=== ring_freq_meter ===
ring_freq_meter/final_congestion.png
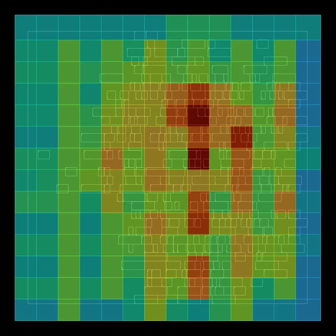

[config.mk]
export PLATFORM = sky130hd
export DESIGN_NAME = ring_freq_meter
export DESIGN_NICKNAME = d
export VERILOG_FILES = /design/src/rtl/ring_freq_meter.sv
export SDC_FILE = /design/constraint.sdc
export NUM_CORES = 1
export LEC_CHECK = 0
export CORE_MARGIN = 4
export CORE_UTILIZATION = 30
export DETAILED_ROUTE_END_ITERATION = 10
export GPL_TIMING_DRIVEN = 1
export MAX_ROUTING_LAYER = met4
export PLACE_DENSITY = 0.6
export SLEW_MARGIN = 0
export SYNTH_ARGS = -nofsm -noshare
export SYNTH_HDL_FRONTEND = slang
export SYNTH_SLANG_ARGS = --single-unit
[constraint.sdc]
create_clock -name i_clk -period 2.1 [get_ports i_clk]
set_clock_uncertainty 0.1 [all_clocks]
set_input_delay 0.21 -clock i_clk [delete_from_list [all_inputs] [get_ports i_clk]]
set_output_delay 0.21 -clock i_clk [all_outputs]
set_load 0.05 [all_outputs]
[src/rtl/ring_freq_meter.sv]
// Ring-oscillator frequency meter: enables the ring, lets it settle, then counts
// synchronised ring rising edges over a 2**pGATE-cycle gate window.
module ring_freq_meter #(
    parameter int pSYNC   = 2,
    parameter int pSETTLE = 16,
    parameter int pGATE   = 10,
    parameter int pCW     = 12
) (
    input  logic           i_clk,
    input  logic           i_rst_n,
    input  logic           i_start,
    input  logic           i_cont,
    input  logic           i_ring,
    output logic           o_sel,
    output logic           o_busy,
    output logic           o_valid,
    output logic [pCW-1:0] o_count,
    output logic           o_ovf
);

    localparam int TW = ((pGATE > $clog2(pSETTLE)) ? pGATE : $clog2(pSETTLE)) + 1;
    localparam logic [TW-1:0]  SETTLE_END = TW'(pSETTLE - 1);
    localparam logic [TW-1:0]  GATE_END   = TW'((2 ** pGATE) - 1);
    localparam logic [pCW-1:0] CNT_MAX    = {pCW{1'b1}};

    typedef enum logic [1:0] {
        ST_IDLE    = 2'd0,
        ST_WARMUP  = 2'd1,
        ST_MEASURE = 2'd2,
        ST_DONE    = 2'd3
    } state_t;

    state_t         state_r, state_nxt_s;
    logic [pSYNC-1:0] sync_r;
    logic           s_prev_r;
    logic           s_last_s;
    logic           rise_s;
    logic [TW-1:0]  timer_r, timer_nxt_s;
    logic [pCW-1:0] cnt_r, cnt_nxt_s, cnt_inc_s;
    logic           ovf_r, ovf_nxt_s, ovf_inc_s;
    logic           load_s;
    logic           sel_r, busy_r, valid_r, out_ovf_r;
    logic [pCW-1:0] out_count_r;

    assign s_last_s = sync_r[pSYNC-1];
    assign rise_s   = s_last_s & ~s_prev_r;

    // Saturating increment; ovf latches once the counter reaches all-ones.
    assign cnt_inc_s = (rise_s && (cnt_r != CNT_MAX)) ? (cnt_r + pCW'(1)) : cnt_r;
    assign ovf_inc_s = ovf_r | (cnt_inc_s == CNT_MAX);

    // Ring synchroniser and edge-detect history, running in every state.
    always_ff @(posedge i_clk) begin
        if (!i_rst_n) begin
            sync_r   <= {pSYNC{1'b0}};
            s_prev_r <= 1'b0;
        end else begin
            sync_r   <= {sync_r[pSYNC-2:0], i_ring};
            s_prev_r <= s_last_s;
        end
    end

    // Next-state, gate timer and edge counter control.
    always_comb begin
        state_nxt_s = state_r;
        timer_nxt_s = timer_r;
        cnt_nxt_s   = cnt_r;
        ovf_nxt_s   = ovf_r;
        load_s      = 1'b0;
        case (state_r)
            ST_IDLE: begin
                if (i_start) begin
                    state_nxt_s = ST_WARMUP;
                    timer_nxt_s = {TW{1'b0}};
                end else begin
                    state_nxt_s = ST_IDLE;
                end
            end
            ST_WARMUP: begin
                if (timer_r == SETTLE_END) begin
                    state_nxt_s = ST_MEASURE;
                    timer_nxt_s = {TW{1'b0}};
                    cnt_nxt_s   = {pCW{1'b0}};
                    ovf_nxt_s   = 1'b0;
                end else begin
                    timer_nxt_s = timer_r + TW'(1);
                end
            end
            ST_MEASURE: begin
                cnt_nxt_s = cnt_inc_s;
                ovf_nxt_s = ovf_inc_s;
                if (timer_r == GATE_END) begin
                    state_nxt_s = ST_DONE;
                    load_s      = 1'b1;
                end else begin
                    timer_nxt_s = timer_r + TW'(1);
                end
            end
            ST_DONE: begin
                if (i_cont) begin
                    state_nxt_s = ST_MEASURE;
                    timer_nxt_s = {TW{1'b0}};
                    cnt_nxt_s   = {pCW{1'b0}};
                    ovf_nxt_s   = 1'b0;
                end else begin
                    state_nxt_s = ST_IDLE;
                end
            end
            default: begin
                state_nxt_s = ST_IDLE;
            end
        endcase
    end

    // State, timer and counter registers.
    always_ff @(posedge i_clk) begin
        if (!i_rst_n) begin
            state_r <= ST_IDLE;
            timer_r <= {TW{1'b0}};
            cnt_r   <= {pCW{1'b0}};
            ovf_r   <= 1'b0;
        end else begin
            state_r <= state_nxt_s;
            timer_r <= timer_nxt_s;
            cnt_r   <= cnt_nxt_s;
            ovf_r   <= ovf_nxt_s;
        end
    end

    // Output flops track the state being entered, so they match the state register.
    always_ff @(posedge i_clk) begin
        if (!i_rst_n) begin
            sel_r       <= 1'b0;
            busy_r      <= 1'b0;
            valid_r     <= 1'b0;
            out_count_r <= {pCW{1'b0}};
            out_ovf_r   <= 1'b0;
        end else begin
            sel_r   <= (state_nxt_s != ST_IDLE);
            busy_r  <= (state_nxt_s != ST_IDLE);
            valid_r <= (state_nxt_s == ST_DONE);
            if (load_s) begin
                out_count_r <= cnt_inc_s;
                out_ovf_r   <= ovf_inc_s;
            end else begin
                out_count_r <= out_count_r;
                out_ovf_r   <= out_ovf_r;
            end
        end
    end

    assign o_sel   = sel_r;
    assign o_busy  = busy_r;
    assign o_valid = valid_r;
    assign o_count = out_count_r;
    assign o_ovf   = out_ovf_r;

endmodule

=== fifo_rd_ctrl ===
[src/rtl/fifo_rd_ctrl.sv]
// ============================================================================
// fifo_rd_ctrl : async FIFO read-side pointer / flag controller (read domain)
// Rev 1.0
// ============================================================================
`default_nettype none

module fifo_rd_ctrl #(
  parameter int ADDR_WIDTH = 3,
  parameter int AE_THRESH  = 1
) (
  input  logic                  r_clk,
  input  logic                  r_rst,
  input  logic                  r_inc,
  input  logic [ADDR_WIDTH:0]   sync_wr_ptr,
  input  logic                  clr_underflow,
  output logic [ADDR_WIDTH-1:0] rd_addr,
  output logic                  rd_en,
  output logic [ADDR_WIDTH:0]   gray_rd_ptr,
  output logic                  empty,
  output logic                  almost_empty,
  output logic [ADDR_WIDTH:0]   rd_level,
  output logic                  underflow
);

  localparam logic [ADDR_WIDTH:0] AE_LIMIT = (ADDR_WIDTH+1)'(AE_THRESH);

  logic [ADDR_WIDTH:0] bin_ptr;
  logic [ADDR_WIDTH:0] bin_next;
  logic [ADDR_WIDTH:0] gray_next;
  logic [ADDR_WIDTH:0] wr_bin;
  logic [ADDR_WIDTH:0] level_next;
  logic                acc;

  assign acc       = r_inc & ~empty;
  assign bin_next  = bin_ptr + {{ADDR_WIDTH{1'b0}}, acc};
  assign gray_next = bin_next ^ (bin_next >> 1);

  // Gray-to-binary: each binary bit is the XOR of all Gray bits from the MSB down.
  genvar i;
  generate
    for (i = 0; i <= ADDR_WIDTH; i++) begin : g_g2b
      assign wr_bin[i] = ^sync_wr_ptr[ADDR_WIDTH:i];
    end
  endgenerate

  assign level_next = wr_bin - bin_next;
  assign rd_addr    = bin_ptr[ADDR_WIDTH-1:0];
  assign rd_en      = acc;

  always_ff @(posedge r_clk or posedge r_rst) begin
    if (r_rst) begin
      bin_ptr      <= '0;
      gray_rd_ptr  <= '0;
      empty        <= 1'b1;
      almost_empty <= 1'b1;
      rd_level     <= '0;
      underflow    <= 1'b0;
    end else begin
      bin_ptr      <= bin_next;
      gray_rd_ptr  <= gray_next;
      empty        <= (gray_next == sync_wr_ptr);
      rd_level     <= level_next;
      almost_empty <= (level_next <= AE_LIMIT);
      // A new underflow takes priority over a simultaneous clear.
      if (r_inc & empty)
        underflow <= 1'b1;
      else if (clr_underflow)
        underflow <= 1'b0;
    end
  end

endmodule

`default_nettype wire

[config.mk]
export PLATFORM = sky130hd
export DESIGN_NAME = fifo_rd_ctrl
export DESIGN_NICKNAME = d
export VERILOG_FILES = /design/src/rtl/fifo_rd_ctrl.sv
export SDC_FILE = /design/constraint.sdc
export NUM_CORES = 1
export LEC_CHECK = 0
export CORE_UTILIZATION = 35
export CTS_CLUSTER_DIAMETER = 200
export CTS_CLUSTER_SIZE = 10
export DETAILED_ROUTE_END_ITERATION = 6
export MAX_ROUTING_LAYER = met4
export PLACE_DENSITY_LB_ADDON = 0.12
export SETUP_SLACK_MARGIN = 0.15
export SLEW_MARGIN = 20
export SYNTH_ARGS = -nofsm -noshare
export SYNTH_HDL_FRONTEND = slang
export SYNTH_SLANG_ARGS = --single-unit
[constraint.sdc]
create_clock -name r_clk -period 2.6 [get_ports r_clk]
set_input_delay 0.26 -clock r_clk [delete_from_list [all_inputs] [get_ports r_clk]]
set_output_delay 0.26 -clock r_clk [all_outputs]
set_load 0.1 [all_outputs]
=== gate_length_meter ===
==> src/rtl/gate_length_meter_pkg.sv <==
// Shared definitions for the gate length meter: record layout, status counter
// width, FSM encoding and a saturating-increment helper.
package gate_length_meter_pkg;

  localparam int DEF_CNT_W = 16;
  // Record layout: {sat, length}; the sat flag sits just above the length field.
  localparam int SAT_BIT = DEF_CNT_W;
  localparam int LEN_LSB = 0;

  localparam int STAT_W = 8;

  typedef enum logic {
    ST_IDLE = 1'b0,
    ST_OPEN = 1'b1
  } state_t;

  function automatic int sat_bit(input int cnt_w);
    return cnt_w;
  endfunction

  function automatic logic [STAT_W-1:0] stat_inc(input logic [STAT_W-1:0] v);
    return (v == '1) ? v : v + STAT_W'(1);
  endfunction

endpackage

==> src/rtl/sync_fifo.sv <==
// Single-clock show-ahead FIFO; head entry is presented on pop_data whenever
// not empty. A push while full is accepted only alongside a pop.
module sync_fifo #(
  parameter int WIDTH = 8,
  parameter int DEPTH = 4
) (
  input  logic             clk_i,
  input  logic             resetn_i,
  input  logic             push,
  input  logic [WIDTH-1:0] push_data,
  input  logic             pop,
  output logic [WIDTH-1:0] pop_data,
  output logic             full,
  output logic             empty
);

  localparam int AW = $clog2(DEPTH);
  localparam logic [AW:0] PTR_ONE = (AW + 1)'(1);

  logic [AW:0]      r_wr_ptr;
  logic [AW:0]      r_rd_ptr;
  logic [WIDTH-1:0] r_mem [DEPTH];

  logic w_do_push;
  logic w_do_pop;

  // Extra wrap bit distinguishes full (wrap differs) from empty (all equal).
  assign empty = (r_wr_ptr == r_rd_ptr);
  assign full  = (r_wr_ptr[AW] != r_rd_ptr[AW]) &&
                 (r_wr_ptr[AW-1:0] == r_rd_ptr[AW-1:0]);

  assign w_do_pop  = pop && !empty;
  assign w_do_push = push && (!full || w_do_pop);

  assign pop_data = empty ? '0 : r_mem[r_rd_ptr[AW-1:0]];

  always_ff @(posedge clk_i or negedge resetn_i) begin
    if (!resetn_i) begin
      r_wr_ptr <= '0;
      r_rd_ptr <= '0;
    end else begin
      if (w_do_push) r_wr_ptr <= r_wr_ptr + PTR_ONE;
      if (w_do_pop)  r_rd_ptr <= r_rd_ptr + PTR_ONE;
    end
  end

  // NOTE: storage is deliberately not reset; the pointers alone define
  // which entries are valid, and empty masks the read port to zero.
  always_ff @(posedge clk_i) begin
    if (w_do_push) r_mem[r_wr_ptr[AW-1:0]] <= push_data;
  end

endmodule

==> src/rtl/gate_length_meter.sv <==
// Times gate intervals framed by pulse_up/pulse_dn, queues {sat, length}
// records in a show-ahead FIFO and counts protocol errors and drops.
module gate_length_meter
  import gate_length_meter_pkg::*;
#(
  parameter int CNT_W      = 16,
  parameter int FIFO_DEPTH = 4
) (
  input  logic              clk_i,
  input  logic              resetn_i,
  input  logic              pulse_up,
  input  logic              pulse_dn,
  output logic              m_valid,
  input  logic              m_ready,
  output logic [CNT_W:0]    m_data,
  output logic              gate_open,
  output logic [STAT_W-1:0] drop_cnt,
  output logic [STAT_W-1:0] err_cnt
);

  localparam int             SAT_IDX = sat_bit(CNT_W);
  localparam logic [CNT_W-1:0] CNT_ONE = CNT_W'(1);

  state_t            r_state;
  logic [CNT_W-1:0]  r_cnt;
  logic              r_sat;
  logic [STAT_W-1:0] r_err_cnt;
  logic [STAT_W-1:0] r_drop_cnt;

  logic           w_push;
  logic           w_full;
  logic           w_empty;
  logic           w_drop;
  logic [CNT_W:0] w_rec;

  // A clean falling edge while open closes the interval and emits a record.
  assign w_push = (r_state == ST_OPEN) && pulse_dn && !pulse_up;

  // Full implies non-empty, so a same-cycle pop happens exactly when m_ready.
  assign w_drop = w_push && w_full && !m_ready;

  always_comb begin
    w_rec                   = '0;
    w_rec[SAT_IDX]          = r_sat;
    w_rec[LEN_LSB +: CNT_W] = r_cnt;
  end

  always_ff @(posedge clk_i or negedge resetn_i) begin
    if (!resetn_i) begin
      r_state   <= ST_IDLE;
      r_cnt     <= '0;
      r_sat     <= 1'b0;
      r_err_cnt <= '0;
    end else begin
      case (r_state)
        ST_IDLE: begin
          if (pulse_up && !pulse_dn) begin
            r_state <= ST_OPEN;
            r_cnt   <= CNT_ONE;
            r_sat   <= 1'b0;
          end else if (pulse_dn) begin
            // Orphan falling edge, or both edges at once.
            r_err_cnt <= stat_inc(r_err_cnt);
          end
        end
        ST_OPEN: begin
          if (pulse_up && pulse_dn) begin
            r_err_cnt <= stat_inc(r_err_cnt);
            r_state   <= ST_IDLE;
          end else if (pulse_dn) begin
            r_state <= ST_IDLE;
          end else if (pulse_up) begin
            // Retrigger: restart timing from this rising edge.
            r_err_cnt <= stat_inc(r_err_cnt);
            r_cnt     <= CNT_ONE;
            r_sat     <= 1'b0;
          end else if (r_cnt == '1) begin
            r_sat <= 1'b1;
          end else begin
            r_cnt <= r_cnt + CNT_ONE;
          end
        end
        default: r_state <= ST_IDLE;
      endcase
    end
  end

  always_ff @(posedge clk_i or negedge resetn_i) begin
    if (!resetn_i) begin
      r_drop_cnt <= '0;
    end else if (w_drop) begin
      r_drop_cnt <= stat_inc(r_drop_cnt);
    end
  end

  sync_fifo #(
    .WIDTH (CNT_W + 1),
    .DEPTH (FIFO_DEPTH)
  ) u_fifo (
    .clk_i     (clk_i),
    .resetn_i  (resetn_i),
    .push      (w_push),
    .push_data (w_rec),
    .pop       (m_ready),
    .pop_data  (m_data),
    .full      (w_full),
    .empty     (w_empty)
  );

  assign m_valid   = !w_empty;
  assign gate_open = (r_state == ST_OPEN);
  assign drop_cnt  = r_drop_cnt;
  assign err_cnt   = r_err_cnt;

endmodule

==> config.mk <==
export PLATFORM = sky130hd
export DESIGN_NAME = gate_length_meter
export DESIGN_NICKNAME = d
export VERILOG_FILES = /design/src/rtl/gate_length_meter_pkg.sv /design/src/rtl/sync_fifo.sv /design/src/rtl/gate_length_meter.sv
export SDC_FILE = /design/constraint.sdc
export NUM_CORES = 1
export LEC_CHECK = 0
export ABC_AREA = 1
export ABC_CLOCK_PERIOD_IN_PS = 2000
export CAP_MARGIN = 20
export CORE_MARGIN = 2
export CORE_UTILIZATION = 53
export CTS_CLUSTER_DIAMETER = 50
export CTS_CLUSTER_SIZE = 30
export DETAILED_ROUTE_END_ITERATION = 10
export PLACE_DENSITY = 0.76
export SETUP_SLACK_MARGIN = 0.05
export SLEW_MARGIN = 15
export SYNTH_ARGS = -nofsm -noshare
export SYNTH_HDL_FRONTEND = slang
export SYNTH_SLANG_ARGS = --single-unit
==> constraint.sdc <==
create_clock -name clk_i -period 2 [get_ports clk_i]
set_input_delay 0.2 -clock clk_i [delete_from_list [all_inputs] [get_ports clk_i]]
set_output_delay 0.2 -clock clk_i [all_outputs]
set_load 0.01 [all_outputs]
ring_freq_meter/registers.png
(4 px per um) Other sequential cells in the stronger gray, the rest of the logic in the fainter gray.
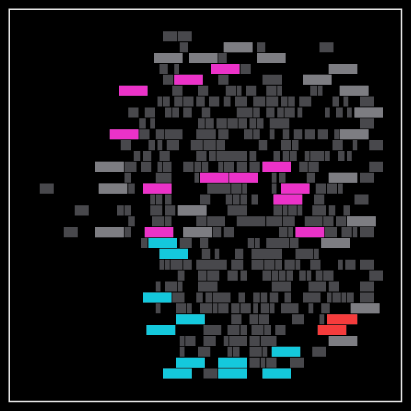
[cnt_r] magenta | placed flops: 12
[state_r] red | placed flops: 2
[timer_r] cyan | placed flops: 11 | where: bottom center
fraction of area in registers: 0.2924
Util after Layout: 0.3884
Flop area: 882.1 sq um

About ring_freq_meter/final_congestion.png:
met2 Use GR: 0.2124
overall routing resource usage: 0.1351

==> results_dict.tcl, ring_freq_meter <==
# implementation run metrics
set metrics [dict create \
    status "complete, no violations" \
    syn_area_per_cell_sq_um 8.410 \
    fp-utilization 0.3107 \
    min_to "sync_r[1]" \
    cp_max_fo 3 \
    diodes 0 \
    post_layout_nonfiller_instances 433 \
    hpwl_mm 4.558 \
    detail-route-antenna-nets 0 \
    ys_sh_xor 0.05443 \
    cp_num_buf_inv 1 \
    cpMostUsedCell "o21ai_1" \
    period_minus_slack_ns 1.986 \
    worst_hold_path.num_cells 1 \
    crit_type "reg2reg" \
    hold_viol_final 0 \
    worst_r2r_endpoint "cnt_r[11]" \
    post-cts-setup-buffers 0 \
    cp_top_family "simple AND/OR/NAND/NOR gates" \
    ff2ff_path_depth 7 \
    fill_cells 823 \
    buffer_area_frac 0.1626 \
    ys_sh_aoi 0.1871 \
    drcViolationCount 0 \
    rrSetupSlack_ns 0.11 \
    fmax_mhz 503.6 \
    required_ns 2.24 \
    simple_gate_area_frac 0.2991 \
    seq_cells 44 \
    holdWs_ns 0.3357 \
    finalWorstSetupSlack_ns 0.1142 \
    path_cells "ha_1 > nand3_1 > buf_4 > o21ai_1 > or3_4 > or4_1 > o21ai_1" \
    place_inst 425 \
    placement.io_buffers 20 \
    root_buffer "clkbuf_8" \
]
==> ring_freq_meter: sequential cells by signal (all words and copies together) (netlist names) <==
name and flops:
o_count 12, o_valid 1, o_busy 1, s_prev_r 1, ovf_r 1, timer_r 11, state_r 2, cnt_r 12
o_ovf 1, sync_r 2
==> ring_freq_meter: synthesized netlist by cell type, types with 3 or more instances <==
library cell	n
nand3_1	18
nor2b_1	3
dfxtp_1	44
nor2_1	21
a31oi_1	5
nand2b_1	3
clkbuf_1	7
xor2_1	9
a21oi_1	24
or2_2	3
o21ai_0	12
xnor2_1	6
nor3_1	7
buf_2	7
ha_1	6
nand3b_1	3
o21a_1	5
a211oi_1	5
and2_1	8
nand4_1	10
buf_4	5
inv_1	6
a21boi_0	3
nand2_1	26
and4_1	5
==> ring_freq_meter: metal layers <==
layer | up-vias | share of wire | wire length, um | global-route usage
met2 | 54 | 0.47 | 2875 | 0.2124
met1 | 1062 | 0.47 | 2903 | 0.1757
met4 | 0 | 0.016 | 95 | 0.04579
met3 | 8 | 0.040 | 247 | 0.02297
met5 | - | 0 | 0 | -
li1 | 1114 | - | - | -
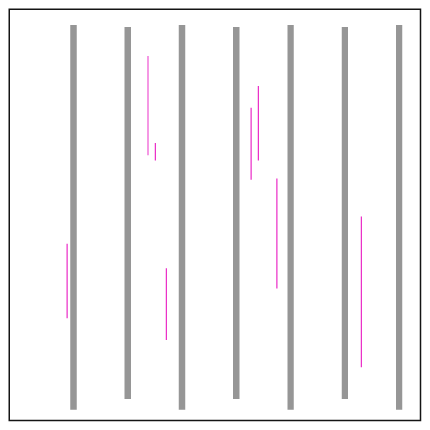
gate_length_meter/met4.png
(4 px per um) Supply wires on this layer in gray.
nets with wire on the layer: 5
wire length on this layer: 165 um
longest straight run: 37.4 um
DR vias: 3938
Detailed Route WL: 11.58 mm

==> results_dict.tcl, gate_length_meter <==
# implementation run metrics
set metrics [dict create \
    status "complete, no violations" \
    rsz0062_at_grt "true" \
    cp_num_buf_inv 4 \
    fin_crit_sh 0.9622 \
    placementRows 35 \
    crit_end "m_data[0]" \
    grt_max_degree 36 \
    cp-startpoint "u_fifo.r_rd_ptr[0]" \
    root_buffer "clkbuf_8" \
    chipArea_sq_um 10490 \
    fmax_mhz 519.7 \
    drcViolationCount 0 \
    grt_pass1_wl_mm 18.31 \
    numCtsBuffers 9 \
    cp_top_family "buffers and inverters" \
    start_kind "register" \
    fin_nets 612 \
    ioPinCount 40 \
    netlist.top_cell.by_area "edfxtp_1" \
    setup_viol_count_final 0 \
    finalWorstSetupSlack_ns 0.07568 \
    hold_viol_final 0 \
    hpwl_mm 6.852 \
    ff_type "edfxtp_1" \
    grt_pass1_vias 3710 \
    ff2ff_path_depth 7 \
    drt_iter0_markers 263 \
    clkLatencyLatePin_ns 0.37 \
    die_h_um 102.4 \
    grt_overflow 0 \
    yosys_area_sq_um 5136 \
    syn_to_final_growth_pct 24.99 \
    synth-seq-cells 108 \
    final_cell_mix "nand2_1 (116), nor2_1 (80), edfxtp_1 (68), inv_1 (54), dfrtp_1 (34)" \
    placement.io_buffers 39 \
    hp-class "in2async" \
    post_drt_wl_per_cell_um 15.80 \
    final_area_sq_um 6420 \
    die_w_um 102.4 \
    ys_warn_count 0 \
    top_area_frac 0.3976 \
    sh_seq_area 0.4752 \
]
gate_length_meter: metal layers:
metal	up-vias	wire [um]	track usage
li1	1900	-	-
met1	1897	5045	0.3237
met2	122	5782	0.3595
met3	19	587	0.02873
met4	0	165	0.09436
met5	-	0	0
gate_length_meter: logic make-up after synthesis:
group,count (synthesis),synth area share
AND-OR/OR-AND,59,0.08185
XOR/XNOR,18,0.03069
adder cells (fa/ha/maj),8,0.01949
buffers and inverters,75,0.06041
flip-flops,108,0.5924
AND/OR/NAND/NOR,260,0.2151
gate_length_meter: repair_timing:
action                                  in CTS  in global routing
resized                                     99                 46
gates cloned                                 4                  1
buffers inserted                            11                  3
hold buffers                                 1                  0
endpoints found under the setup margin      18                 23
pin swaps                                    9                 19
hold endpoints to repair                    25                  0
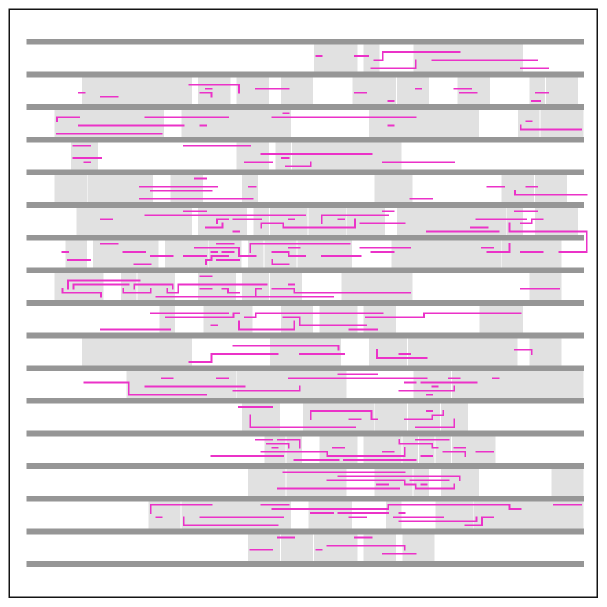
fifo_rd_ctrl/met1.png
(12 px per um) Supply wires on this layer in gray. Cells faint in the background.
wire length on this layer: 691 um
longest straight run: 14.7 um
main direction: horizontal
DR vias: 581
Detailed Route WL: 1.440 mm
GR Layer Usage met1: 0.1725

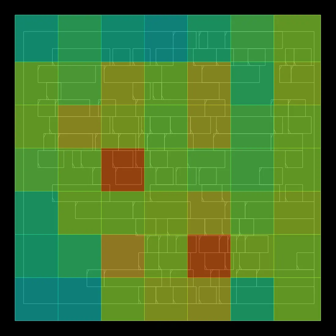
fifo_rd_ctrl/final_congestion.png
per-cell routed wire length: 11.43 um
M3 GR Usage: 0.04050
Util after Layout: 0.5483
met2 Use GR: 0.2060
overall routing resource usage: 0.1418

==> results_dict.tcl, fifo_rd_ctrl <==
# implementation run metrics
set metrics [dict create \
    vias_per_cell 4.611 \
    cp_top_family "buffers and inverters" \
    m1WireLength_um 690 \
    status "complete, no violations" \
    postSynthCellCount 70 \
    grt_pass1_vias 574 \
    post-cts-setup-buffers 0 \
    syn_area_per_cell_sq_um 10.99 \
    antenna_found_initial 0 \
    post_cts_resized 0 \
    clkLatencyLatePin_ns 0.29 \
    fp-utilization 0.3806 \
    synthTopCellsByArea "dfrtp_1 (39%), xnor2_1 (9.1%), xor2_1 (8.0%)" \
    worstMarginPinSlew_ns 0.5368 \
    post_layout_nonfiller_instances 126 \
    met3WireLength_um 61 \
    hold_viol_final 0 \
    simple_gate_area_frac 0.1057 \
    clockBufferDepth 2 \
    routed.top_layer "met4" \
    wl_met2_um 655 \
    rsz0062_at_grt "false" \
    fp_nets 82 \
]
==> fifo_rd_ctrl: worst reg2reg max path: cells and delay by family (launching register included) <==
kind                     cells  cell delay [ns]
flip-flops                   1             0.65
adder cells (fa/ha/maj)      3             0.60
AND/OR/NAND/NOR              3             0.49
AND-OR/OR-AND                1             0.24
XOR/XNOR                     1             0.18
==> fifo_rd_ctrl: worst max path at each step <==
stage                              start           to  slack, ns
after floorplan                    empty  rd_level[2]      -0.21
after global placement    sync_wr_ptr[2]  rd_level[2]       0.03
after detailed placement  sync_wr_ptr[2]  rd_level[2]      0.007
after CTS                 sync_wr_ptr[2]  rd_level[2]       0.29
after global routing      sync_wr_ptr[3]  rd_level[2]       0.16
final                     sync_wr_ptr[2]  rd_level[2]       0.30
==> fifo_rd_ctrl: cell type report <==
cell class,count,area (sq um)
Clock buffer,4,36.28
Fill cell,180,913.4
Inverter,5,18.77
Multi-Input combinational cell,49,442.9
Sequential cell,14,356.6
Tap cell,27,33.78
Timing Repair Buffer,27,220.2
==> fifo_rd_ctrl: sequential cells by signal, indices dropped and copies added, names as in the netlist <==
name          count
underflow         1
rd_level          4
gray_rd_ptr       3
almost_empty      1
bin_ptr           4
empty             1

=== odu_cfg_master ===
File: config.mk
export PLATFORM = sky130hd
export DESIGN_NAME = odu_cfg_master
export DESIGN_NICKNAME = d
export VERILOG_FILES = /design/src/rtl/odu_cfg_pkg.sv /design/src/rtl/odu_cfg_master.sv
export SDC_FILE = /design/constraint.sdc
export NUM_CORES = 1
export LEC_CHECK = 0
export CAP_MARGIN = 10
export CORE_MARGIN = 4
export CORE_UTILIZATION = 47
export CTS_CLUSTER_DIAMETER = 150
export CTS_CLUSTER_SIZE = 14
export DETAILED_ROUTE_END_ITERATION = 8
export GPL_TIMING_DRIVEN = 0
export PLACE_DENSITY = 0.78
export SLEW_MARGIN = 40
export SYNTH_ARGS = -nofsm -noshare
export SYNTH_HDL_FRONTEND = slang
export SYNTH_SLANG_ARGS = --single-unit
File: constraint.sdc
create_clock -name clk -period 3.5 [get_ports clk]
set_input_delay 0.7 -clock clk [delete_from_list [all_inputs] [get_ports clk]]
set_output_delay 0.7 -clock clk [all_outputs]
set_load 0.02 [all_outputs]
File: src/rtl/odu_cfg_pkg.sv
// Shared definitions for the ODU channel configuration bus: address map,
// start-register value and master FSM encoding. The slave register block
// imports the same package so both sides agree on the word layout.
package odu_cfg_pkg;

    localparam int CFG_WORD_WIDTH = 16;
    localparam int NUM_WORDS      = 5;
    localparam int CHID_WIDTH     = NUM_WORDS * CFG_WORD_WIDTH;

    localparam logic [3:0] ADDR_START     = 4'd0;
    localparam logic [3:0] ADDR_EN_BASE   = 4'd1;
    localparam logic [3:0] ADDR_TYPE_BASE = 4'd6;
    localparam logic [3:0] LAST_INDEX     = 4'd9;

    localparam logic [CFG_WORD_WIDTH-1:0] START_VALUE = 16'h0001;

    typedef enum logic [2:0] {
        ST_IDLE  = 3'd0,
        ST_WR    = 3'd1,
        ST_RD    = 3'd2,
        ST_CMP   = 3'd3,
        ST_GAP   = 3'd4,
        ST_START = 3'd5,
        ST_DONE  = 3'd6,
        ST_ERR   = 3'd7
    } odu_cfg_state_e;

    // Word index 0..4 lands on the enable block, 5..9 on the type block.
    function automatic logic [3:0] index_to_addr(input logic [3:0] idx);
        logic [3:0] addr;
        if (idx < 4'(NUM_WORDS)) begin
            addr = ADDR_EN_BASE + idx;
        end else begin
            addr = ADDR_TYPE_BASE + (idx - 4'(NUM_WORDS));
        end
        return addr;
    endfunction

endpackage

File: src/rtl/odu_cfg_master.sv
// Programs one ODU channel configuration (80 enable bits + 80 type bits) into
// the cfg register slave as ten 16-bit words, optionally reading each word
// back for comparison, then writes the start register. All bus outputs are
// registered; the FSM sets next-cycle outputs together with the next state.
module odu_cfg_master
    import odu_cfg_pkg::*;
#(
    parameter int DATA_WIDTH_CFG = 16,
    parameter int ADDR_WIDTH_CFG = 4,
    parameter bit VERIFY         = 1'b1
) (
    input  logic                      clk,
    input  logic                      rst,
    input  logic                      cmd_valid,
    output logic                      cmd_ready,
    input  logic [CHID_WIDTH-1:0]     cmd_enable_chid,
    input  logic [CHID_WIDTH-1:0]     cmd_type_chid,
    output logic                      cfg_n_cs,
    output logic                      cfg_n_we,
    output logic                      cfg_n_oe,
    output logic [ADDR_WIDTH_CFG-1:0] cfg_addr,
    output logic [DATA_WIDTH_CFG-1:0] cfg_din,
    input  logic [DATA_WIDTH_CFG-1:0] cfg_dout,
    output logic                      busy,
    output logic                      done,
    output logic                      err,
    output logic [ADDR_WIDTH_CFG-1:0] err_addr
);

    odu_cfg_state_e            state_r;
    logic [3:0]                index_r;
    logic                      first_r;
    logic [CHID_WIDTH-1:0]     en_snap_r;
    logic [CHID_WIDTH-1:0]     ty_snap_r;

    logic [3:0]                nxt_index_s;
    logic [CFG_WORD_WIDTH-1:0] cur_word_s;
    logic [CFG_WORD_WIDTH-1:0] nxt_word_s;

    // Index-driven word select over the snapshotted enable/type vectors.
    function automatic logic [CFG_WORD_WIDTH-1:0] word_at(
        input logic [3:0]            idx,
        input logic [CHID_WIDTH-1:0] en,
        input logic [CHID_WIDTH-1:0] ty
    );
        logic [CFG_WORD_WIDTH-1:0] w;
        case (idx)
            4'd0:    w = en[0*CFG_WORD_WIDTH +: CFG_WORD_WIDTH];
            4'd1:    w = en[1*CFG_WORD_WIDTH +: CFG_WORD_WIDTH];
            4'd2:    w = en[2*CFG_WORD_WIDTH +: CFG_WORD_WIDTH];
            4'd3:    w = en[3*CFG_WORD_WIDTH +: CFG_WORD_WIDTH];
            4'd4:    w = en[4*CFG_WORD_WIDTH +: CFG_WORD_WIDTH];
            4'd5:    w = ty[0*CFG_WORD_WIDTH +: CFG_WORD_WIDTH];
            4'd6:    w = ty[1*CFG_WORD_WIDTH +: CFG_WORD_WIDTH];
            4'd7:    w = ty[2*CFG_WORD_WIDTH +: CFG_WORD_WIDTH];
            4'd8:    w = ty[3*CFG_WORD_WIDTH +: CFG_WORD_WIDTH];
            4'd9:    w = ty[4*CFG_WORD_WIDTH +: CFG_WORD_WIDTH];
            default: w = {CFG_WORD_WIDTH{1'b0}};
        endcase
        return w;
    endfunction

    // Current and next word so the FSM can launch the following write directly.
    always_comb begin
        nxt_index_s = index_r + 4'd1;
        cur_word_s  = word_at(index_r, en_snap_r, ty_snap_r);
        nxt_word_s  = word_at(nxt_index_s, en_snap_r, ty_snap_r);
    end

    // Programming sequencer: state, word index, snapshot and all registered outputs.
    always_ff @(posedge clk) begin
        if (rst) begin
            state_r   <= ST_IDLE;
            index_r   <= 4'd0;
            first_r   <= 1'b0;
            en_snap_r <= {CHID_WIDTH{1'b0}};
            ty_snap_r <= {CHID_WIDTH{1'b0}};
            cfg_n_cs  <= 1'b1;
            cfg_n_we  <= 1'b1;
            cfg_n_oe  <= 1'b1;
            cfg_addr  <= {ADDR_WIDTH_CFG{1'b0}};
            cfg_din   <= {DATA_WIDTH_CFG{1'b0}};
            busy      <= 1'b0;
            done      <= 1'b0;
            err       <= 1'b0;
            err_addr  <= {ADDR_WIDTH_CFG{1'b0}};
            cmd_ready <= 1'b1;
        end else begin
            case (state_r)
                ST_IDLE: begin
                    if (cmd_valid) begin
                        // Accept: freeze both vectors; a one-cycle idle bus
                        // slot precedes the first write.
                        en_snap_r <= cmd_enable_chid;
                        ty_snap_r <= cmd_type_chid;
                        index_r   <= 4'd0;
                        first_r   <= 1'b1;
                        busy      <= 1'b1;
                        cmd_ready <= 1'b0;
                        err_addr  <= {ADDR_WIDTH_CFG{1'b0}};
                        state_r   <= ST_GAP;
                    end else begin
                        cmd_ready <= 1'b1;
                    end
                end
                ST_GAP: begin
                    if (first_r) begin
                        first_r  <= 1'b0;
                        cfg_n_cs <= 1'b0;
                        cfg_n_we <= 1'b0;
                        cfg_addr <= ADDR_WIDTH_CFG'(index_to_addr(index_r));
                        cfg_din  <= DATA_WIDTH_CFG'(cur_word_s);
                        state_r  <= ST_WR;
                    end else if (index_r == LAST_INDEX) begin
                        cfg_n_cs <= 1'b0;
                        cfg_n_we <= 1'b0;
                        cfg_addr <= ADDR_WIDTH_CFG'(ADDR_START);
                        cfg_din  <= DATA_WIDTH_CFG'(START_VALUE);
                        state_r  <= ST_START;
                    end else begin
                        index_r  <= nxt_index_s;
                        cfg_n_cs <= 1'b0;
                        cfg_n_we <= 1'b0;
                        cfg_addr <= ADDR_WIDTH_CFG'(index_to_addr(nxt_index_s));
                        cfg_din  <= DATA_WIDTH_CFG'(nxt_word_s);
                        state_r  <= ST_WR;
                    end
                end
                ST_WR: begin
                    cfg_n_we <= 1'b1;
                    if (VERIFY) begin
                        // Same address, switch the strobe from write to read.
                        cfg_n_cs <= 1'b0;
                        cfg_n_oe <= 1'b0;
                        state_r  <= ST_RD;
                    end else begin
                        cfg_n_cs <= 1'b1;
                        state_r  <= ST_GAP;
                    end
                end
                ST_RD: begin
                    cfg_n_cs <= 1'b1;
                    cfg_n_oe <= 1'b1;
                    state_r  <= ST_CMP;
                end
                ST_CMP: begin
                    // Slave read data is valid in this cycle.
                    if (cfg_dout != DATA_WIDTH_CFG'(cur_word_s)) begin
                        err      <= 1'b1;
                        err_addr <= ADDR_WIDTH_CFG'(index_to_addr(index_r));
                        state_r  <= ST_ERR;
                    end else if (index_r == LAST_INDEX) begin
                        cfg_n_cs <= 1'b0;
                        cfg_n_we <= 1'b0;
                        cfg_addr <= ADDR_WIDTH_CFG'(ADDR_START);
                        cfg_din  <= DATA_WIDTH_CFG'(START_VALUE);
                        state_r  <= ST_START;
                    end else begin
                        index_r  <= nxt_index_s;
                        cfg_n_cs <= 1'b0;
                        cfg_n_we <= 1'b0;
                        cfg_addr <= ADDR_WIDTH_CFG'(index_to_addr(nxt_index_s));
                        cfg_din  <= DATA_WIDTH_CFG'(nxt_word_s);
                        state_r  <= ST_WR;
                    end
                end
                ST_START: begin
                    cfg_n_cs <= 1'b1;
                    cfg_n_we <= 1'b1;
                    done     <= 1'b1;
                    state_r  <= ST_DONE;
                end
                ST_DONE: begin
                    done      <= 1'b0;
                    busy      <= 1'b0;
                    cmd_ready <= 1'b1;
                    state_r   <= ST_IDLE;
                end
                ST_ERR: begin
                    err       <= 1'b0;
                    busy      <= 1'b0;
                    cmd_ready <= 1'b1;
                    state_r   <= ST_IDLE;
                end
                default: begin
                    cfg_n_cs  <= 1'b1;
                    cfg_n_we  <= 1'b1;
                    cfg_n_oe  <= 1'b1;
                    busy      <= 1'b0;
                    done      <= 1'b0;
                    err       <= 1'b0;
                    cmd_ready <= 1'b1;
                    state_r   <= ST_IDLE;
                end
            endcase
        end
    end

endmodule

=== sipo_frame_ctrl ===
$ cat src/rtl/sipo_frame_ctrl.sv
// rtl/sipo_frame_ctrl.sv - SIPO frame sequencer: serial accept, word hold under backpressure
// Optional parity stage enabled by defining SIPO_FRAME_PARITY_EN.
module sipo_frame_ctrl #(
    parameter int WIDTH = 4
) (
    input  logic                       clk,
    input  logic                       rst,
    input  logic                       start,
    input  logic                       abort,
    input  logic                       ser_in,
    input  logic                       ser_valid,
    output logic                       ser_ready,
    output logic [WIDTH-1:0]           par_out,
    output logic                       par_valid,
    input  logic                       par_ready,
    output logic                       busy,
    output logic [$clog2(WIDTH+1)-1:0] bit_cnt,
    output logic                       parity_err
);

    localparam int CW = $clog2(WIDTH + 1);
    localparam logic [CW-1:0] LAST_BIT = CW'(WIDTH - 1);

    localparam logic [1:0] IDLE   = 2'd0;
    localparam logic [1:0] SHIFT  = 2'd1;
    localparam logic [1:0] HOLD   = 2'd2;
`ifdef SIPO_FRAME_PARITY_EN
    localparam logic [1:0] PARITY = 2'd3;
    localparam logic [1:0] AFTER_DATA = PARITY;
`else
    localparam logic [1:0] AFTER_DATA = HOLD;
`endif

    logic [1:0]       state;
    logic [WIDTH-1:0] sr;
    logic             frame_start;

    // A new frame begins from IDLE, or straight from HOLD when the word is consumed.
    assign frame_start = start & ((state == IDLE) | ((state == HOLD) & par_ready));

    // Handshake outputs depend on state only, so no ser_valid/par_ready feed-through.
`ifdef SIPO_FRAME_PARITY_EN
    assign ser_ready = (state == SHIFT) | (state == PARITY);
`else
    assign ser_ready = (state == SHIFT);
`endif
    assign par_valid = (state == HOLD);
    assign busy      = (state != IDLE);
    assign par_out   = sr;

    always_ff @(posedge clk or posedge rst) begin
        if (rst) begin
            state   <= IDLE;
            sr      <= '0;
            bit_cnt <= '0;
        end else begin
            case (state)
                IDLE: begin
                    if (start) begin
                        state   <= SHIFT;
                        sr      <= '0;
                        bit_cnt <= '0;
                    end
                end
                SHIFT: begin
                    // abort wins over a coincident bit accept
                    if (abort) begin
                        state   <= IDLE;
                        bit_cnt <= '0;
                    end else if (ser_valid) begin
                        sr      <= {ser_in, sr[WIDTH-1:1]};
                        bit_cnt <= bit_cnt + CW'(1);
                        if (bit_cnt == LAST_BIT) begin
                            state <= AFTER_DATA;
                        end
                    end
                end
`ifdef SIPO_FRAME_PARITY_EN
                PARITY: begin
                    if (abort) begin
                        state   <= IDLE;
                        bit_cnt <= '0;
                    end else if (ser_valid) begin
                        state <= HOLD;
                    end
                end
`endif
                HOLD: begin
                    if (par_ready) begin
                        if (start) begin
                            state   <= SHIFT;
                            sr      <= '0;
                            bit_cnt <= '0;
                        end else begin
                            state <= IDLE;
                        end
                    end
                end
                default: state <= IDLE;
            endcase
        end
    end

`ifdef SIPO_FRAME_PARITY_EN
    always_ff @(posedge clk or posedge rst) begin
        if (rst) begin
            parity_err <= 1'b0;
        end else if (frame_start) begin
            parity_err <= 1'b0;
        end else if ((state == PARITY) && ser_valid && !abort) begin
            // even parity over data plus parity bit; 1 flags an error
            parity_err <= (^sr) ^ ser_in;
        end
    end
`else
    assign parity_err = 1'b0;
`endif

endmodule

$ cat config.mk
export PLATFORM = sky130hd
export DESIGN_NAME = sipo_frame_ctrl
export DESIGN_NICKNAME = d
export VERILOG_FILES = /design/src/rtl/sipo_frame_ctrl.sv
export SDC_FILE = /design/constraint.sdc
export NUM_CORES = 1
export LEC_CHECK = 0
export CELL_PAD_IN_SITES_DETAIL_PLACEMENT = 1
export CELL_PAD_IN_SITES_GLOBAL_PLACEMENT = 1
export CORE_MARGIN = 2
export CORE_UTILIZATION = 33
export DETAILED_ROUTE_END_ITERATION = 10
export PLACE_DENSITY_LB_ADDON = 0.08
export SLEW_MARGIN = 15
export SYNTH_ARGS = -nofsm -noshare
export SYNTH_HDL_FRONTEND = slang
export SYNTH_SLANG_ARGS = --single-unit
export TNS_END_PERCENT = 10
$ cat constraint.sdc
create_clock -name clk -period 3.25 [get_ports clk]
set_input_delay 0.65 -clock clk [delete_from_list [all_inputs] [get_ports clk]]
set_output_delay 0.65 -clock clk [all_outputs]
set_load 0.005 [all_outputs]
=== pipe_stage_buffer ===
**src/rtl/pipe_stage_buffer.sv**
```systemverilog
// Inter-stage pipeline buffer: one registered entry (payload, write control, valid)
// steered by the global stall vector and flush, with saturating bubble/hold debug counters.
module pipe_stage_buffer #(
  parameter int DATA_W     = 64,
  parameter int ADDR_W     = 5,
  parameter int STALL_W    = 6,
  parameter int STAGE_IDX  = 2,
  parameter int CLEAR_DATA = 1,
  parameter int CNT_W      = 16
) (
  input  logic               clk,
  input  logic               reset,
  input  logic [STALL_W-1:0] stall_en,
  input  logic               flush,
  input  logic               cnt_clr,
  input  logic               in_valid,
  input  logic [DATA_W-1:0]  in_data,
  input  logic [ADDR_W-1:0]  in_wr_addr,
  input  logic               in_wr_en,
  output logic               out_valid,
  output logic [DATA_W-1:0]  out_data,
  output logic [ADDR_W-1:0]  out_wr_addr,
  output logic               out_wr_en,
  output logic [CNT_W-1:0]   bubble_cnt,
  output logic [CNT_W-1:0]   hold_cnt
);

  localparam logic [CNT_W-1:0] CNT_ONE = {{(CNT_W-1){1'b0}}, 1'b1};

  if (STAGE_IDX > STALL_W-2) begin : g_bad_stage_idx
    initial $error("pipe_stage_buffer: STAGE_IDX=%0d out of range for STALL_W=%0d",
                   STAGE_IDX, STALL_W);
  end

  logic s_up;
  logic s_dn;
  logic do_clear;
  logic do_bubble;
  logic do_hold;
  logic stall_unused;

  assign s_up = stall_en[STAGE_IDX];
  assign s_dn = stall_en[STAGE_IDX+1];
  // only our two stage bits matter; the rest of the vector is deliberately ignored
  assign stall_unused = ^stall_en;

  assign do_clear  = flush | (s_up & ~s_dn);
  assign do_bubble = ~flush & s_up & ~s_dn;
  assign do_hold   = ~flush & s_up & s_dn;

  always_ff @(posedge clk) begin
    if (reset) begin
      out_valid   <= 1'b0;
      out_data    <= '0;
      out_wr_addr <= '0;
      out_wr_en   <= 1'b0;
      bubble_cnt  <= '0;
      hold_cnt    <= '0;
    end else begin
      if (do_clear) begin
        out_valid   <= 1'b0;
        out_wr_en   <= 1'b0;
        out_wr_addr <= '0;
        if (CLEAR_DATA != 0) out_data <= '0;
      end else if (!s_up) begin
        // s_up=0 captures even when s_dn=1; the stall controller never issues that pair
        out_valid   <= in_valid;
        out_data    <= in_data;
        out_wr_addr <= in_wr_addr;
        out_wr_en   <= in_wr_en & in_valid;
      end

      if (cnt_clr) begin
        bubble_cnt <= '0;
        hold_cnt   <= '0;
      end else begin
        if (do_bubble && (bubble_cnt != '1)) bubble_cnt <= bubble_cnt + CNT_ONE;
        if (do_hold && (hold_cnt != '1))     hold_cnt   <= hold_cnt + CNT_ONE;
      end
    end
  end

endmodule

```
**config.mk**
```make
export PLATFORM = sky130hd
export DESIGN_NAME = pipe_stage_buffer
export DESIGN_NICKNAME = d
export VERILOG_FILES = /design/src/rtl/pipe_stage_buffer.sv
export SDC_FILE = /design/constraint.sdc
export NUM_CORES = 1
export LEC_CHECK = 0
export CAP_MARGIN = 20
export CORE_MARGIN = 5
export CORE_UTILIZATION = 41
export CTS_CLUSTER_DIAMETER = 50
export DETAILED_ROUTE_END_ITERATION = 8
export HOLD_SLACK_MARGIN = 0.15
export PLACE_DENSITY = 0.77
export SYNTH_ARGS = -nofsm -noshare
export SYNTH_HDL_FRONTEND = slang
export SYNTH_SLANG_ARGS = --single-unit
export TNS_END_PERCENT = 100
```
**constraint.sdc**
```tcl
create_clock -name clk -period 2.3 [get_ports clk]
set_clock_uncertainty 0.1 [all_clocks]
set_input_delay 0.46 -clock clk [delete_from_list [all_inputs] [get_ports clk]]
set_output_delay 0.46 -clock clk [all_outputs]
set_load 0.1 [all_outputs]
```
=== datapath_sequencer ===
**config.mk**
```make
export PLATFORM = sky130hd
export DESIGN_NAME = datapath_sequencer
export DESIGN_NICKNAME = d
export VERILOG_FILES = /design/src/rtl/datapath_sequencer.sv
export SDC_FILE = /design/constraint.sdc
export NUM_CORES = 1
export LEC_CHECK = 0
export ABC_AREA = 1
export CAP_MARGIN = 15
export CORE_AREA = 2 2 39 41
export CTS_CLUSTER_DIAMETER = 30
export CTS_CLUSTER_SIZE = 28
export DETAILED_ROUTE_END_ITERATION = 8
export DIE_AREA = 0 0 41 43
export GPL_TIMING_DRIVEN = 0
export PLACE_DENSITY_LB_ADDON = 0.12
export SETUP_SLACK_MARGIN = 0.1
export SYNTH_ARGS = -nofsm -noshare
export SYNTH_HDL_FRONTEND = slang
export SYNTH_SLANG_ARGS = --single-unit
```
**constraint.sdc**
```tcl
create_clock -name clk -period 2.07 [get_ports clk]
set_input_delay 0.414 -clock clk [delete_from_list [all_inputs] [get_ports clk]]
set_output_delay 0.414 -clock clk [all_outputs]
set_load 0.03 [all_outputs]
```
**src/rtl/datapath_sequencer.sv**
```systemverilog
// Purpose : single-op command sequencer for the RA/RB/RZ datapath. It drives the register load enables and the bus-select enables.
// Latency : LDA/MOV done at k+2, ADD at k+3, ADDN(n) at k+1+2n, ADDN(0) at k+1, where k is the edge at which start is sampled.
// Backpressure: start is accepted only in IDLE and is dropped while busy. Optional SEQ_HOLD_EN adds a hold input that freezes the sequence.
module datapath_sequencer #(
  parameter int CNT_W = 4
) (
  input  logic             clk,
  input  logic             clear,
`ifdef SEQ_HOLD_EN
  input  logic             hold,
`endif
  input  logic             start,
  input  logic [1:0]       op,
  input  logic [CNT_W-1:0] count,
  output logic             RAin,
  output logic             RBin,
  output logic             RZin,
  output logic             RAout,
  output logic             RBout,
  output logic             RZout,
  output logic             busy,
  output logic             done
);

  localparam logic [2:0] S_IDLE   = 3'd0;
  localparam logic [2:0] S_LDA    = 3'd1;
  localparam logic [2:0] S_MOV    = 3'd2;
  localparam logic [2:0] S_ADD_Z  = 3'd3;
  localparam logic [2:0] S_ADD_WB = 3'd4;
  localparam logic [2:0] S_DONE   = 3'd5;

  localparam logic [1:0] OP_LDA  = 2'b00;
  localparam logic [1:0] OP_MOV  = 2'b01;
  localparam logic [1:0] OP_ADD  = 2'b10;
  localparam logic [1:0] OP_ADDN = 2'b11;

  localparam logic [CNT_W-1:0] REM_ONE = {{(CNT_W-1){1'b0}}, 1'b1};

  logic [2:0]       state;
  logic [2:0]       state_nxt;
  logic [CNT_W-1:0] rem;
  logic [CNT_W-1:0] rem_nxt;
  logic [CNT_W-1:0] rem_dec;
  logic             frz;

  // The freeze request exists only when the hold feature is built in.
`ifdef SEQ_HOLD_EN
  assign frz = hold;
`else
  assign frz = 1'b0;
`endif

  // The remaining-iteration counter decrements on every write-back. It never wraps because the loop exits when the result reaches zero.
  assign rem_dec = rem - REM_ONE;

  // Next-state and next-count logic. A frozen cycle holds both the state and rem.
  always_comb begin
    state_nxt = state;
    rem_nxt   = rem;
    if (!frz) begin
      case (state)
        S_IDLE: begin
          if (start) begin
            case (op)
              OP_LDA: state_nxt = S_LDA;
              OP_MOV: state_nxt = S_MOV;
              OP_ADD: begin
                state_nxt = S_ADD_Z;
                rem_nxt   = REM_ONE;
              end
              OP_ADDN: begin
                if (count != '0) begin
                  state_nxt = S_ADD_Z;
                  rem_nxt   = count;
                end else begin
                  // A zero repeat count completes without touching the datapath.
                  state_nxt = S_DONE;
                end
              end
              default: state_nxt = S_IDLE;
            endcase
          end
        end
        S_LDA:    state_nxt = S_DONE;
        S_MOV:    state_nxt = S_DONE;
        S_ADD_Z:  state_nxt = S_ADD_WB;
        S_ADD_WB: begin
          rem_nxt   = rem_dec;
          state_nxt = (rem_dec != '0) ? S_ADD_Z : S_DONE;
        end
        S_DONE:   state_nxt = S_IDLE;
        default:  state_nxt = S_IDLE;
      endcase
    end
  end

  // State and counter registers. Clear drops the sequencer to IDLE asynchronously, even in the middle of an operation.
  always_ff @(posedge clk or negedge clear) begin
    if (!clear) begin
      state <= S_IDLE;
      rem   <= '0;
    end else begin
      state <= state_nxt;
      rem   <= rem_nxt;
    end
  end

  // Moore decode of the enables from the registered state. Hold masks the enables and done, but busy still reflects the state.
  always_comb begin
    RAin  = 1'b0;
    RBin  = 1'b0;
    RZin  = 1'b0;
    RAout = 1'b0;
    RBout = 1'b0;
    RZout = 1'b0;
    done  = 1'b0;
    busy  = (state != S_IDLE);
    if (!frz) begin
      case (state)
        S_LDA: RAin = 1'b1;
        S_MOV: begin
          RAout = 1'b1;
          RBin  = 1'b1;
        end
        S_ADD_Z: begin
          RBout = 1'b1;
          RZin  = 1'b1;
        end
        S_ADD_WB: begin
          RZout = 1'b1;
          RBin  = 1'b1;
        end
        S_DONE:  done = 1'b1;
        default: ;
      endcase
    end
  end

endmodule

```
=== pipe_stage_buf ===
--- config.mk ---
export PLATFORM = sky130hd
export DESIGN_NAME = pipe_stage_buf
export DESIGN_NICKNAME = d
export VERILOG_FILES = /design/src/rtl/pipe_stage_buf.sv
export SDC_FILE = /design/constraint.sdc
export NUM_CORES = 1
export LEC_CHECK = 0
export CORE_MARGIN = 10
export CORE_UTILIZATION = 37
export DETAILED_ROUTE_END_ITERATION = 6
export PLACE_DENSITY_LB_ADDON = 0.05
export SYNTH_ARGS = -nofsm -noshare
export SYNTH_HDL_FRONTEND = slang
export SYNTH_SLANG_ARGS = --single-unit
--- constraint.sdc ---
create_clock -name clk -period 2.15 [get_ports clk]
set_input_delay 0.3225 -clock clk [delete_from_list [all_inputs] [get_ports clk]]
set_output_delay 0.3225 -clock clk [all_outputs]
set_load 0.02 [all_outputs]
--- src/rtl/pipe_stage_buf.sv ---
// ---------------------------------------------------------------------------
// pipe_stage_buf
//
// Parametrised inter-stage pipeline register for the 5-stage core. Carries an
// opaque payload, a vector of write-enable bits and a valid flag from the
// upstream stage to the downstream stage, under control of the shared stall
// vector.
//
// Per-edge action, highest priority first:
//   rst    : everything cleared, including the performance counters
//   flush  : slot cleared and hold_cnt cleared, performance counters kept
//   LOAD   : stall[STAGE] = 0 (stall[STAGE+1] is ignored)
//   BUBBLE : stall[STAGE] = 1, stall[STAGE+1] = 0 -> NOP slot, bubble_cnt++
//   HOLD   : stall[STAGE] = 1, stall[STAGE+1] = 1 -> slot kept, hold_cnt++
//
// Stall protocol: there is no valid/ready handshake. A high stall bit means
// that stage is paused this cycle. stall[STAGE] gates whether this buffer
// accepts the upstream slot. stall[STAGE+1] tells whether the downstream
// stage consumes the current slot. A slot is consumed on every edge where the
// downstream stage runs.
//
// Configuration macro:
//   PIPE_STAGE_PERF_EN - when defined, bubble_cnt and hold_total are 32-bit
//                        saturating counters. When undefined, no counter
//                        flops exist and both ports read constant 0.
//
// Ports:
//   clk        in   1        clock, rising edge
//   rst        in   1        synchronous reset, active-high
//   stall      in   STALL_W  global stall vector, bit i high = stage i paused
//   flush      in   1        synchronous flush (exception / branch kill)
//   in_valid   in   1        upstream slot holds a real instruction
//   in_wen     in   NWE      upstream write enables
//   in_data    in   DW       upstream payload
//   out_valid  out  1        registered valid
//   out_wen    out  NWE      registered write enables (gated by in_valid)
//   out_data   out  DW       registered payload
//   hold_cnt   out  HCW      consecutive HOLD cycles, saturating
//   bubble_cnt out  32       bubbles injected (perf build only)
//   hold_total out  32       total HOLD cycles (perf build only)
//
// STAGE must lie in 0..STALL_W-2 so that stall[STAGE+1] exists.
// ---------------------------------------------------------------------------
module pipe_stage_buf #(
  parameter int              DW       = 64,
  parameter int              NWE      = 2,
  parameter int              STALL_W  = 6,
  parameter int              STAGE    = 4,
  parameter logic [DW-1:0]   NOP_DATA = '0,
  parameter int              HCW      = 8
) (
  input  logic               clk,
  input  logic               rst,
  input  logic [STALL_W-1:0] stall,
  input  logic               flush,
  input  logic               in_valid,
  input  logic [NWE-1:0]     in_wen,
  input  logic [DW-1:0]      in_data,
  output logic               out_valid,
  output logic [NWE-1:0]     out_wen,
  output logic [DW-1:0]      out_data,
  output logic [HCW-1:0]     hold_cnt,
  output logic [31:0]        bubble_cnt,
  output logic [31:0]        hold_total
);

  typedef enum logic [1:0] {
    ACT_LOAD   = 2'd0,
    ACT_BUBBLE = 2'd1,
    ACT_HOLD   = 2'd2
  } act_e;

  act_e act;

  // Only two bits of the shared stall vector matter to this buffer. The rest
  // are folded here so that they are visibly consumed.
  logic unused_stall;
  assign unused_stall = ^stall;

  // Stall decode. The pattern (0,1) is never produced by the stall
  // controller. It falls into LOAD because the upstream stage is running.
  always_comb begin
    act = ACT_LOAD;
    if (stall[STAGE]) begin
      act = stall[STAGE+1] ? ACT_HOLD : ACT_BUBBLE;
    end
  end

  // -------------------------------------------------------------------------
  // Slot registers and consecutive-hold counter
  // -------------------------------------------------------------------------
  logic           valid_q, valid_d;
  logic [NWE-1:0] wen_q,   wen_d;
  logic [DW-1:0]  data_q,  data_d;
  logic [HCW-1:0] hcnt_q,  hcnt_d;

  always_comb begin
    valid_d = valid_q;
    wen_d   = wen_q;
    data_d  = data_q;
    hcnt_d  = hcnt_q;
    if (rst || flush) begin
      valid_d = 1'b0;
      wen_d   = '0;
      data_d  = NOP_DATA;
      hcnt_d  = '0;
    end else begin
      case (act)
        ACT_LOAD: begin
          valid_d = in_valid;
          // An invalid slot must never request a register-file write.
          wen_d   = in_wen & {NWE{in_valid}};
          data_d  = in_data;
          hcnt_d  = '0;
        end
        ACT_BUBBLE: begin
          valid_d = 1'b0;
          wen_d   = '0;
          data_d  = NOP_DATA;
          hcnt_d  = '0;
        end
        default: begin
          if (hcnt_q != {HCW{1'b1}}) begin
            hcnt_d = hcnt_q + HCW'(1);
          end
        end
      endcase
    end
  end

  always_ff @(posedge clk) begin
    valid_q <= valid_d;
    wen_q   <= wen_d;
    data_q  <= data_d;
    hcnt_q  <= hcnt_d;
  end

  assign out_valid = valid_q;
  assign out_wen   = wen_q;
  assign out_data  = data_q;
  assign hold_cnt  = hcnt_q;

  // -------------------------------------------------------------------------
  // Optional performance counters. A flush does not clear these; only reset
  // clears them. Both counters stick at all-ones instead of wrapping.
  // -------------------------------------------------------------------------
`ifdef PIPE_STAGE_PERF_EN
  logic [31:0] bub_q, bub_d;
  logic [31:0] htot_q, htot_d;

  always_comb begin
    bub_d  = bub_q;
    htot_d = htot_q;
    if (rst) begin
      bub_d  = '0;
      htot_d = '0;
    end else if (!flush) begin
      if (act == ACT_BUBBLE && bub_q != 32'hFFFF_FFFF) begin
        bub_d = bub_q + 32'd1;
      end
      if (act == ACT_HOLD && htot_q != 32'hFFFF_FFFF) begin
        htot_d = htot_q + 32'd1;
      end
    end
  end

  always_ff @(posedge clk) begin
    bub_q  <= bub_d;
    htot_q <= htot_d;
  end

  assign bubble_cnt = bub_q;
  assign hold_total = htot_q;
`else
  assign bubble_cnt = 32'd0;
  assign hold_total = 32'd0;
`endif

endmodule


==> notes/layouts.md <==
Pictures saved along the way, in no particular order.

Wiring by layer.
shot_01.png
(4 px per um) Only two layers are drawn.
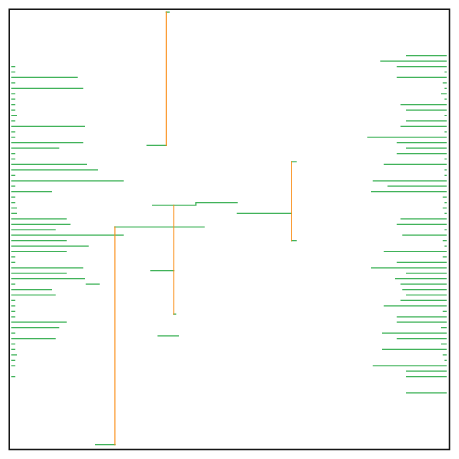
shot_02.png
(4 px per um) Only two layers are drawn.
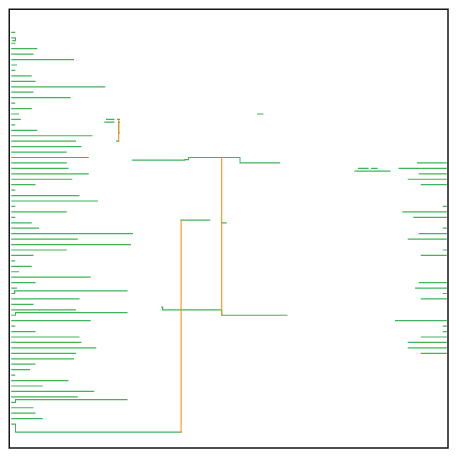
shot_03.png
(3 px per um) Only two layers are drawn.
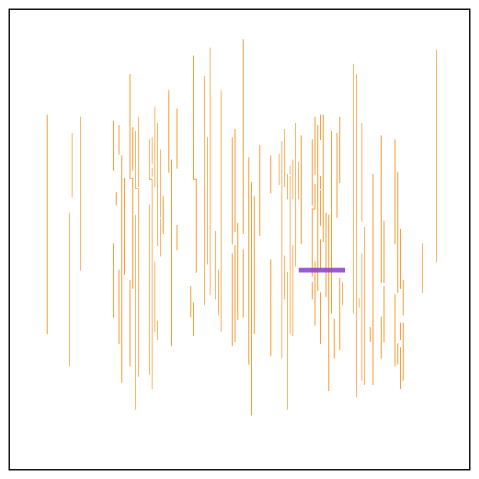
shot_04.png
(12 px per um) Only two layers are drawn.
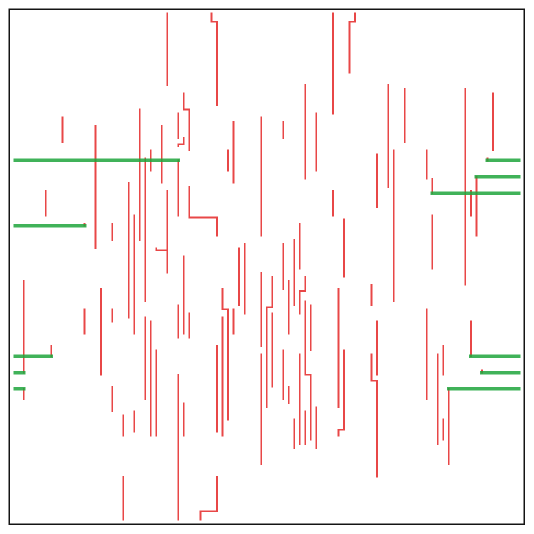
shot_05.png
(12 px per um) Only two layers are drawn.
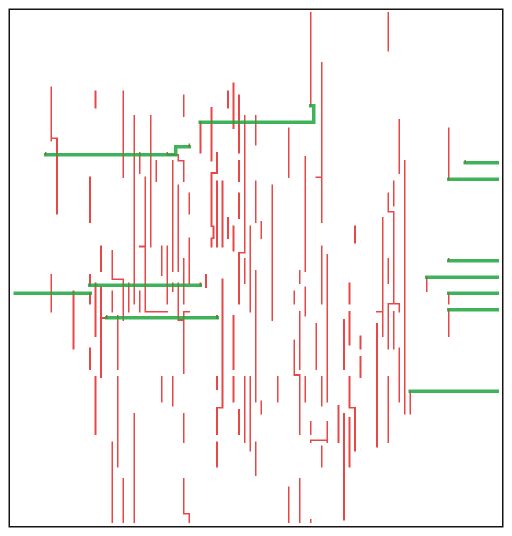
- largest die: shot_03.png
- most wire: shot_03.png
odu_cfg_master is shot_03.png.
pipe_stage_buf is shot_01.png.
sipo_frame_ctrl is shot_04.png.
pipe_stage_buffer is shot_02.png.
datapath_sequencer is shot_05.png.

Key to shot_04.png:
[met3] green | wire length: 49.9 um
[met2] red | wire length: 502 um

sipo_frame_ctrl/final_congestion.png
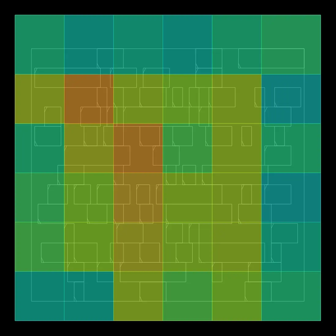
overall routing resource usage: 0.1400
GR Layer Usage met1: 0.1942

==> results_dict.tcl, sipo_frame_ctrl <==
# implementation run metrics
set metrics [dict create \
    status "complete, no violations" \
    path_cells "and2b_1 > clkdlybuf4s50_1" \
    syn_to_final_growth_pct 37.53 \
    worst_hold_path.num_cells 2 \
    seq_cells 9 \
    synthesis.area_sq_um 496.7 \
    cp_top_family "buffers and inverters" \
    grt_pass1_wl_mm 1.959 \
    routed_wirelength_mm 1.088 \
    ys_sh_xor 0 \
    final_cell_mix "clkdlybuf4s50_1 (16), nand2_1 (13), dfrtp_1 (9), mux2i_1 (4)" \
    multi_input_comb_cells 38 \
    fill_cells 161 \
    worst_r2r_endpoint "par_out[3]" \
    ys_sh_adder 0.05038 \
    hp-class "reg2reg" \
    gr-usage-met2 0.2121 \
    routed.top_layer "met3" \
    buffers 16 \
    start_kind "register" \
    cp_num_buf_inv 1 \
    clockBufferDepth 2 \
    cts_max_level 1 \
    post_layout_nonfiller_instances 85 \
    top_usage_layer "met2" \
    drcViolationCount 0 \
    grt_overflow 0 \
    fp_nets 61 \
    holdWs_ns 0.5261 \
]
## sipo_frame_ctrl: report_power, final
group,internal [mW],leakage (nW),switching (mW)
Sequential,0.129,0.121,0.0154
Clock,0.0472,0.0150,0.0385
Combinational,0.0654,0.172,0.0447
Total,0.241,0.308,0.0986
## sipo_frame_ctrl: through the flow
step                  util  area, sq um  setup slack, ns  total power, mW
global placement    0.4866        656.9            1.211           0.2564
finish              0.5060        683.2            1.056           0.3400
floorplan                -        496.7            1.844           0.2024
global route        0.5060        683.2           0.9827           0.3648
detailed placement  0.4866        656.9            1.184           0.2583
CTS                 0.5060        683.2            1.047           0.3462
## sipo_frame_ctrl: Yosys cell counts
cell	count	area, sq um
and4bb_1	1	12.51
o21ba_1	1	10.01
nand2b_1	1	6.260
o2bb2ai_1	1	8.760
inv_1	3	11.26
a21boi_0	1	7.510
o21ai_0	3	15.01
nand3_1	1	5.000
nand3b_1	2	15.01
conb_1	1	3.750
buf_6	1	11.26
nor2b_1	2	12.51
mux2i_1	4	40.04
and2b_1	1	7.510
buf_4	1	7.510
ha_1	2	25.02
nand2_1	13	48.80
dfrtp_1	9	225.2
a21oi_1	1	5.000
or2_2	1	6.260
o22ai_1	2	12.51
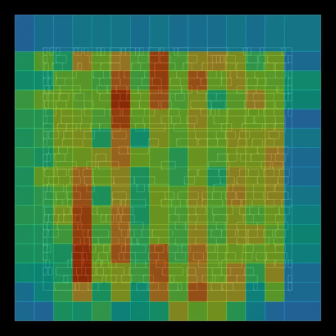
pipe_stage_buf/final_congestion.png
Util after Layout: 0.5733
GR Layer Usage met1: 0.1660
M3 GR Usage: 0.05149

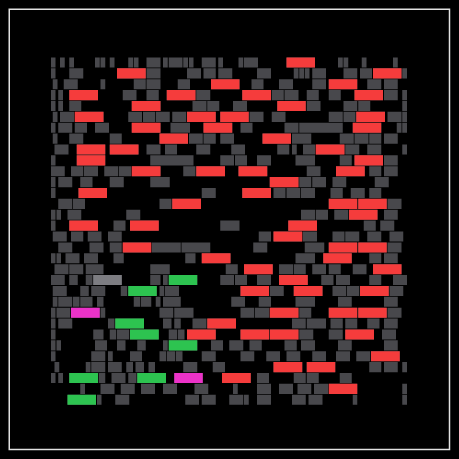
pipe_stage_buf/registers.png
(4 px per um) Other sequential cells in the stronger gray, the rest of the logic in the fainter gray.
[out_data] red | placed flops: 64
[hold_cnt] green | placed flops: 8
[out_wen] magenta | placed flops: 2
not colored: 1
fraction of area in registers: 0.3372
Sequential Power: 1.44 mW
Flop area: 1501 sq um

==> results_dict.tcl, pipe_stage_buf <==
# implementation run metrics
set metrics [dict create \
    path_depth 1 \
    final_cell_mix "clkdlybuf4s50_1 (146), dfxtp_1 (75), a22o_1 (64), conb_1 (64), clkbuf_8 (11)" \
    clockBufferDepth 2 \
    fin_nets 483 \
    die_h_um 109.7 \
    hp-start "out_wen[0]" \
    required_ns 1.83 \
    cp_num_buf_inv 1 \
    status "complete, no violations" \
    crit_type "reg2out" \
    cp_max_fo 9 \
    post_cts_resized 0 \
    ys_sh_xor 0 \
    numCtsBuffers 9 \
    gp_congestion 0.7199 \
]
==> pipe_stage_buf: cells in the mapped netlist, types with 2 or more instances <==
| master | n | area [sq um] |
|---|---|---|
| buf_6 | 13 | 146.4 |
| nand2_1 | 5 | 18.77 |
| a21oi_1 | 2 | 10.01 |
| and3_1 | 2 | 12.51 |
| a31oi_1 | 4 | 25.02 |
| nor3_1 | 4 | 20.02 |
| a22o_1 | 64 | 560.5 |
| buf_4 | 64 | 480.5 |
| and4_1 | 2 | 17.52 |
| nand3_1 | 5 | 25.02 |
| o21ai_0 | 2 | 10.01 |
| dfxtp_1 | 75 | 1501 |
==> pipe_stage_buf: power breakdown <==
| group | switching (mW) | internal, mW |
|---|---|---|
| Combinational | 0.227 | 0.205 |
| Clock | 0.506 | 0.716 |
| Sequential | 0.0186 | 1.43 |
| Total | 0.751 | 2.35 |
==> pipe_stage_buf: stage by stage <==
stage	hold WS [ns]	std cells	area (sq um)	setup slack [ns]
finish	0.4734	513	4453	0.3660
global placement	0.4478	497	4225	0.2273
floorplan	0.3993	324	3212	0.8334
detailed placement	0.4586	497	4225	0.2126
global route	0.4893	513	4453	0.3013
CTS	0.4769	513	4453	0.3420
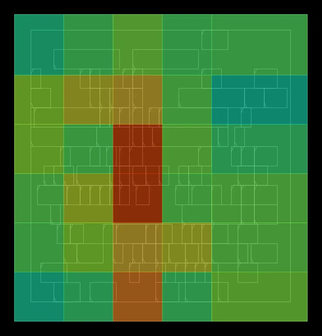
datapath_sequencer/final_congestion.png
GRT Max-Usage Layer: met2
met2 Use GR: 0.2563

==> results_dict.tcl, datapath_sequencer <==
# implementation run metrics
set metrics [dict create \
    p_total_mw 1.069 \
    die_h_um 43 \
    die_w_um 41 \
    clkLatencyLatePin_ns 0.25 \
    largest_register_ffs 4 \
    cts_sinks 7 \
    seq_area_sq_um 176.4 \
    status "complete, no violations" \
    ys_top_logic_family "simple AND/OR/NAND/NOR gates" \
    skew_ns 0.004623 \
    comb_area_sq_um 321.6 \
    post_layout_nonfiller_instances 126 \
    hp-class "in2async" \
    numCtsBuffers 3 \
    sh_seq_area 0.2285 \
    ys_sh_aoi 0.07623 \
]
[datapath_sequencer: repair_timing]
action	in CTS	in global routing
resized	14	2
setup buffers	0	2
setup endpoints to repair	8	1
pin swaps	0	1
[datapath_sequencer: metal layers]
metal / part of all wire / GRT usage / vias up
met2: 0.48 / 0.2563 / 16
met4: 0 / 0.02000 / 0
met1: 0.44 / 0.2047 / 269
met3: 0.069 / 0.06283 / 0
met5: 0 / 0 / -
li1: - / - / 317
[datapath_sequencer: worst max path at each step]
stage | endpoint | start | depth (start not counted) | slack (ns)
after floorplan | RBin | state[1] | 3 | 0.17
after global placement | RBin | state[1] | 5 | -0.05
after detailed placement | RBin | state[1] | 5 | -0.05
after CTS | RBin | state[1] | 5 | 0.13
after global routing | done | state[2] | 3 | 0.14
final | RBin | state[0] | 5 | 0.26
[datapath_sequencer: power by group through the flow]
| stage | sequential (mW) | combinational, mW | clock, mW |
|---|---|---|---|
| finish | 0.258 | 0.693 | 0.119 |
| global route | 0.266 | 0.780 | 0.131 |
| CTS | 0.258 | 0.672 | 0.125 |
| detailed placement | 0.257 | 0.704 | 0 |
| global placement | 0.255 | 0.706 | 0 |
| floorplan | 0.244 | 0.505 | 0 |
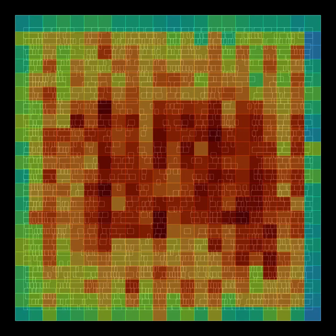
odu_cfg_master/final_congestion.png
overall routing resource usage: 0.3958
GR Layer Usage met1: 0.4783
GRT Max-Usage Layer: met2
Util after Layout: 0.6497

==> results_dict.tcl, odu_cfg_master <==
# implementation run metrics
set metrics [dict create \
    status "finished, violations left" \
    violations "setup timing" \
    final_cell_mix "nand2_1 (363), clkdlybuf4s50_1 (208), dfxtp_1 (197), a21oi_1 (186), clkbuf_1 (75)" \
    setup_viol_count_final 18 \
    grt_pass1_vias 11040 \
    yosys_area_sq_um 9887 \
    crit_type "reg2reg" \
    post_cts_resized 64 \
    cp_num_buf_inv 6 \
    met3WireLength_mm 5.436 \
    crit_path_top_delay_cell "clkbuf_1" \
    ys_top_logic_family "AND-OR/OR-AND gates" \
    arrival_ns 4.03 \
    async_flop_share 0 \
    synthTopCellsByArea "dfxtp_1 (40%), nand2_1 (14%), a21oi_1 (9.6%)" \
    synthesis.area_sq_um 9887 \
    clk_pin_slew_ns 0.09 \
    path_depth 12 \
    finalWorstSetupSlack_ns -0.1485 \
    syn_area_per_cell_sq_um 7.694 \
    synth.most_common_cell "nand2_1" \
    synth.top_cells.by_count "nand2_1 (363), dfxtp_1 (199), a21oi_1 (189), clkbuf_1 (106), a22oi_1 (62)" \
    worstMarginPinSlew_ns 0.9025 \
    fill_cells 1784 \
    hold_viol_final 0 \
    ys_seq_share 0.4029 \
    drive_gt1_frac 0.08778 \
    maxSlewViolCount 0 \
    grt_max_degree 22 \
    grt_pass1_wl_mm 69.77 \
    syn_to_final_growth_pct 34.68 \
    crit_path_end_kind "register" \
    ys_sh_adder 0.008859 \
    cts_max_level 4 \
]
## odu_cfg_master: cell type report
type	count	share of cell area
timing repair buffer	226	0.1664
sequential	199	0.2996
tap	270	0.02537
clock inverter	14	0.01287
clock buffer	18	0.03298
inverter	15	0.004510
buffer	115	0.04257
multi-input combinational	951	0.4157
## odu_cfg_master: power breakdown
part,switching [mW],internal (mW),total [mW]
combinational,0.788,0.579,1.37
sequential,0.275,2.47,2.74
clock,1.05,0.987,2.04
total,2.12,4.03,6.15
## odu_cfg_master: metrics by stage
stage	total power, mW	cell area (sq um)	hold WS, ns
2_1_floorplan	3.354	9887	0.4460
3_3_place_gp	4.004	12310	0.4464
3_5_place_dp	4.032	12350	0.4512
4_1_cts	6.043	13180	0.4622
5_1_grt	6.326	13320	0.4833
6_report	6.147	13320	0.4603
## odu_cfg_master: worst reg2reg max path, cell delays in order, from the launching register on
cell        delay [ns]
dfxtp_4           0.38
buf_8             0.14
clkinvlp_4        0.12
ha_4              0.23
clkbuf_4          0.28
buf_4             0.25
and3_1            0.18
clkbuf_1          0.53
clkbuf_2          0.48
a22oi_1           0.16
a31oi_1           0.36
o21ai_0           0.28
mux2i_1           0.19
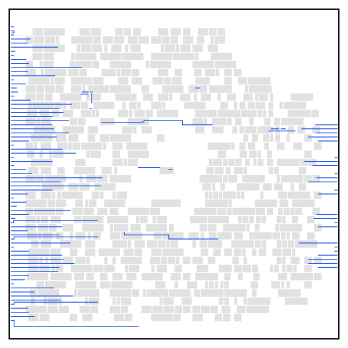
pipe_stage_buffer/met3.png
(3 px per um) Cells faint in the background.
wire length on this layer: 1070 um
nets with wire on the layer: 105
longest straight run: 41.4 um
main direction: horizontal
M3 GR Usage: 0.08280
DR vias: 3613

==> results_dict.tcl, pipe_stage_buffer <==
# implementation run metrics
set metrics [dict create \
    worst_r2r_endpoint "hold_cnt[11]" \
    largest_register "out_data" \
    cp-startpoint "flush" \
    antenna_found_initial 0 \
    routed_wirelength_mm 10.76 \
    postSynthCellCount 421 \
    clock_buffers 10 \
    diodes 0 \
    reg_top3 "out_data: 64 flops, bubble_cnt: 16 flops, hold_cnt: 16 flops" \
    arrival_ns 2.37 \
    ff_type "dfxtp_1" \
    clk_pin_slew_ns 0.10 \
    hold_viol_final 0 \
    ff2ff_path_depth 6 \
    status "complete, no violations" \
    post-cts-setup-buffers 0 \
    met3WireLength_mm 1.072 \
    drcViolationCount 0 \
    fin_crit_sh 0.9776 \
    fmax_mhz 444.8 \
    slew_headroom 0.6015 \
]
## pipe_stage_buffer: stage by stage
step	instances	TNS, ns	hold WS, ns	area, sq um	power (mW)
2_1_floorplan	421	0	0.5039	4091	2.267
3_3_place_gp	724	-2.339	0.3752	5819	2.486
3_5_place_dp	724	-3.011	0.3888	5819	2.496
4_1_cts	740	0	0.3872	6003	3.554
5_1_grt	741	0	0.3979	6031	3.657
6_report	741	0	0.4031	6031	3.503
## pipe_stage_buffer: cells by family (layout without fill, tap and decap cells)
family                   Yosys count  after routing  synth area share
XOR/XNOR                          22             22           0.04766
AND-OR/OR-AND                     23             23           0.03095
AND/OR/NAND/NOR                  177            177            0.2108
flip-flops                       103            103            0.5101
adder cells (fa/ha/maj)            2              2          0.006189
multiplexers                      69             69            0.1708
buffers and inverters             25            212           0.02352
## pipe_stage_buffer: worst max-delay path, stage by stage
cell,delay (ns)
clkdlybuf4s50_1,0.42
or3b_4,0.44
or4_1,0.53
nor4b_2,0.29
xnor2_1,0.16
nor2_1,0.06

=== rssb_mem_arbiter ===
rssb_mem_arbiter/final_congestion.png
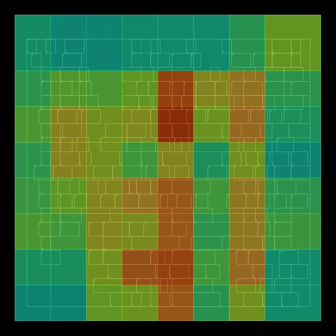

$ cat src/rtl/rssb_mem_arbiter.sv
// rssb_mem_arbiter: shares one synchronous data memory between the RSSB core
// datapath and a host loader/debug port, with an exclusive host lock.
// Optional build macro: RSSB_ARB_RR_EN selects round-robin tie-break in the
// shared state; when undefined the host always wins a tie.
module rssb_mem_arbiter #(
  parameter int unsigned ADDR_W = 8,
  parameter int unsigned DATA_W = 8
) (
  input  logic              clk,
  input  logic              rst,
  input  logic              i_core_req,
  input  logic              i_core_we,
  input  logic [ADDR_W-1:0] i_core_addr,
  input  logic [DATA_W-1:0] i_core_wdata,
  output logic              o_core_gnt,
  output logic              o_core_rvalid,
  output logic [DATA_W-1:0] o_core_rdata,
  output logic              o_core_stall,
  input  logic              i_host_req,
  input  logic              i_host_we,
  input  logic [ADDR_W-1:0] i_host_addr,
  input  logic [DATA_W-1:0] i_host_wdata,
  output logic              o_host_gnt,
  output logic              o_host_rvalid,
  output logic [DATA_W-1:0] o_host_rdata,
  input  logic              i_host_lock_req,
  output logic              o_host_lock_ack,
  output logic              o_mem_en,
  output logic              o_mem_we,
  output logic [ADDR_W-1:0] o_mem_addr,
  output logic [DATA_W-1:0] o_mem_wdata,
  input  logic [DATA_W-1:0] i_mem_rdata
);

  typedef enum logic [1:0] {
    ST_SHARED = 2'd0,
    ST_DRAIN  = 2'd1,
    ST_LOCKED = 2'd2
  } state_t;

  localparam logic LG_CORE = 1'b0;
  localparam logic LG_HOST = 1'b1;

  state_t            r_state;
  logic              r_lock_ack;
  logic              r_last_gnt;
  logic              r_core_rd;
  logic              r_host_rd;

  logic              w_host_wins;
  logic              w_core_gnt;
  logic              w_host_gnt;
  logic              w_mem_en;
  logic              w_mem_we;
  logic [ADDR_W-1:0] w_mem_addr;
  logic [DATA_W-1:0] w_mem_wdata;

`ifdef RSSB_ARB_RR_EN
  // Round-robin: on a tie the requester not served last time wins.
  assign w_host_wins = (r_last_gnt == LG_CORE);
`else
  // Fixed priority: host wins every tie; grant history does not matter.
  assign w_host_wins = r_last_gnt | 1'b1;
`endif

  // Grant selection: one access per cycle, none while reset is asserted.
  always_comb begin
    w_core_gnt = 1'b0;
    w_host_gnt = 1'b0;
    if (!rst) begin
      case (r_state)
        ST_SHARED: begin
          if (i_core_req && i_host_req) begin
            w_host_gnt = w_host_wins;
            w_core_gnt = ~w_host_wins;
          end else begin
            w_host_gnt = i_host_req;
            w_core_gnt = i_core_req;
          end
        end
        ST_DRAIN, ST_LOCKED: w_host_gnt = i_host_req;
        default: begin
          w_core_gnt = 1'b0;
          w_host_gnt = 1'b0;
        end
      endcase
    end
  end

  // Memory port mux driven by the granted requester, zero when idle.
  always_comb begin
    w_mem_en    = 1'b0;
    w_mem_we    = 1'b0;
    w_mem_addr  = '0;
    w_mem_wdata = '0;
    if (w_host_gnt) begin
      w_mem_en    = 1'b1;
      w_mem_we    = i_host_we;
      w_mem_addr  = i_host_addr;
      w_mem_wdata = i_host_wdata;
    end else if (w_core_gnt) begin
      w_mem_en    = 1'b1;
      w_mem_we    = i_core_we;
      w_mem_addr  = i_core_addr;
      w_mem_wdata = i_core_wdata;
    end
  end

  // Lock FSM: SHARED -> DRAIN -> LOCKED, ack registered alongside the state.
  always_ff @(posedge clk or posedge rst) begin
    if (rst) begin
      r_state    <= ST_SHARED;
      r_lock_ack <= 1'b0;
    end else begin
      case (r_state)
        ST_SHARED: begin
          if (i_host_lock_req) begin
            r_state <= ST_DRAIN;
          end
        end
        ST_DRAIN: begin
          r_state    <= ST_LOCKED;
          r_lock_ack <= 1'b1;
        end
        ST_LOCKED: begin
          if (!i_host_lock_req) begin
            r_state    <= ST_SHARED;
            r_lock_ack <= 1'b0;
          end
        end
        default: begin
          r_state    <= ST_SHARED;
          r_lock_ack <= 1'b0;
        end
      endcase
    end
  end

  // Read-return ownership and last-granted requester history.
  always_ff @(posedge clk or posedge rst) begin
    if (rst) begin
      r_core_rd  <= 1'b0;
      r_host_rd  <= 1'b0;
      r_last_gnt <= LG_HOST;
    end else begin
      r_core_rd <= w_core_gnt & ~i_core_we;
      r_host_rd <= w_host_gnt & ~i_host_we;
      if (w_host_gnt) begin
        r_last_gnt <= LG_HOST;
      end else if (w_core_gnt) begin
        r_last_gnt <= LG_CORE;
      end
    end
  end

  assign o_core_gnt      = w_core_gnt;
  assign o_host_gnt      = w_host_gnt;
  assign o_core_stall    = i_core_req & ~w_core_gnt & ~rst;
  assign o_core_rvalid   = r_core_rd;
  assign o_host_rvalid   = r_host_rd;
  assign o_core_rdata    = r_core_rd ? i_mem_rdata : '0;
  assign o_host_rdata    = r_host_rd ? i_mem_rdata : '0;
  assign o_host_lock_ack = r_lock_ack;
  assign o_mem_en        = w_mem_en;
  assign o_mem_we        = w_mem_we;
  assign o_mem_addr      = w_mem_addr;
  assign o_mem_wdata     = w_mem_wdata;

endmodule

$ cat config.mk
export PLATFORM = sky130hd
export DESIGN_NAME = rssb_mem_arbiter
export DESIGN_NICKNAME = d
export VERILOG_FILES = /design/src/rtl/rssb_mem_arbiter.sv
export SDC_FILE = /design/constraint.sdc
export NUM_CORES = 1
export LEC_CHECK = 0
export CAP_MARGIN = 10
export CORE_MARGIN = 2
export CORE_UTILIZATION = 25
export CTS_BUF_LIST = sky130_fd_sc_hd__clkbuf_4 sky130_fd_sc_hd__clkbuf_8 sky130_fd_sc_hd__clkbuf_16
export DETAILED_ROUTE_END_ITERATION = 16
export PLACE_DENSITY = 0.81
export SYNTH_ARGS = -nofsm -noshare
export SYNTH_HDL_FRONTEND = slang
export SYNTH_SLANG_ARGS = --single-unit
export TNS_END_PERCENT = 1
$ cat constraint.sdc
create_clock -name clk -period 1.5 [get_ports clk]
set_clock_uncertainty 0.05 [all_clocks]
set_input_delay 0.15 -clock clk [delete_from_list [all_inputs] [get_ports clk]]
set_output_delay 0.15 -clock clk [all_outputs]
set_load 0.01 [all_outputs]
=== can_frame_sequencer ===
### config.mk
export PLATFORM = sky130hd
export DESIGN_NAME = can_frame_sequencer
export DESIGN_NICKNAME = d
export VERILOG_FILES = /design/src/rtl/can_frame_sequencer.sv
export SDC_FILE = /design/constraint.sdc
export NUM_CORES = 1
export LEC_CHECK = 0
export CORE_MARGIN = 2
export CORE_UTILIZATION = 35
export CTS_BUF_LIST = sky130_fd_sc_hd__clkbuf_8 sky130_fd_sc_hd__clkbuf_16
export CTS_CLUSTER_DIAMETER = 50
export DETAILED_ROUTE_END_ITERATION = 7
export HOLD_SLACK_MARGIN = 0.12
export PLACE_DENSITY = 0.62
export SYNTH_ARGS = -nofsm -noshare
export SYNTH_HDL_FRONTEND = slang
export SYNTH_SLANG_ARGS = --single-unit
### constraint.sdc
create_clock -name clock -period 3.6 [get_ports clock]
set_input_delay 0.72 -clock clock [delete_from_list [all_inputs] [get_ports clock]]
set_output_delay 0.72 -clock clock [all_outputs]
set_load 0.1 [all_outputs]
### src/rtl/can_frame_sequencer.sv
// CAN 2.0A base-format field sequencer: walks SOF..EOF(/IFS), counting only non-stuff bits.
// Build option: define CAN_SEQ_IFS_EN to append the 3-bit intermission field before frame_done.
module can_frame_sequencer (
  input  logic       clock,
  input  logic       reset_n,
  input  logic       enable,
  input  logic       tx_request,
  input  logic       frame_type_in,
  input  logic [3:0] dlc_in,
  input  logic       sample_point,
  input  logic       stuff_bit_inserted,
  input  logic       bit_error,
  input  logic       arbitration_lost,
  output logic [3:0] field,
  output logic       field_start,
  output logic [5:0] bit_index,
  output logic       stuff_enable,
  output logic       crc_enable,
  output logic       busy,
  output logic       tx_ack,
  output logic       frame_done,
  output logic       frame_abort,
  output logic       frame_type_out,
  output logic [3:0] dlc_out
);

  typedef enum logic [3:0] {
    F_IDLE    = 4'd0,
    F_SOF     = 4'd1,
    F_ID      = 4'd2,
    F_RTR     = 4'd3,
    F_IDE     = 4'd4,
    F_R0      = 4'd5,
    F_DLC     = 4'd6,
    F_DATA    = 4'd7,
    F_CRC     = 4'd8,
    F_CRC_DEL = 4'd9,
    F_ACK     = 4'd10,
    F_ACK_DEL = 4'd11,
`ifdef CAN_SEQ_IFS_EN
    F_EOF     = 4'd12,
    F_IFS     = 4'd13
`else
    F_EOF     = 4'd12
`endif
  } field_t;

  field_t     field_q, field_d, field_next;
  logic [5:0] idx_d, last_idx, data_last;
  logic [3:0] data_bytes, dlc_d;
  logic       start_d, ack_d, done_d, abort_d, type_d, stuff_d, crc_d;
  logic       qual, skip_data, abort_req;

  assign field     = field_q;
  assign qual      = sample_point && !stuff_bit_inserted;
  assign skip_data = frame_type_out || (dlc_out == 4'd0);
  assign abort_req = bit_error || (arbitration_lost && (field_q == F_ID || field_q == F_RTR));

  // DLC 9..15 saturates to 8 bytes; raw value stays on dlc_out
  assign data_bytes = dlc_out[3] ? 4'd8 : dlc_out;
  assign data_last  = 6'({data_bytes, 3'b000} - 7'd1);

  always_comb begin
    case (field_q)
      F_ID:    last_idx = 6'd10;
      F_DLC:   last_idx = 6'd3;
      F_DATA:  last_idx = data_last;
      F_CRC:   last_idx = 6'd14;
      F_EOF:   last_idx = 6'd6;
`ifdef CAN_SEQ_IFS_EN
      F_IFS:   last_idx = 6'd2;
`endif
      default: last_idx = 6'd0;
    endcase
  end

  always_comb begin
    case (field_q)
      F_SOF:     field_next = F_ID;
      F_ID:      field_next = F_RTR;
      F_RTR:     field_next = F_IDE;
      F_IDE:     field_next = F_R0;
      F_R0:      field_next = F_DLC;
      F_DLC:     field_next = skip_data ? F_CRC : F_DATA;
      F_DATA:    field_next = F_CRC;
      F_CRC:     field_next = F_CRC_DEL;
      F_CRC_DEL: field_next = F_ACK;
      F_ACK:     field_next = F_ACK_DEL;
      F_ACK_DEL: field_next = F_EOF;
`ifdef CAN_SEQ_IFS_EN
      F_EOF:     field_next = F_IFS;
`endif
      default:   field_next = F_IDLE;
    endcase
  end

  always_comb begin
    field_d = field_q;
    idx_d   = bit_index;
    start_d = 1'b0;
    ack_d   = 1'b0;
    done_d  = 1'b0;
    abort_d = 1'b0;
    type_d  = frame_type_out;
    dlc_d   = dlc_out;
    if (!enable) begin
      field_d = F_IDLE;
      idx_d   = '0;
      type_d  = 1'b0;
      dlc_d   = '0;
    end else if (field_q == F_IDLE) begin
      if (tx_request) begin
        field_d = F_SOF;
        idx_d   = '0;
        start_d = 1'b1;
        ack_d   = 1'b1;
        type_d  = frame_type_in;
        dlc_d   = dlc_in;
      end
    end else if (abort_req) begin
      field_d = F_IDLE;
      idx_d   = '0;
      abort_d = 1'b1;
    end else if (qual) begin
      if (bit_index == last_idx) begin
        field_d = field_next;
        idx_d   = '0;
        if (field_next == F_IDLE) done_d = 1'b1;
        else                      start_d = 1'b1;
      end else begin
        idx_d = bit_index + 6'd1;
      end
    end
  end

  // enables decoded from the next field so they register alongside it
  assign stuff_d = (field_d != F_IDLE) && (field_d <= F_CRC);
  assign crc_d   = (field_d != F_IDLE) && (field_d <= F_DATA);

  always_ff @(posedge clock or negedge reset_n) begin
    if (!reset_n) begin
      field_q        <= F_IDLE;
      bit_index      <= '0;
      field_start    <= 1'b0;
      stuff_enable   <= 1'b0;
      crc_enable     <= 1'b0;
      busy           <= 1'b0;
      tx_ack         <= 1'b0;
      frame_done     <= 1'b0;
      frame_abort    <= 1'b0;
      frame_type_out <= 1'b0;
      dlc_out        <= '0;
    end else begin
      field_q        <= field_d;
      bit_index      <= idx_d;
      field_start    <= start_d;
      stuff_enable   <= stuff_d;
      crc_enable     <= crc_d;
      busy           <= (field_d != F_IDLE);
      tx_ack         <= ack_d;
      frame_done     <= done_d;
      frame_abort    <= abort_d;
      frame_type_out <= type_d;
      dlc_out        <= dlc_d;
    end
  end

endmodule


==> notes/layouts.md <==
Pictures saved along the way, in no particular order.

M3 wires.
(6 px per um) Cells faint in the background.
(a)
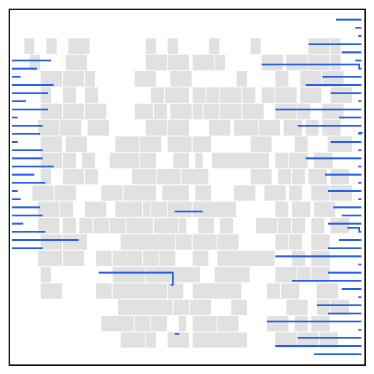
(b)
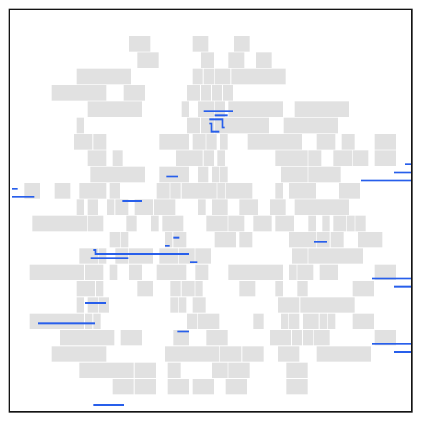
(b) -> can_frame_sequencer
(a) -> rssb_mem_arbiter
- largest die: (b)

Key to (b):
main direction: horizontal
wire length on this layer: 95.2 um

can_frame_sequencer/metal_stack.png
(8 px per um) Only two layers are drawn.
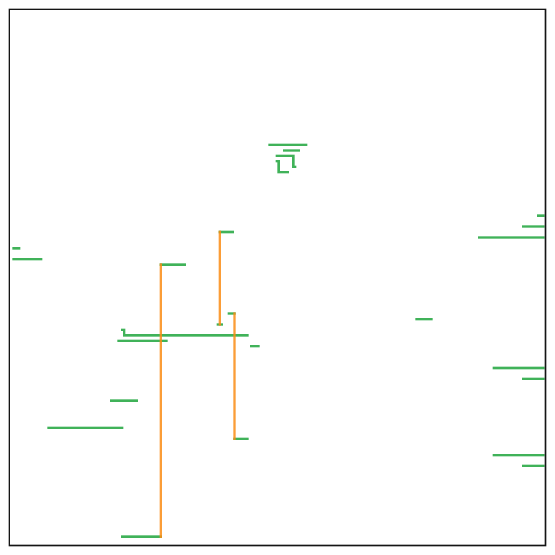
[met3] green | wire length: 95.2 um
[met4] orange | wire length: 61.2 um
Detailed Route WL: 3.235 mm
per-cell routed wire length: 14.19 um
overall routing resource usage: 0.1646

==> results_dict.tcl, can_frame_sequencer <==
# implementation run metrics
set metrics [dict create \
    fp_nets 166 \
    fp-utilization 0.3721 \
    worstMarginPinSlew_ns 0.9857 \
    final_area_sq_um 1765 \
    pg_clk_mw 0.149 \
    status "complete, no violations" \
    rrSetupSlack_ns 0.71 \
    design.core.area_sq_um 3716 \
    synth.distinct_cells 53 \
    m1WireLength_mm 1.442 \
    cp_max_fo 7 \
    yosys_cells 151 \
    hold_viol_final 0 \
    ff2ff_path_depth 10 \
    synthTopCellsByArea "dfrtp_1 (40%), nand2_1 (4.9%), nand2b_1 (3.6%)" \
    grtUsageMet1 0.2159 \
    fill_cells 368 \
    crit_type "reg2reg" \
    crit_path_end_kind "register" \
    p_seq_frac 0.481 \
    async_flop_share 1.000 \
    hpwl_mm 2.513 \
    largest_register_ffs 6 \
    post_layout_nonfiller_instances 228 \
    layout_top_cell "clkdlybuf4s50_1" \
    die_w_um 66.85 \
    wl_met2_mm 1.637 \
    slew_headroom 0.3408 \
    synth.most_common_cell "dfrtp_1" \
    root_buffer "clkbuf_8" \
    yosys_area_sq_um 1383 \
    cp-startpoint "dlc_out[3]" \
]
## can_frame_sequencer: area by class of cell
| cell class | count | area share |
|---|---|---|
| tap | 48 | 0.03402 |
| inverter | 4 | 0.008505 |
| sequential | 22 | 0.3118 |
| timing repair buffer | 35 | 0.1857 |
| clock buffer | 3 | 0.02339 |
| multi-input combinational | 116 | 0.4366 |
## can_frame_sequencer: cell families after synthesis
group,Yosys count,synth area share
adders and majority gates,2,0.01810
and+or+nand+nor,71,0.2887
xor gates and xnor gates,3,0.02444
AOI/OAI and AO/OA,35,0.1819
DFF,22,0.3982
buffers and inverters,13,0.04434
muxes,5,0.04434
## can_frame_sequencer: per-stage QoR
step | hold slack, ns | util
6_report | 0.5660 | 0.4751
3_3_place_gp | 0.5596 | 0.4640
5_1_grt | 0.6084 | 0.4751
2_1_floorplan | 0.4244 | -
3_5_place_dp | 0.5634 | 0.4640
4_1_cts | 0.5739 | 0.4751
## can_frame_sequencer: critical path, stage by stage, from the launching register on
cell and delay, ns:
dfrtp_1 0.43, nand2b_1 0.20, ha_1 0.30, nand2_1 0.05, mux2_4 0.27, nor3b_2 0.17
o22ai_2 0.13, nor3_2 0.37, mux2_2 0.42, a211oi_2 0.31, xnor2_1 0.16
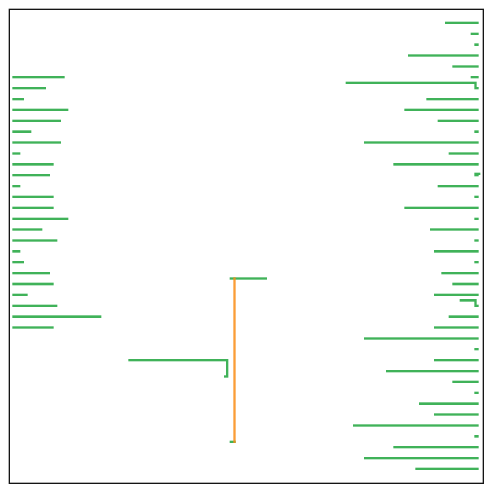
rssb_mem_arbiter/metal_stack.png
(8 px per um) Only two layers are drawn.
[met3] green | wire length: 347 um
[met4] orange | wire length: 20.4 um
DR vias: 1095
per-cell routed wire length: 15.54 um
overall routing resource usage: 0.1849
Detailed Route WL: 3.435 mm

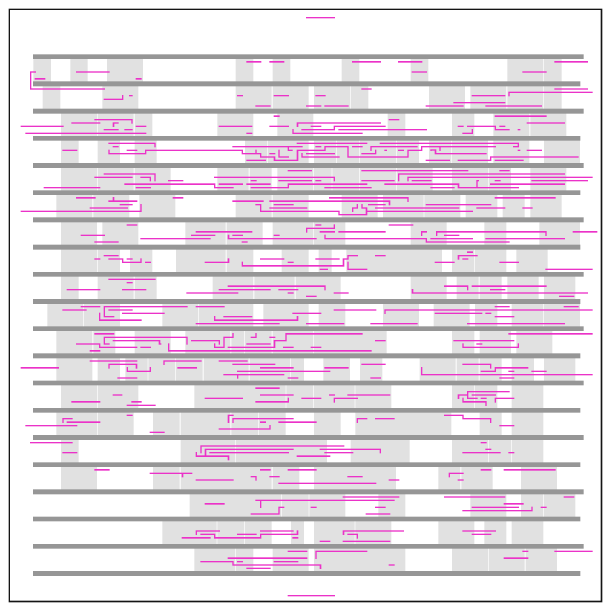
rssb_mem_arbiter/met1.png
(10 px per um) Supply wires on this layer in gray. Cells faint in the background.
share of all routed wire: 39%
nets with wire on the layer: 195
longest straight run: 20.7 um
wire length on this layer: 1330 um
GR Layer Usage met1: 0.2019

Notes on rssb_mem_arbiter/final_congestion.png above:
M3 GR Usage: 0.04367
Util after Layout: 0.6431

==> results_dict.tcl, rssb_mem_arbiter <==
# implementation run metrics
set metrics [dict create \
    status "finished, violations left" \
    violations "setup timing" \
    diodes 0 \
    routed.top_layer "met4" \
    crit_type "reg2out" \
    met3WireLength_um 346 \
    grt_pass1_vias 1065 \
    ys_sh_adder 0.08251 \
    yosys_area_sq_um 758.2 \
    slowest_delay_ns 0.41 \
    die_h_um 59.07 \
    layout_top_cell "clkdlybuf4s50_1" \
    cp_num_buf_inv 3 \
    inverters 3 \
    clock_buffers 4 \
    syn_to_final_growth_pct 139.9 \
    ys_seq_share 0.1650 \
    finalWorstSetupSlack_ns -0.4078 \
    cpMostUsedCell "buf_6" \
    gr-usage-met2 0.3619 \
    worstMarginPinSlew_ns 0.2410 \
    comb_area_sq_um 658.1 \
    tool_warnings 33 \
    numCtsBuffers 3 \
    cts_max_level 1 \
    dr.pass1.iters 4 \
    grt_max_degree 21 \
    antenna_found_initial 0 \
    hold_viol_final 0 \
    clk_share 0.01651 \
    clockBufferDepth 2 \
    hpwl_mm 2.565 \
    ff2ff_path_depth 6 \
    rsz0062_at_grt "true" \
    ys_sh_aoi 0.2442 \
    place_area_sq_um 1724 \
    setup_viol_count_final 23 \
    slew_headroom 0.8380 \
    ioPinCount 87 \
    cts_hold_buf 0 \
    yosys_cells 87 \
    multi_input_comb_cells 71 \
]
[rssb_mem_arbiter: cells by family (layout without fill, tap and decap cells)]
kind of cell    Yosys count  in the layout
compound gates           19             19
simple gates             43             43
buf+inv                  11            114
flops                     5              5
mux                       4              4
fa+ha+maj                 5              5
[rssb_mem_arbiter: Yosys cell counts]
master / count
nor2b_1: 19
a32o_1: 16
and2_1: 16
dfrtp_1: 5
ha_1: 5
buf_2: 3
inv_1: 3
mux2_2: 3
a21oi_1: 1
a31o_1: 1
a32o_2: 1
and3_1: 1
and4bb_2: 1
buf_4: 1
buf_6: 1
buf_8: 1
clkbuf_1: 1
clkbuf_2: 1
mux2i_1: 1
nand2b_1: 1
nor2_1: 1
nor3_1: 1
nor4_1: 1
or2_1: 1
or2b_1: 1
[rssb_mem_arbiter: sequential cells by signal, summed over array words and instances (netlist names)]
register and cells:
o_core_rvalid 1, o_host_lock_ack 1, o_host_rvalid 1, r_state 2
[rssb_mem_arbiter: power by group]
group / total, mW / switching [mW] / internal [mW]
registers: 0.219 / 0.0380 / 0.181
logic: 1.71 / 0.719 / 0.988
clock network: 0.180 / 0.0608 / 0.119

=== cl_frame_gen ===
cl_frame_gen/final_congestion.png
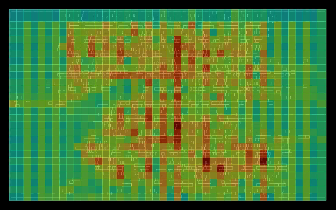

`config.mk`:
```
export PLATFORM = sky130hd
export DESIGN_NAME = cl_frame_gen
export DESIGN_NICKNAME = d
export VERILOG_FILES = /design/src/rtl/cl_frame_gen_pkg.sv /design/src/rtl/cl_frame_gen_pixel_pack.sv /design/src/rtl/cl_frame_gen.sv
export SDC_FILE = /design/constraint.sdc
export NUM_CORES = 1
export LEC_CHECK = 0
export CAP_MARGIN = 20
export CORE_ASPECT_RATIO = 0.6
export CORE_UTILIZATION = 24
export CTS_BUF_LIST = sky130_fd_sc_hd__clkbuf_2 sky130_fd_sc_hd__clkbuf_4 sky130_fd_sc_hd__clkbuf_8
export CTS_CLUSTER_DIAMETER = 30
export CTS_CLUSTER_SIZE = 28
export DETAILED_ROUTE_END_ITERATION = 10
export GPL_TIMING_DRIVEN = 0
export HOLD_SLACK_MARGIN = 0.1
export PLACE_DENSITY = 0.45
export REMOVE_ABC_BUFFERS = 1
export SLEW_MARGIN = 20
export SYNTH_ARGS = -nofsm -noshare
export SYNTH_HDL_FRONTEND = slang
export SYNTH_HIERARCHICAL = 1
export SYNTH_SLANG_ARGS = --single-unit
```
`constraint.sdc`:
```
create_clock -name clk_85 -period 24.5 [get_ports clk_85]
set_clock_uncertainty 0.05 [all_clocks]
set_input_delay 3.675 -clock clk_85 [delete_from_list [all_inputs] [get_ports clk_85]]
set_output_delay 3.675 -clock clk_85 [all_outputs]
set_load 0.01 [all_outputs]
```
`src/rtl/cl_frame_gen_pkg.sv`:
```
// Shared types for the Camera Link test-pattern transmitter: pixel width, beat phases,
// FSM states and the 3/3/4 beat-packing helper used by cl_pixel_pack.
package cl_frame_gen_pkg;

  localparam int CL_PIXEL_SIZE = 12;

  typedef enum logic [1:0] {
    CL_0 = 2'd0,
    CL_1 = 2'd1,
    CL_2 = 2'd2
  } cl_phase_e;

  typedef enum logic [2:0] {
    ST_IDLE   = 3'd0,
    ST_SETUP  = 3'd1,
    ST_LINE   = 3'd2,
    ST_HBLANK = 3'd3,
    ST_VBLANK = 3'd4
  } fsm_state_e;

  // Ten 12-bit pixels are spread over three beats of five bytes; index 0 is port a (or f).
  function automatic logic [4:0][7:0] cl_pack_beat(input cl_phase_e ph,
                                                   input logic [9:0][CL_PIXEL_SIZE-1:0] p);
    logic [4:0][7:0] b;
    b = '0;
    case (ph)
      CL_0: begin
        b[0] = p[0][11:4];
        b[1] = {p[0][3:0], p[1][11:8]};
        b[2] = p[1][7:0];
        b[3] = p[2][11:4];
        b[4] = {p[2][3:0], p[3][11:8]};
      end
      CL_1: begin
        b[0] = p[3][7:0];
        b[1] = p[4][11:4];
        b[2] = {p[4][3:0], p[5][11:8]};
        b[3] = p[5][7:0];
        b[4] = p[6][11:4];
      end
      CL_2: begin
        b[0] = {p[6][3:0], p[7][11:8]};
        b[1] = p[7][7:0];
        b[2] = p[8][11:4];
        b[3] = {p[8][3:0], p[9][11:8]};
        b[4] = p[9][7:0];
      end
      default: b = '0;
    endcase
    return b;
  endfunction

endpackage

```
`src/rtl/cl_frame_gen_pixel_pack.sv`:
```
// Registered beat packer: turns one phase worth of top/bottom pixels into the ten
// Camera Link port bytes; bytes are forced to zero when the line is not valid.
module cl_pixel_pack
  import cl_frame_gen_pkg::*;
(
  input  logic                             clk_85,
  input  logic                             reset,
  input  logic                             en,
  input  cl_phase_e                        phase,
  input  logic [9:0][CL_PIXEL_SIZE-1:0]    top_px,
  input  logic [9:0][CL_PIXEL_SIZE-1:0]    bot_px,
  output logic [4:0][7:0]                  top_bytes,
  output logic [4:0][7:0]                  bot_bytes
);

  always_ff @(posedge clk_85 or posedge reset) begin
    if (reset) begin
      top_bytes <= '0;
      bot_bytes <= '0;
    end else if (en) begin
      top_bytes <= cl_pack_beat(phase, top_px);
      bot_bytes <= cl_pack_beat(phase, bot_px);
    end else begin
      top_bytes <= '0;
      bot_bytes <= '0;
    end
  end

endmodule

```
`src/rtl/cl_frame_gen.sv`:
```
// Camera Link full-configuration frame transmitter driving a deterministic 12-bit
// test pattern; used as loopback source and as a stand-in for the camera model.
//
// state     | meaning
// ----------+-------------------------------------------------------------
// ST_IDLE   | waiting for start; all outputs low
// ST_SETUP  | FVAL high ahead of the first line (FV_SETUP clocks)
// ST_LINE   | LVAL high, one beat per clock (3*N_COL/10 clocks)
// ST_HBLANK | LVAL low between lines (H_BLANK clocks)
// ST_VBLANK | one FVAL trailer clock, then V_BLANK clocks with FVAL low
module cl_frame_gen
  import cl_frame_gen_pkg::*;
#(
  parameter int PIXEL_SIZE   = 12,
  parameter int N_COL        = 1280,
  parameter int N_ROW        = 1080,
  parameter int FV_SETUP     = 2,
  parameter int H_BLANK      = 16,
  parameter int V_BLANK      = 64,
  parameter int N_FRAME_SIZE = 20
) (
  input  logic                    clk_85,
  input  logic                    reset,
  input  logic                    start,
  input  logic                    abort,
  input  logic [N_FRAME_SIZE-1:0] n_frame,
  output logic                    busy,
  output logic                    frame_done,
  output logic                    seq_done,
  output logic                    cl_fval,
  output logic                    cl_lval,
  output logic [7:0]              cl_port_a,
  output logic [7:0]              cl_port_b,
  output logic [7:0]              cl_port_c,
  output logic [7:0]              cl_port_d,
  output logic [7:0]              cl_port_e,
  output logic [7:0]              cl_port_f,
  output logic [7:0]              cl_port_g,
  output logic [7:0]              cl_port_h,
  output logic [7:0]              cl_port_i,
  output logic [7:0]              cl_port_j
);

  localparam logic [15:0] BEATS_M1   = 16'(3 * N_COL / 10 - 1);
  localparam logic [15:0] SETUP_M1   = 16'(FV_SETUP - 1);
  localparam logic [15:0] HBLANK_M1  = 16'(H_BLANK - 1);
  localparam logic [15:0] VBLANK_LEN = 16'(V_BLANK);
  localparam logic [15:0] LAST_ROW   = 16'(N_ROW - 1);

  fsm_state_e              state, state_n;
  cl_phase_e               phase, phase_n;
  logic [15:0]             timer, timer_n;
  logic [15:0]             col, col_n;
  logic [15:0]             row, row_n;
  logic [N_FRAME_SIZE-1:0] frame, frame_n;
  logic [N_FRAME_SIZE-1:0] total, total_n;
  logic                    last_row, last_frame, accept_zero, abort_hit;
  logic                    fval_d, lval_d, busy_d, frame_done_d, seq_done_d;

  logic [11:0]                  grp_off, base;
  logic [9:0][PIXEL_SIZE-1:0]   top_px, bot_px;
  logic [4:0][7:0]              top_bytes, bot_bytes;

  always_ff @(posedge clk_85 or posedge reset) begin
    if (reset) begin
      state      <= ST_IDLE;
      phase      <= CL_0;
      timer      <= '0;
      col        <= '0;
      row        <= '0;
      frame      <= '0;
      total      <= '0;
      busy       <= 1'b0;
      frame_done <= 1'b0;
      seq_done   <= 1'b0;
      cl_fval    <= 1'b0;
      cl_lval    <= 1'b0;
    end else begin
      state      <= state_n;
      phase      <= phase_n;
      timer      <= timer_n;
      col        <= col_n;
      row        <= row_n;
      frame      <= frame_n;
      total      <= total_n;
      busy       <= busy_d;
      frame_done <= frame_done_d;
      seq_done   <= seq_done_d;
      cl_fval    <= fval_d;
      cl_lval    <= lval_d;
    end
  end

  always_comb begin
    state_n     = state;
    phase_n     = phase;
    timer_n     = timer;
    col_n       = col;
    row_n       = row;
    frame_n     = frame;
    total_n     = total;
    last_row    = (row == LAST_ROW);
    last_frame  = (frame + N_FRAME_SIZE'(1) == total);
    accept_zero = (state == ST_IDLE) && start && (n_frame == '0);
    abort_hit   = abort && (state != ST_IDLE);

    case (state)
      ST_IDLE: begin
        if (start && (n_frame != '0)) begin
          state_n = ST_SETUP;
          timer_n = SETUP_M1;
          frame_n = '0;
          row_n   = '0;
          total_n = n_frame;
        end
      end
      ST_SETUP: begin
        if (timer == '0) begin
          state_n = ST_LINE;
          timer_n = BEATS_M1;
          col_n   = '0;
          phase_n = CL_0;
        end else begin
          timer_n = timer - 16'd1;
        end
      end
      ST_LINE: begin
        if (timer == '0) begin
          if (last_row) begin
            state_n = ST_VBLANK;
            timer_n = VBLANK_LEN;
          end else begin
            state_n = ST_HBLANK;
            timer_n = HBLANK_M1;
            row_n   = row + 16'd1;
          end
        end else begin
          timer_n = timer - 16'd1;
          // pixel base advances 3/3/4 across the three beats of a group
          col_n   = col + ((phase == CL_2) ? 16'd4 : 16'd3);
          case (phase)
            CL_0:    phase_n = CL_1;
            CL_1:    phase_n = CL_2;
            default: phase_n = CL_0;
          endcase
        end
      end
      ST_HBLANK: begin
        if (timer == '0) begin
          state_n = ST_LINE;
          timer_n = BEATS_M1;
          col_n   = '0;
          phase_n = CL_0;
        end else begin
          timer_n = timer - 16'd1;
        end
      end
      ST_VBLANK: begin
        if (timer == '0) begin
          if (last_frame) begin
            state_n = ST_IDLE;
          end else begin
            state_n = ST_SETUP;
            timer_n = SETUP_M1;
            frame_n = frame + N_FRAME_SIZE'(1);
            row_n   = '0;
          end
        end else begin
          timer_n = timer - 16'd1;
        end
      end
      default: state_n = ST_IDLE;
    endcase

    if (abort_hit) state_n = ST_IDLE;

    // outputs are registered from next-state so they line up with the state register
    busy_d       = (state_n != ST_IDLE);
    lval_d       = (state_n == ST_LINE);
    fval_d       = (state_n == ST_SETUP) || (state_n == ST_LINE) || (state_n == ST_HBLANK) ||
                   ((state == ST_LINE) && (state_n == ST_VBLANK));
    frame_done_d = (state == ST_VBLANK) && (timer == VBLANK_LEN) && !abort_hit;
    seq_done_d   = ((state == ST_VBLANK) && (timer == '0) && last_frame && !abort_hit) ||
                   accept_zero;
  end

  always_comb begin
    case (phase_n)
      CL_1:    grp_off = 12'd3;
      CL_2:    grp_off = 12'd6;
      default: grp_off = 12'd0;
    endcase
    base = 12'(frame_n) + 12'(row_n) + 12'(col_n) - grp_off;
    for (int i = 0; i < 10; i++) begin
      top_px[i] = base + 12'(i);
      bot_px[i] = ~top_px[i];
    end
  end

  cl_pixel_pack u_pack (
    .clk_85    (clk_85),
    .reset     (reset),
    .en        (lval_d),
    .phase     (phase_n),
    .top_px    (top_px),
    .bot_px    (bot_px),
    .top_bytes (top_bytes),
    .bot_bytes (bot_bytes)
  );

  assign cl_port_a = top_bytes[0];
  assign cl_port_b = top_bytes[1];
  assign cl_port_c = top_bytes[2];
  assign cl_port_d = top_bytes[3];
  assign cl_port_e = top_bytes[4];
  assign cl_port_f = bot_bytes[0];
  assign cl_port_g = bot_bytes[1];
  assign cl_port_h = bot_bytes[2];
  assign cl_port_i = bot_bytes[3];
  assign cl_port_j = bot_bytes[4];

endmodule
```
=== maxpool_writer ===
<file path="config.mk">
export PLATFORM = sky130hd
export DESIGN_NAME = maxpool_writer
export DESIGN_NICKNAME = d
export VERILOG_FILES = /design/src/rtl/maxpool_writer.sv
export SDC_FILE = /design/constraint.sdc
export NUM_CORES = 1
export LEC_CHECK = 0
export CAP_MARGIN = 20
export CORE_MARGIN = 8
export CORE_UTILIZATION = 60
export CTS_BUF_LIST = sky130_fd_sc_hd__clkbuf_8
export DETAILED_ROUTE_END_ITERATION = 6
export PLACE_DENSITY = 0.77
export SLEW_MARGIN = 15
export SYNTH_ARGS = -nofsm -noshare
export SYNTH_HDL_FRONTEND = slang
export SYNTH_SLANG_ARGS = --single-unit
</file>
<file path="constraint.sdc">
create_clock -name clk -period 9.95 [get_ports clk]
set_input_delay 1.4925 -clock clk [delete_from_list [all_inputs] [get_ports clk]]
set_output_delay 1.4925 -clock clk [all_outputs]
set_load 0.02 [all_outputs]
</file>
<file path="src/rtl/maxpool_writer.sv">
// maxpool_writer: streams window-ordered samples to an image buffer and writes per-channel pooled and flattened results.
module maxpool_writer #(
    parameter int DW      = 19,
    parameter int OW      = 20,
    parameter int IMG_W   = 64,
    parameter int CH      = 2,
    parameter int POOL    = 2,
    parameter int FLAT_EN = 1,
    parameter int AW      = 12
) (
    input  logic          clk,
    input  logic          reset,
    input  logic          i_valid,
    input  logic [DW-1:0] i_data,
    input  logic          i_avg,
    output logic          o_busy,
    output logic          o_wr,
    output logic [AW-1:0] o_addr,
    output logic [OW-1:0] o_data,
    output logic [2:0]    o_sel,
    output logic          o_done
);
    localparam int LP = $clog2(POOL);
    localparam int SW = DW + 2 * LP;
    localparam int NP = IMG_W / POOL;
    localparam int PW = $clog2(NP);
    localparam int KW = (CH > 1) ? $clog2(CH) : 1;
    localparam int NW = CH * (1 + FLAT_EN);
    localparam int JW = (NW > 1) ? $clog2(NW) : 1;

    logic [KW-1:0] k;
    logic [LP-1:0] dx, dy;
    logic [PW-1:0] pc, pr;
    logic [JW-1:0] j;
    logic          avg_mode;
    logic [DW-1:0] max_r [CH];
    logic [SW-1:0] sum_r [CH];

    logic          win_first, win_last, frame_first, flat;
    logic [KW-1:0] jk;
    logic [AW-1:0] p, samp_addr, pool_addr;
    logic [DW-1:0] pool_data;
    logic [2:0]    pool_sel;

    always_comb begin
        win_first   = dx == '0 && dy == '0;
        win_last    = k == KW'(CH - 1) && dx == LP'(POOL - 1) && dy == LP'(POOL - 1);
        frame_first = win_first && k == '0 && pc == '0 && pr == '0;
        flat        = j >= JW'(CH);
        jk          = flat ? KW'(j - JW'(CH)) : KW'(j);
        p           = AW'(pr) * AW'(NP) + AW'(pc);
        samp_addr   = (AW'(pr) * AW'(POOL) + AW'(dy)) * AW'(IMG_W) + AW'(pc) * AW'(POOL) + AW'(dx);
        pool_addr   = flat ? p * AW'(CH) + AW'(jk) : p;
        pool_sel    = flat ? 3'(1 + 2 * CH) : 3'(1 + CH) + 3'(jk);
        pool_data   = avg_mode ? DW'(sum_r[jk] >> (2 * LP)) : max_r[jk];
    end

    always_ff @(posedge clk or negedge reset) begin
        if (!reset) begin
            o_busy   <= 1'b0;
            o_wr     <= 1'b0;
            o_addr   <= '0;
            o_data   <= '0;
            o_sel    <= '0;
            o_done   <= 1'b0;
            k        <= '0;
            dx       <= '0;
            dy       <= '0;
            pc       <= '0;
            pr       <= '0;
            j        <= '0;
            avg_mode <= 1'b0;
            for (int i = 0; i < CH; i++) begin
                max_r[i] <= '0;
                sum_r[i] <= '0;
            end
        end else begin
            o_wr   <= 1'b0;
            o_done <= 1'b0;
            if (o_busy) begin
                o_wr   <= 1'b1;
                o_addr <= pool_addr;
                o_data <= OW'(pool_data);
                o_sel  <= pool_sel;
                j      <= j + 1'b1;
                // window counters advance only once its pooled results are out
                if (j == JW'(NW - 1)) begin
                    o_busy <= 1'b0;
                    j      <= '0;
                    o_done <= pc == '1 && pr == '1;
                    pc     <= pc + 1'b1;
                    if (pc == '1)
                        pr <= pr + 1'b1;
                end
            end else if (i_valid) begin
                o_wr     <= 1'b1;
                o_addr   <= samp_addr;
                o_data   <= OW'(i_data);
                o_sel    <= 3'(k) + 3'd1;
                if (frame_first)
                    avg_mode <= i_avg;
                max_r[k] <= (win_first || i_data > max_r[k]) ? i_data : max_r[k];
                sum_r[k] <= (win_first ? '0 : sum_r[k]) + SW'(i_data);
                if (k == KW'(CH - 1)) begin
                    k  <= '0;
                    dx <= dx + 1'b1;
                    if (dx == LP'(POOL - 1))
                        dy <= dy + 1'b1;
                end else begin
                    k <= k + 1'b1;
                end
                if (win_last)
                    o_busy <= 1'b1;
            end
        end
    end
endmodule
</file>
cl_frame_gen/met1.png
(2 px per um) Supply wires on this layer in gray. Cells faint in the background.
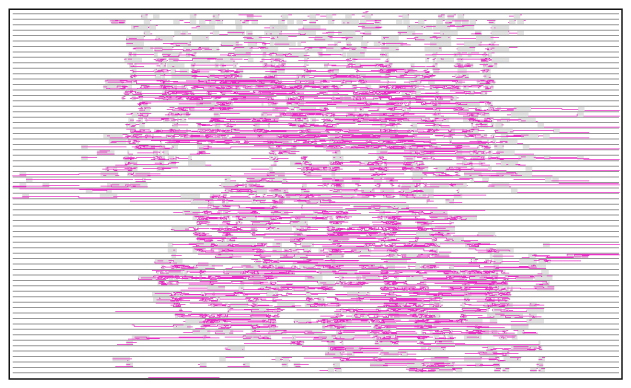
nets with wire on the layer: 1552
main direction: horizontal
wire length on this layer: 21.2 mm
Detailed Route WL: 38.47 mm
GR Layer Usage met1: 0.2212
DR vias: 10.87k

## Picture notes: cl_frame_gen/final_congestion.png
overall routing resource usage: 0.1414
M3 GR Usage: 0.02921
Util after Layout: 0.2863
GRT Max-Usage Layer: met1
per-cell routed wire length: 16.74 um

==> results_dict.tcl, cl_frame_gen <==
# implementation run metrics
set metrics [dict create \
    ff2ff_path_depth 25 \
    met3WireLength_mm 1.800 \
    synth-seq-cells 174 \
    worstMarginPinSlew_ns 1.125 \
    status "complete, no violations" \
    vias_per_cell 4.731 \
    ff_type "dfrtp_1" \
    die_h_um 184.2 \
    period_minus_slack_ns 11.70 \
    die_w_um 305.6 \
    gr-usage-met2 0.1929 \
    cp_num_buf_inv 3 \
    drt_iter0_markers 858 \
    place_inst 2265 \
    clockBufferDepth 2 \
    ioPinCount 109 \
]
==> cl_frame_gen: cell usage in the layout, fill, tap and decap left out, types with 77 or more instances in the layout <==
| master | Yosys | layout |
|---|---|---|
| mux2i_1 | 85 | 85 |
| o21ai_1 | 81 | 80 |
| inv_1 | 137 | 134 |
| nand2_1 | 100 | 99 |
| o21ai_0 | 78 | 77 |
| nand3b_1 | 86 | 86 |
| dfrtp_1 | 174 | 174 |
| xnor2_1 | 112 | 109 |
| and2_1 | 90 | 89 |
| clkdlybuf4s50_1 | 0 | 108 |
==> cl_frame_gen: area by class of cell <==
type / count / share of cell area
sequential: 174 / 0.2794
antenna: 1 / 0.0001606
multi-input combinational: 1111 / 0.5066
tap: 714 / 0.05733
clock buffer: 19 / 0.01678
inverter: 143 / 0.03525
timing repair buffer: 123 / 0.09170
clock inverter: 13 / 0.01277
==> cl_frame_gen: kinds of logic after synthesis <==
| kind of cell | count (synthesis) | synth area share |
|---|---|---|
| simple gates | 505 | 0.2124 |
| compound gates | 301 | 0.1381 |
| buf+inv | 236 | 0.08296 |
| flops | 174 | 0.3281 |
| xor+xnor | 143 | 0.09541 |
| mux | 106 | 0.08193 |
| fa+ha+maj | 56 | 0.06109 |
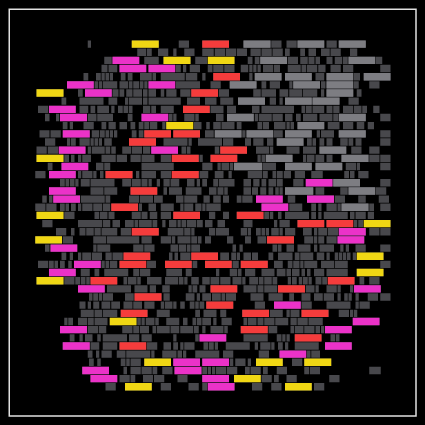
maxpool_writer/registers.png
(3 px per um) Other sequential cells in the stronger gray, the rest of the logic in the fainter gray.
[sum_r] magenta | placed flops: 42 | where: all over the die
[max_r] red | placed flops: 38
[o_data] yellow | placed flops: 19 | where: all over the die
fraction of area in registers: 0.3472
Util after Layout: 0.6911
Flop area: 3331 sq um

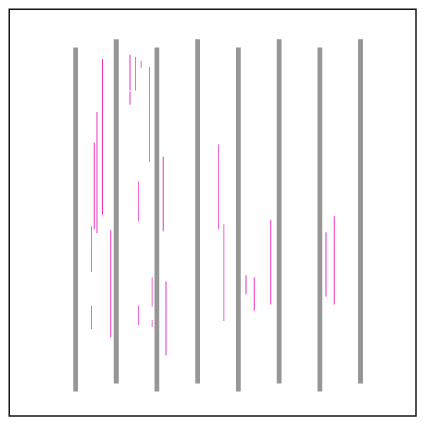
maxpool_writer/met4.png
(3 px per um) Supply wires on this layer in gray.
nets with wire on the layer: 19
longest straight run: 51.7 um
main direction: vertical
wire length on this layer: 473 um
Detailed Route WL: 22.70 mm
DR vias: 7099

==> results_dict.tcl, maxpool_writer <==
# implementation run metrics
set metrics [dict create \
    status "finished, violations left" \
    violations "DRC" \
    yosys_area_sq_um 8513 \
    gp_congestion 0.8627 \
    required_ns 10.25 \
    fin_crit_sh 0.4439 \
    largest_class "logic gates" \
    drt_iter0_markers 605 \
    grt_pass1_wl_mm 36.85 \
    synth-seq-cells 133 \
    fp_nets 939 \
    design.core.area_sq_um 13880 \
    detail-route-antenna-nets 0 \
    drcViolationCount 3 \
    syn_area_per_cell_sq_um 9.808 \
    final_cell_mix "dfrtp_1 (131), nand2_1 (116), mux2i_1 (94), o21ai_0 (72), clkdlybuf4s50_1 (57)" \
    antenna_found_initial 0 \
    dr.pass1.iters 7 \
    fin_nets 971 \
    comb_area_share 0.4994 \
    worstMarginPinSlew_ns 1.135 \
    hp-start "sum_r[21]" \
    async_flop_share 1.000 \
    cts_max_level 4 \
    slowest_delay_ns 0.58 \
    postSynthCellCount 868 \
    min_to "sum_r[21]" \
    syn_to_final_growth_pct 12.68 \
    drive_gt1_frac 0.09858 \
    buffers 71 \
    comb_area_sq_um 4791 \
    fp-utilization 0.6133 \
    cp_num_buf_inv 2 \
    placement.io_buffers 59 \
    path_depth 8 \
    grt_overflow 0 \
    cts_hold_buf 0 \
    setup_viol_count_final 0 \
]
-- maxpool_writer: state kept, by name, summed over array words and instances, names as in the netlist, 2 cells and up --
signal	flops
pr	5
max_r	38
j	2
o_sel	3
pc	5
o_data	19
sum_r	42
o_addr	12
-- maxpool_writer: cell families after synthesis --
logic type	Yosys count
simple gates	230
compound gates	218
flops	133
mux	122
buf+inv	93
fa+ha+maj	48
xor+xnor	23
other cells	1
-- maxpool_writer: through the flow --
| step | cells | area (sq um) | hold slack (ns) | setup WS, ns |
|---|---|---|---|---|
| CTS | 1093 | 9593 | 0.4887 | 5.654 |
| floorplan | 868 | 8513 | 0.4450 | 6.493 |
| global route | 1093 | 9593 | 0.5167 | 5.432 |
| finish | 1093 | 9593 | 0.4853 | 5.533 |
| detailed placement | 1061 | 9155 | 0.4700 | 5.182 |
| global placement | 1061 | 9155 | 0.4600 | 5.237 |
-- maxpool_writer: metal layers --
metal,track usage,part of all wire,up-vias
li1,-,-,3250
met1,0.3155,0.41,3480
met2,0.4242,0.50,315
met3,0.06092,0.074,54
met4,0.08883,0.021,0
met5,0,0,-


==> notes/layouts.md <==
Pictures saved along the way, in no particular order.

Wiring by layer.
picture 1
(10 px per um) Only two layers are drawn.
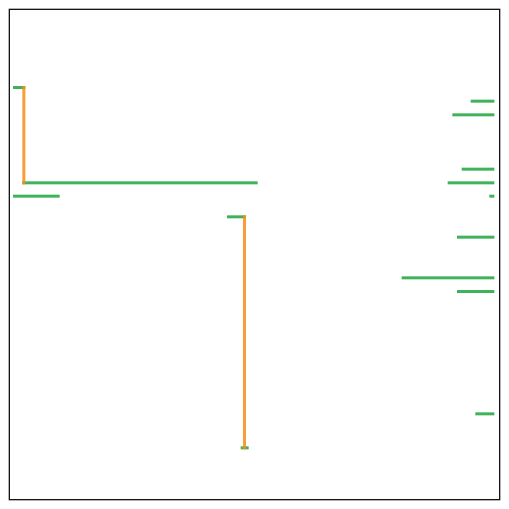
picture 2
(2 px per um) Only two layers are drawn.
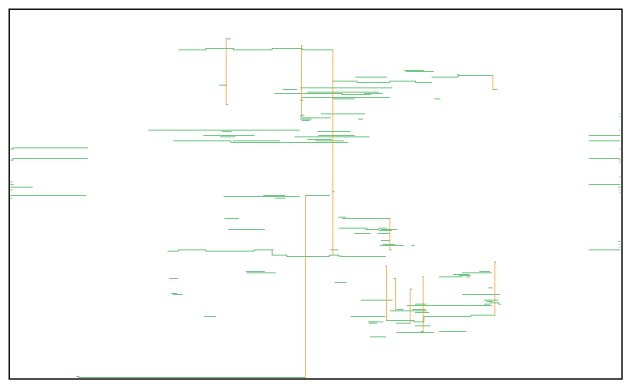
picture 3
(3 px per um) Only two layers are drawn.
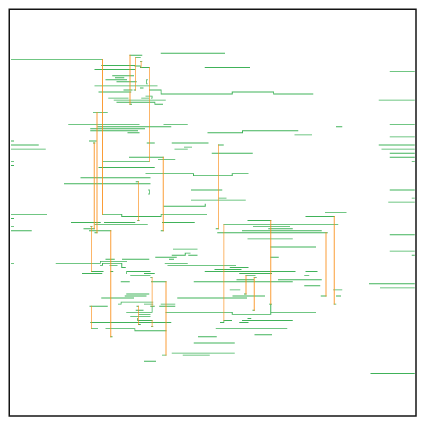
picture 4
(4 px per um) Only two layers are drawn.
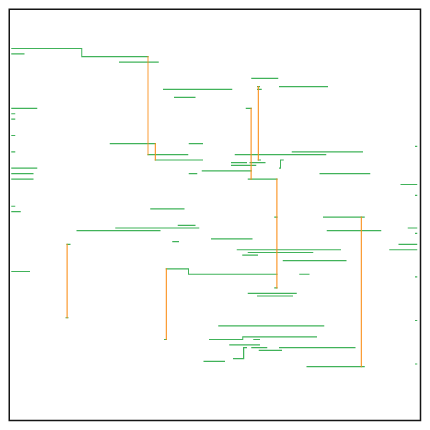
picture 5
(4 px per um) Only two layers are drawn.
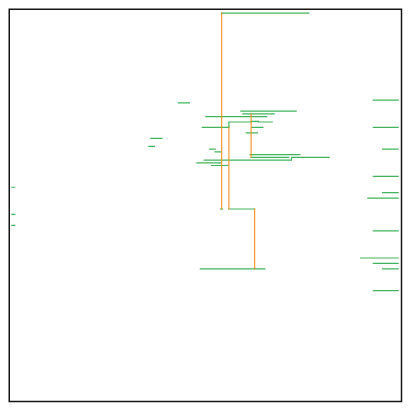
- largest die: picture 2
- most wire: picture 2
Picture 4 comes from gate_length_meter.
Picture 1 comes from fifo_rd_ctrl.
Picture 2 comes from cl_frame_gen.
Picture 3 comes from maxpool_writer.
Picture 5 comes from ring_freq_meter.


==> screenshots <==
Signal wires on met1.
panel A
(4 px per um) Supply wires on this layer in gray. Cells faint in the background.
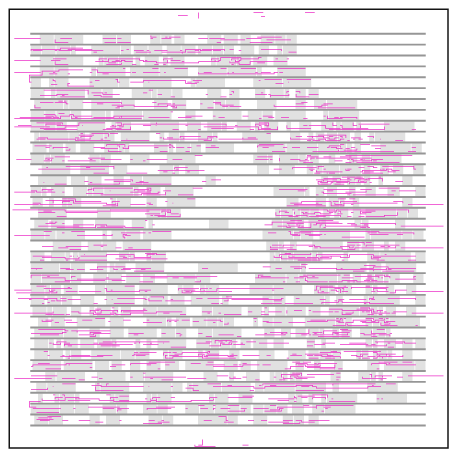
panel B
(6 px per um) Supply wires on this layer in gray. Cells faint in the background.
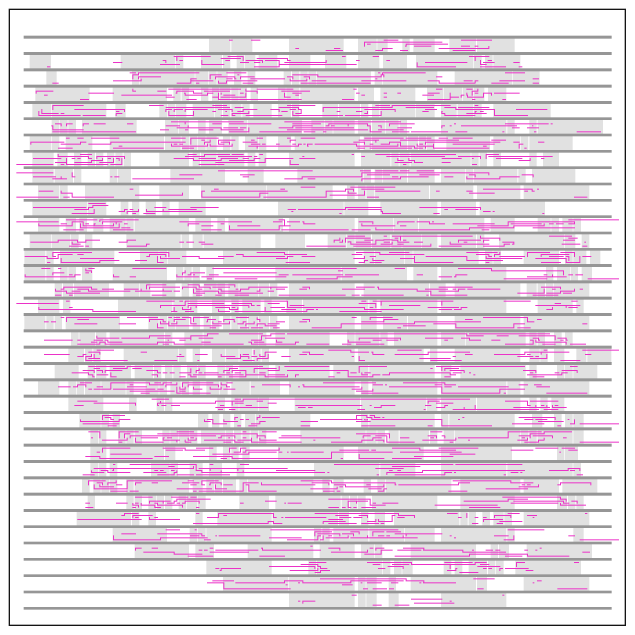
panel C
(12 px per um) Supply wires on this layer in gray. Cells faint in the background.
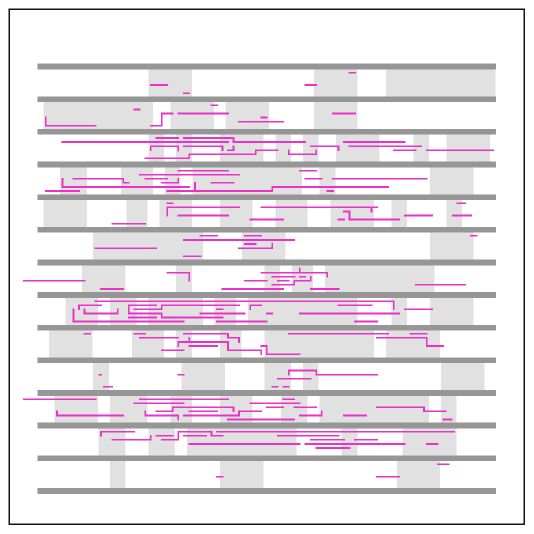
panel D
(8 px per um) Supply wires on this layer in gray. Cells faint in the background.
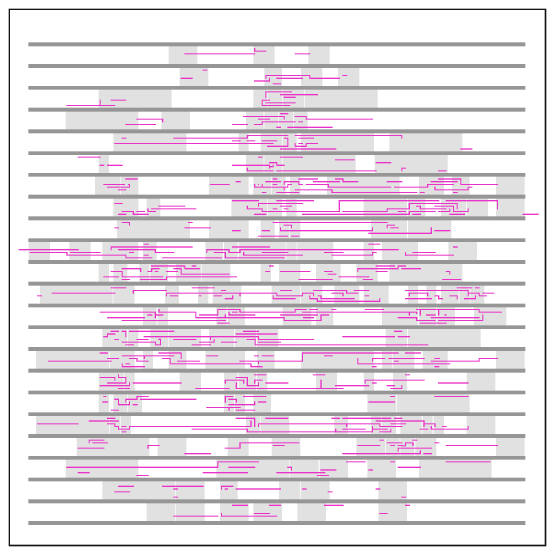
panel E
(4 px per um) Supply wires on this layer in gray. Cells faint in the background.
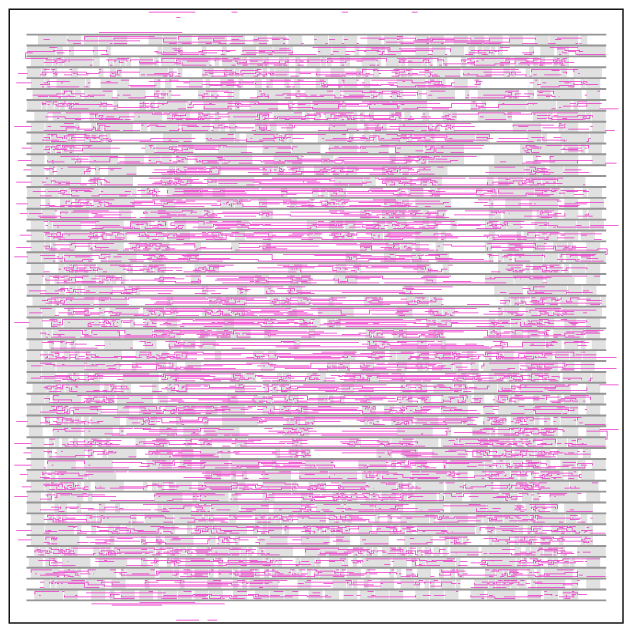
panel F
(4 px per um) Supply wires on this layer in gray. Cells faint in the background.
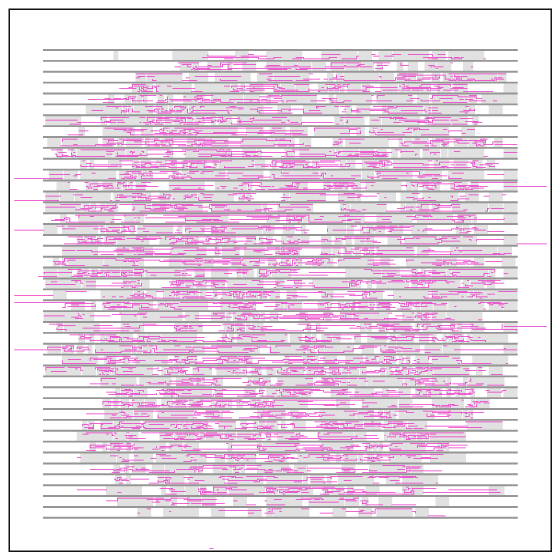
Of these, largest die: panel E
Of these, smallest die: panel C
| picture | from |
|---|---|
| panel F | maxpool_writer |
| panel A | pipe_stage_buffer |
| panel E | odu_cfg_master |
| panel B | gate_length_meter |
| panel C | sipo_frame_ctrl |
| panel D | can_frame_sequencer |

No activity file was given, so power comes from the tool's default toggle rates.
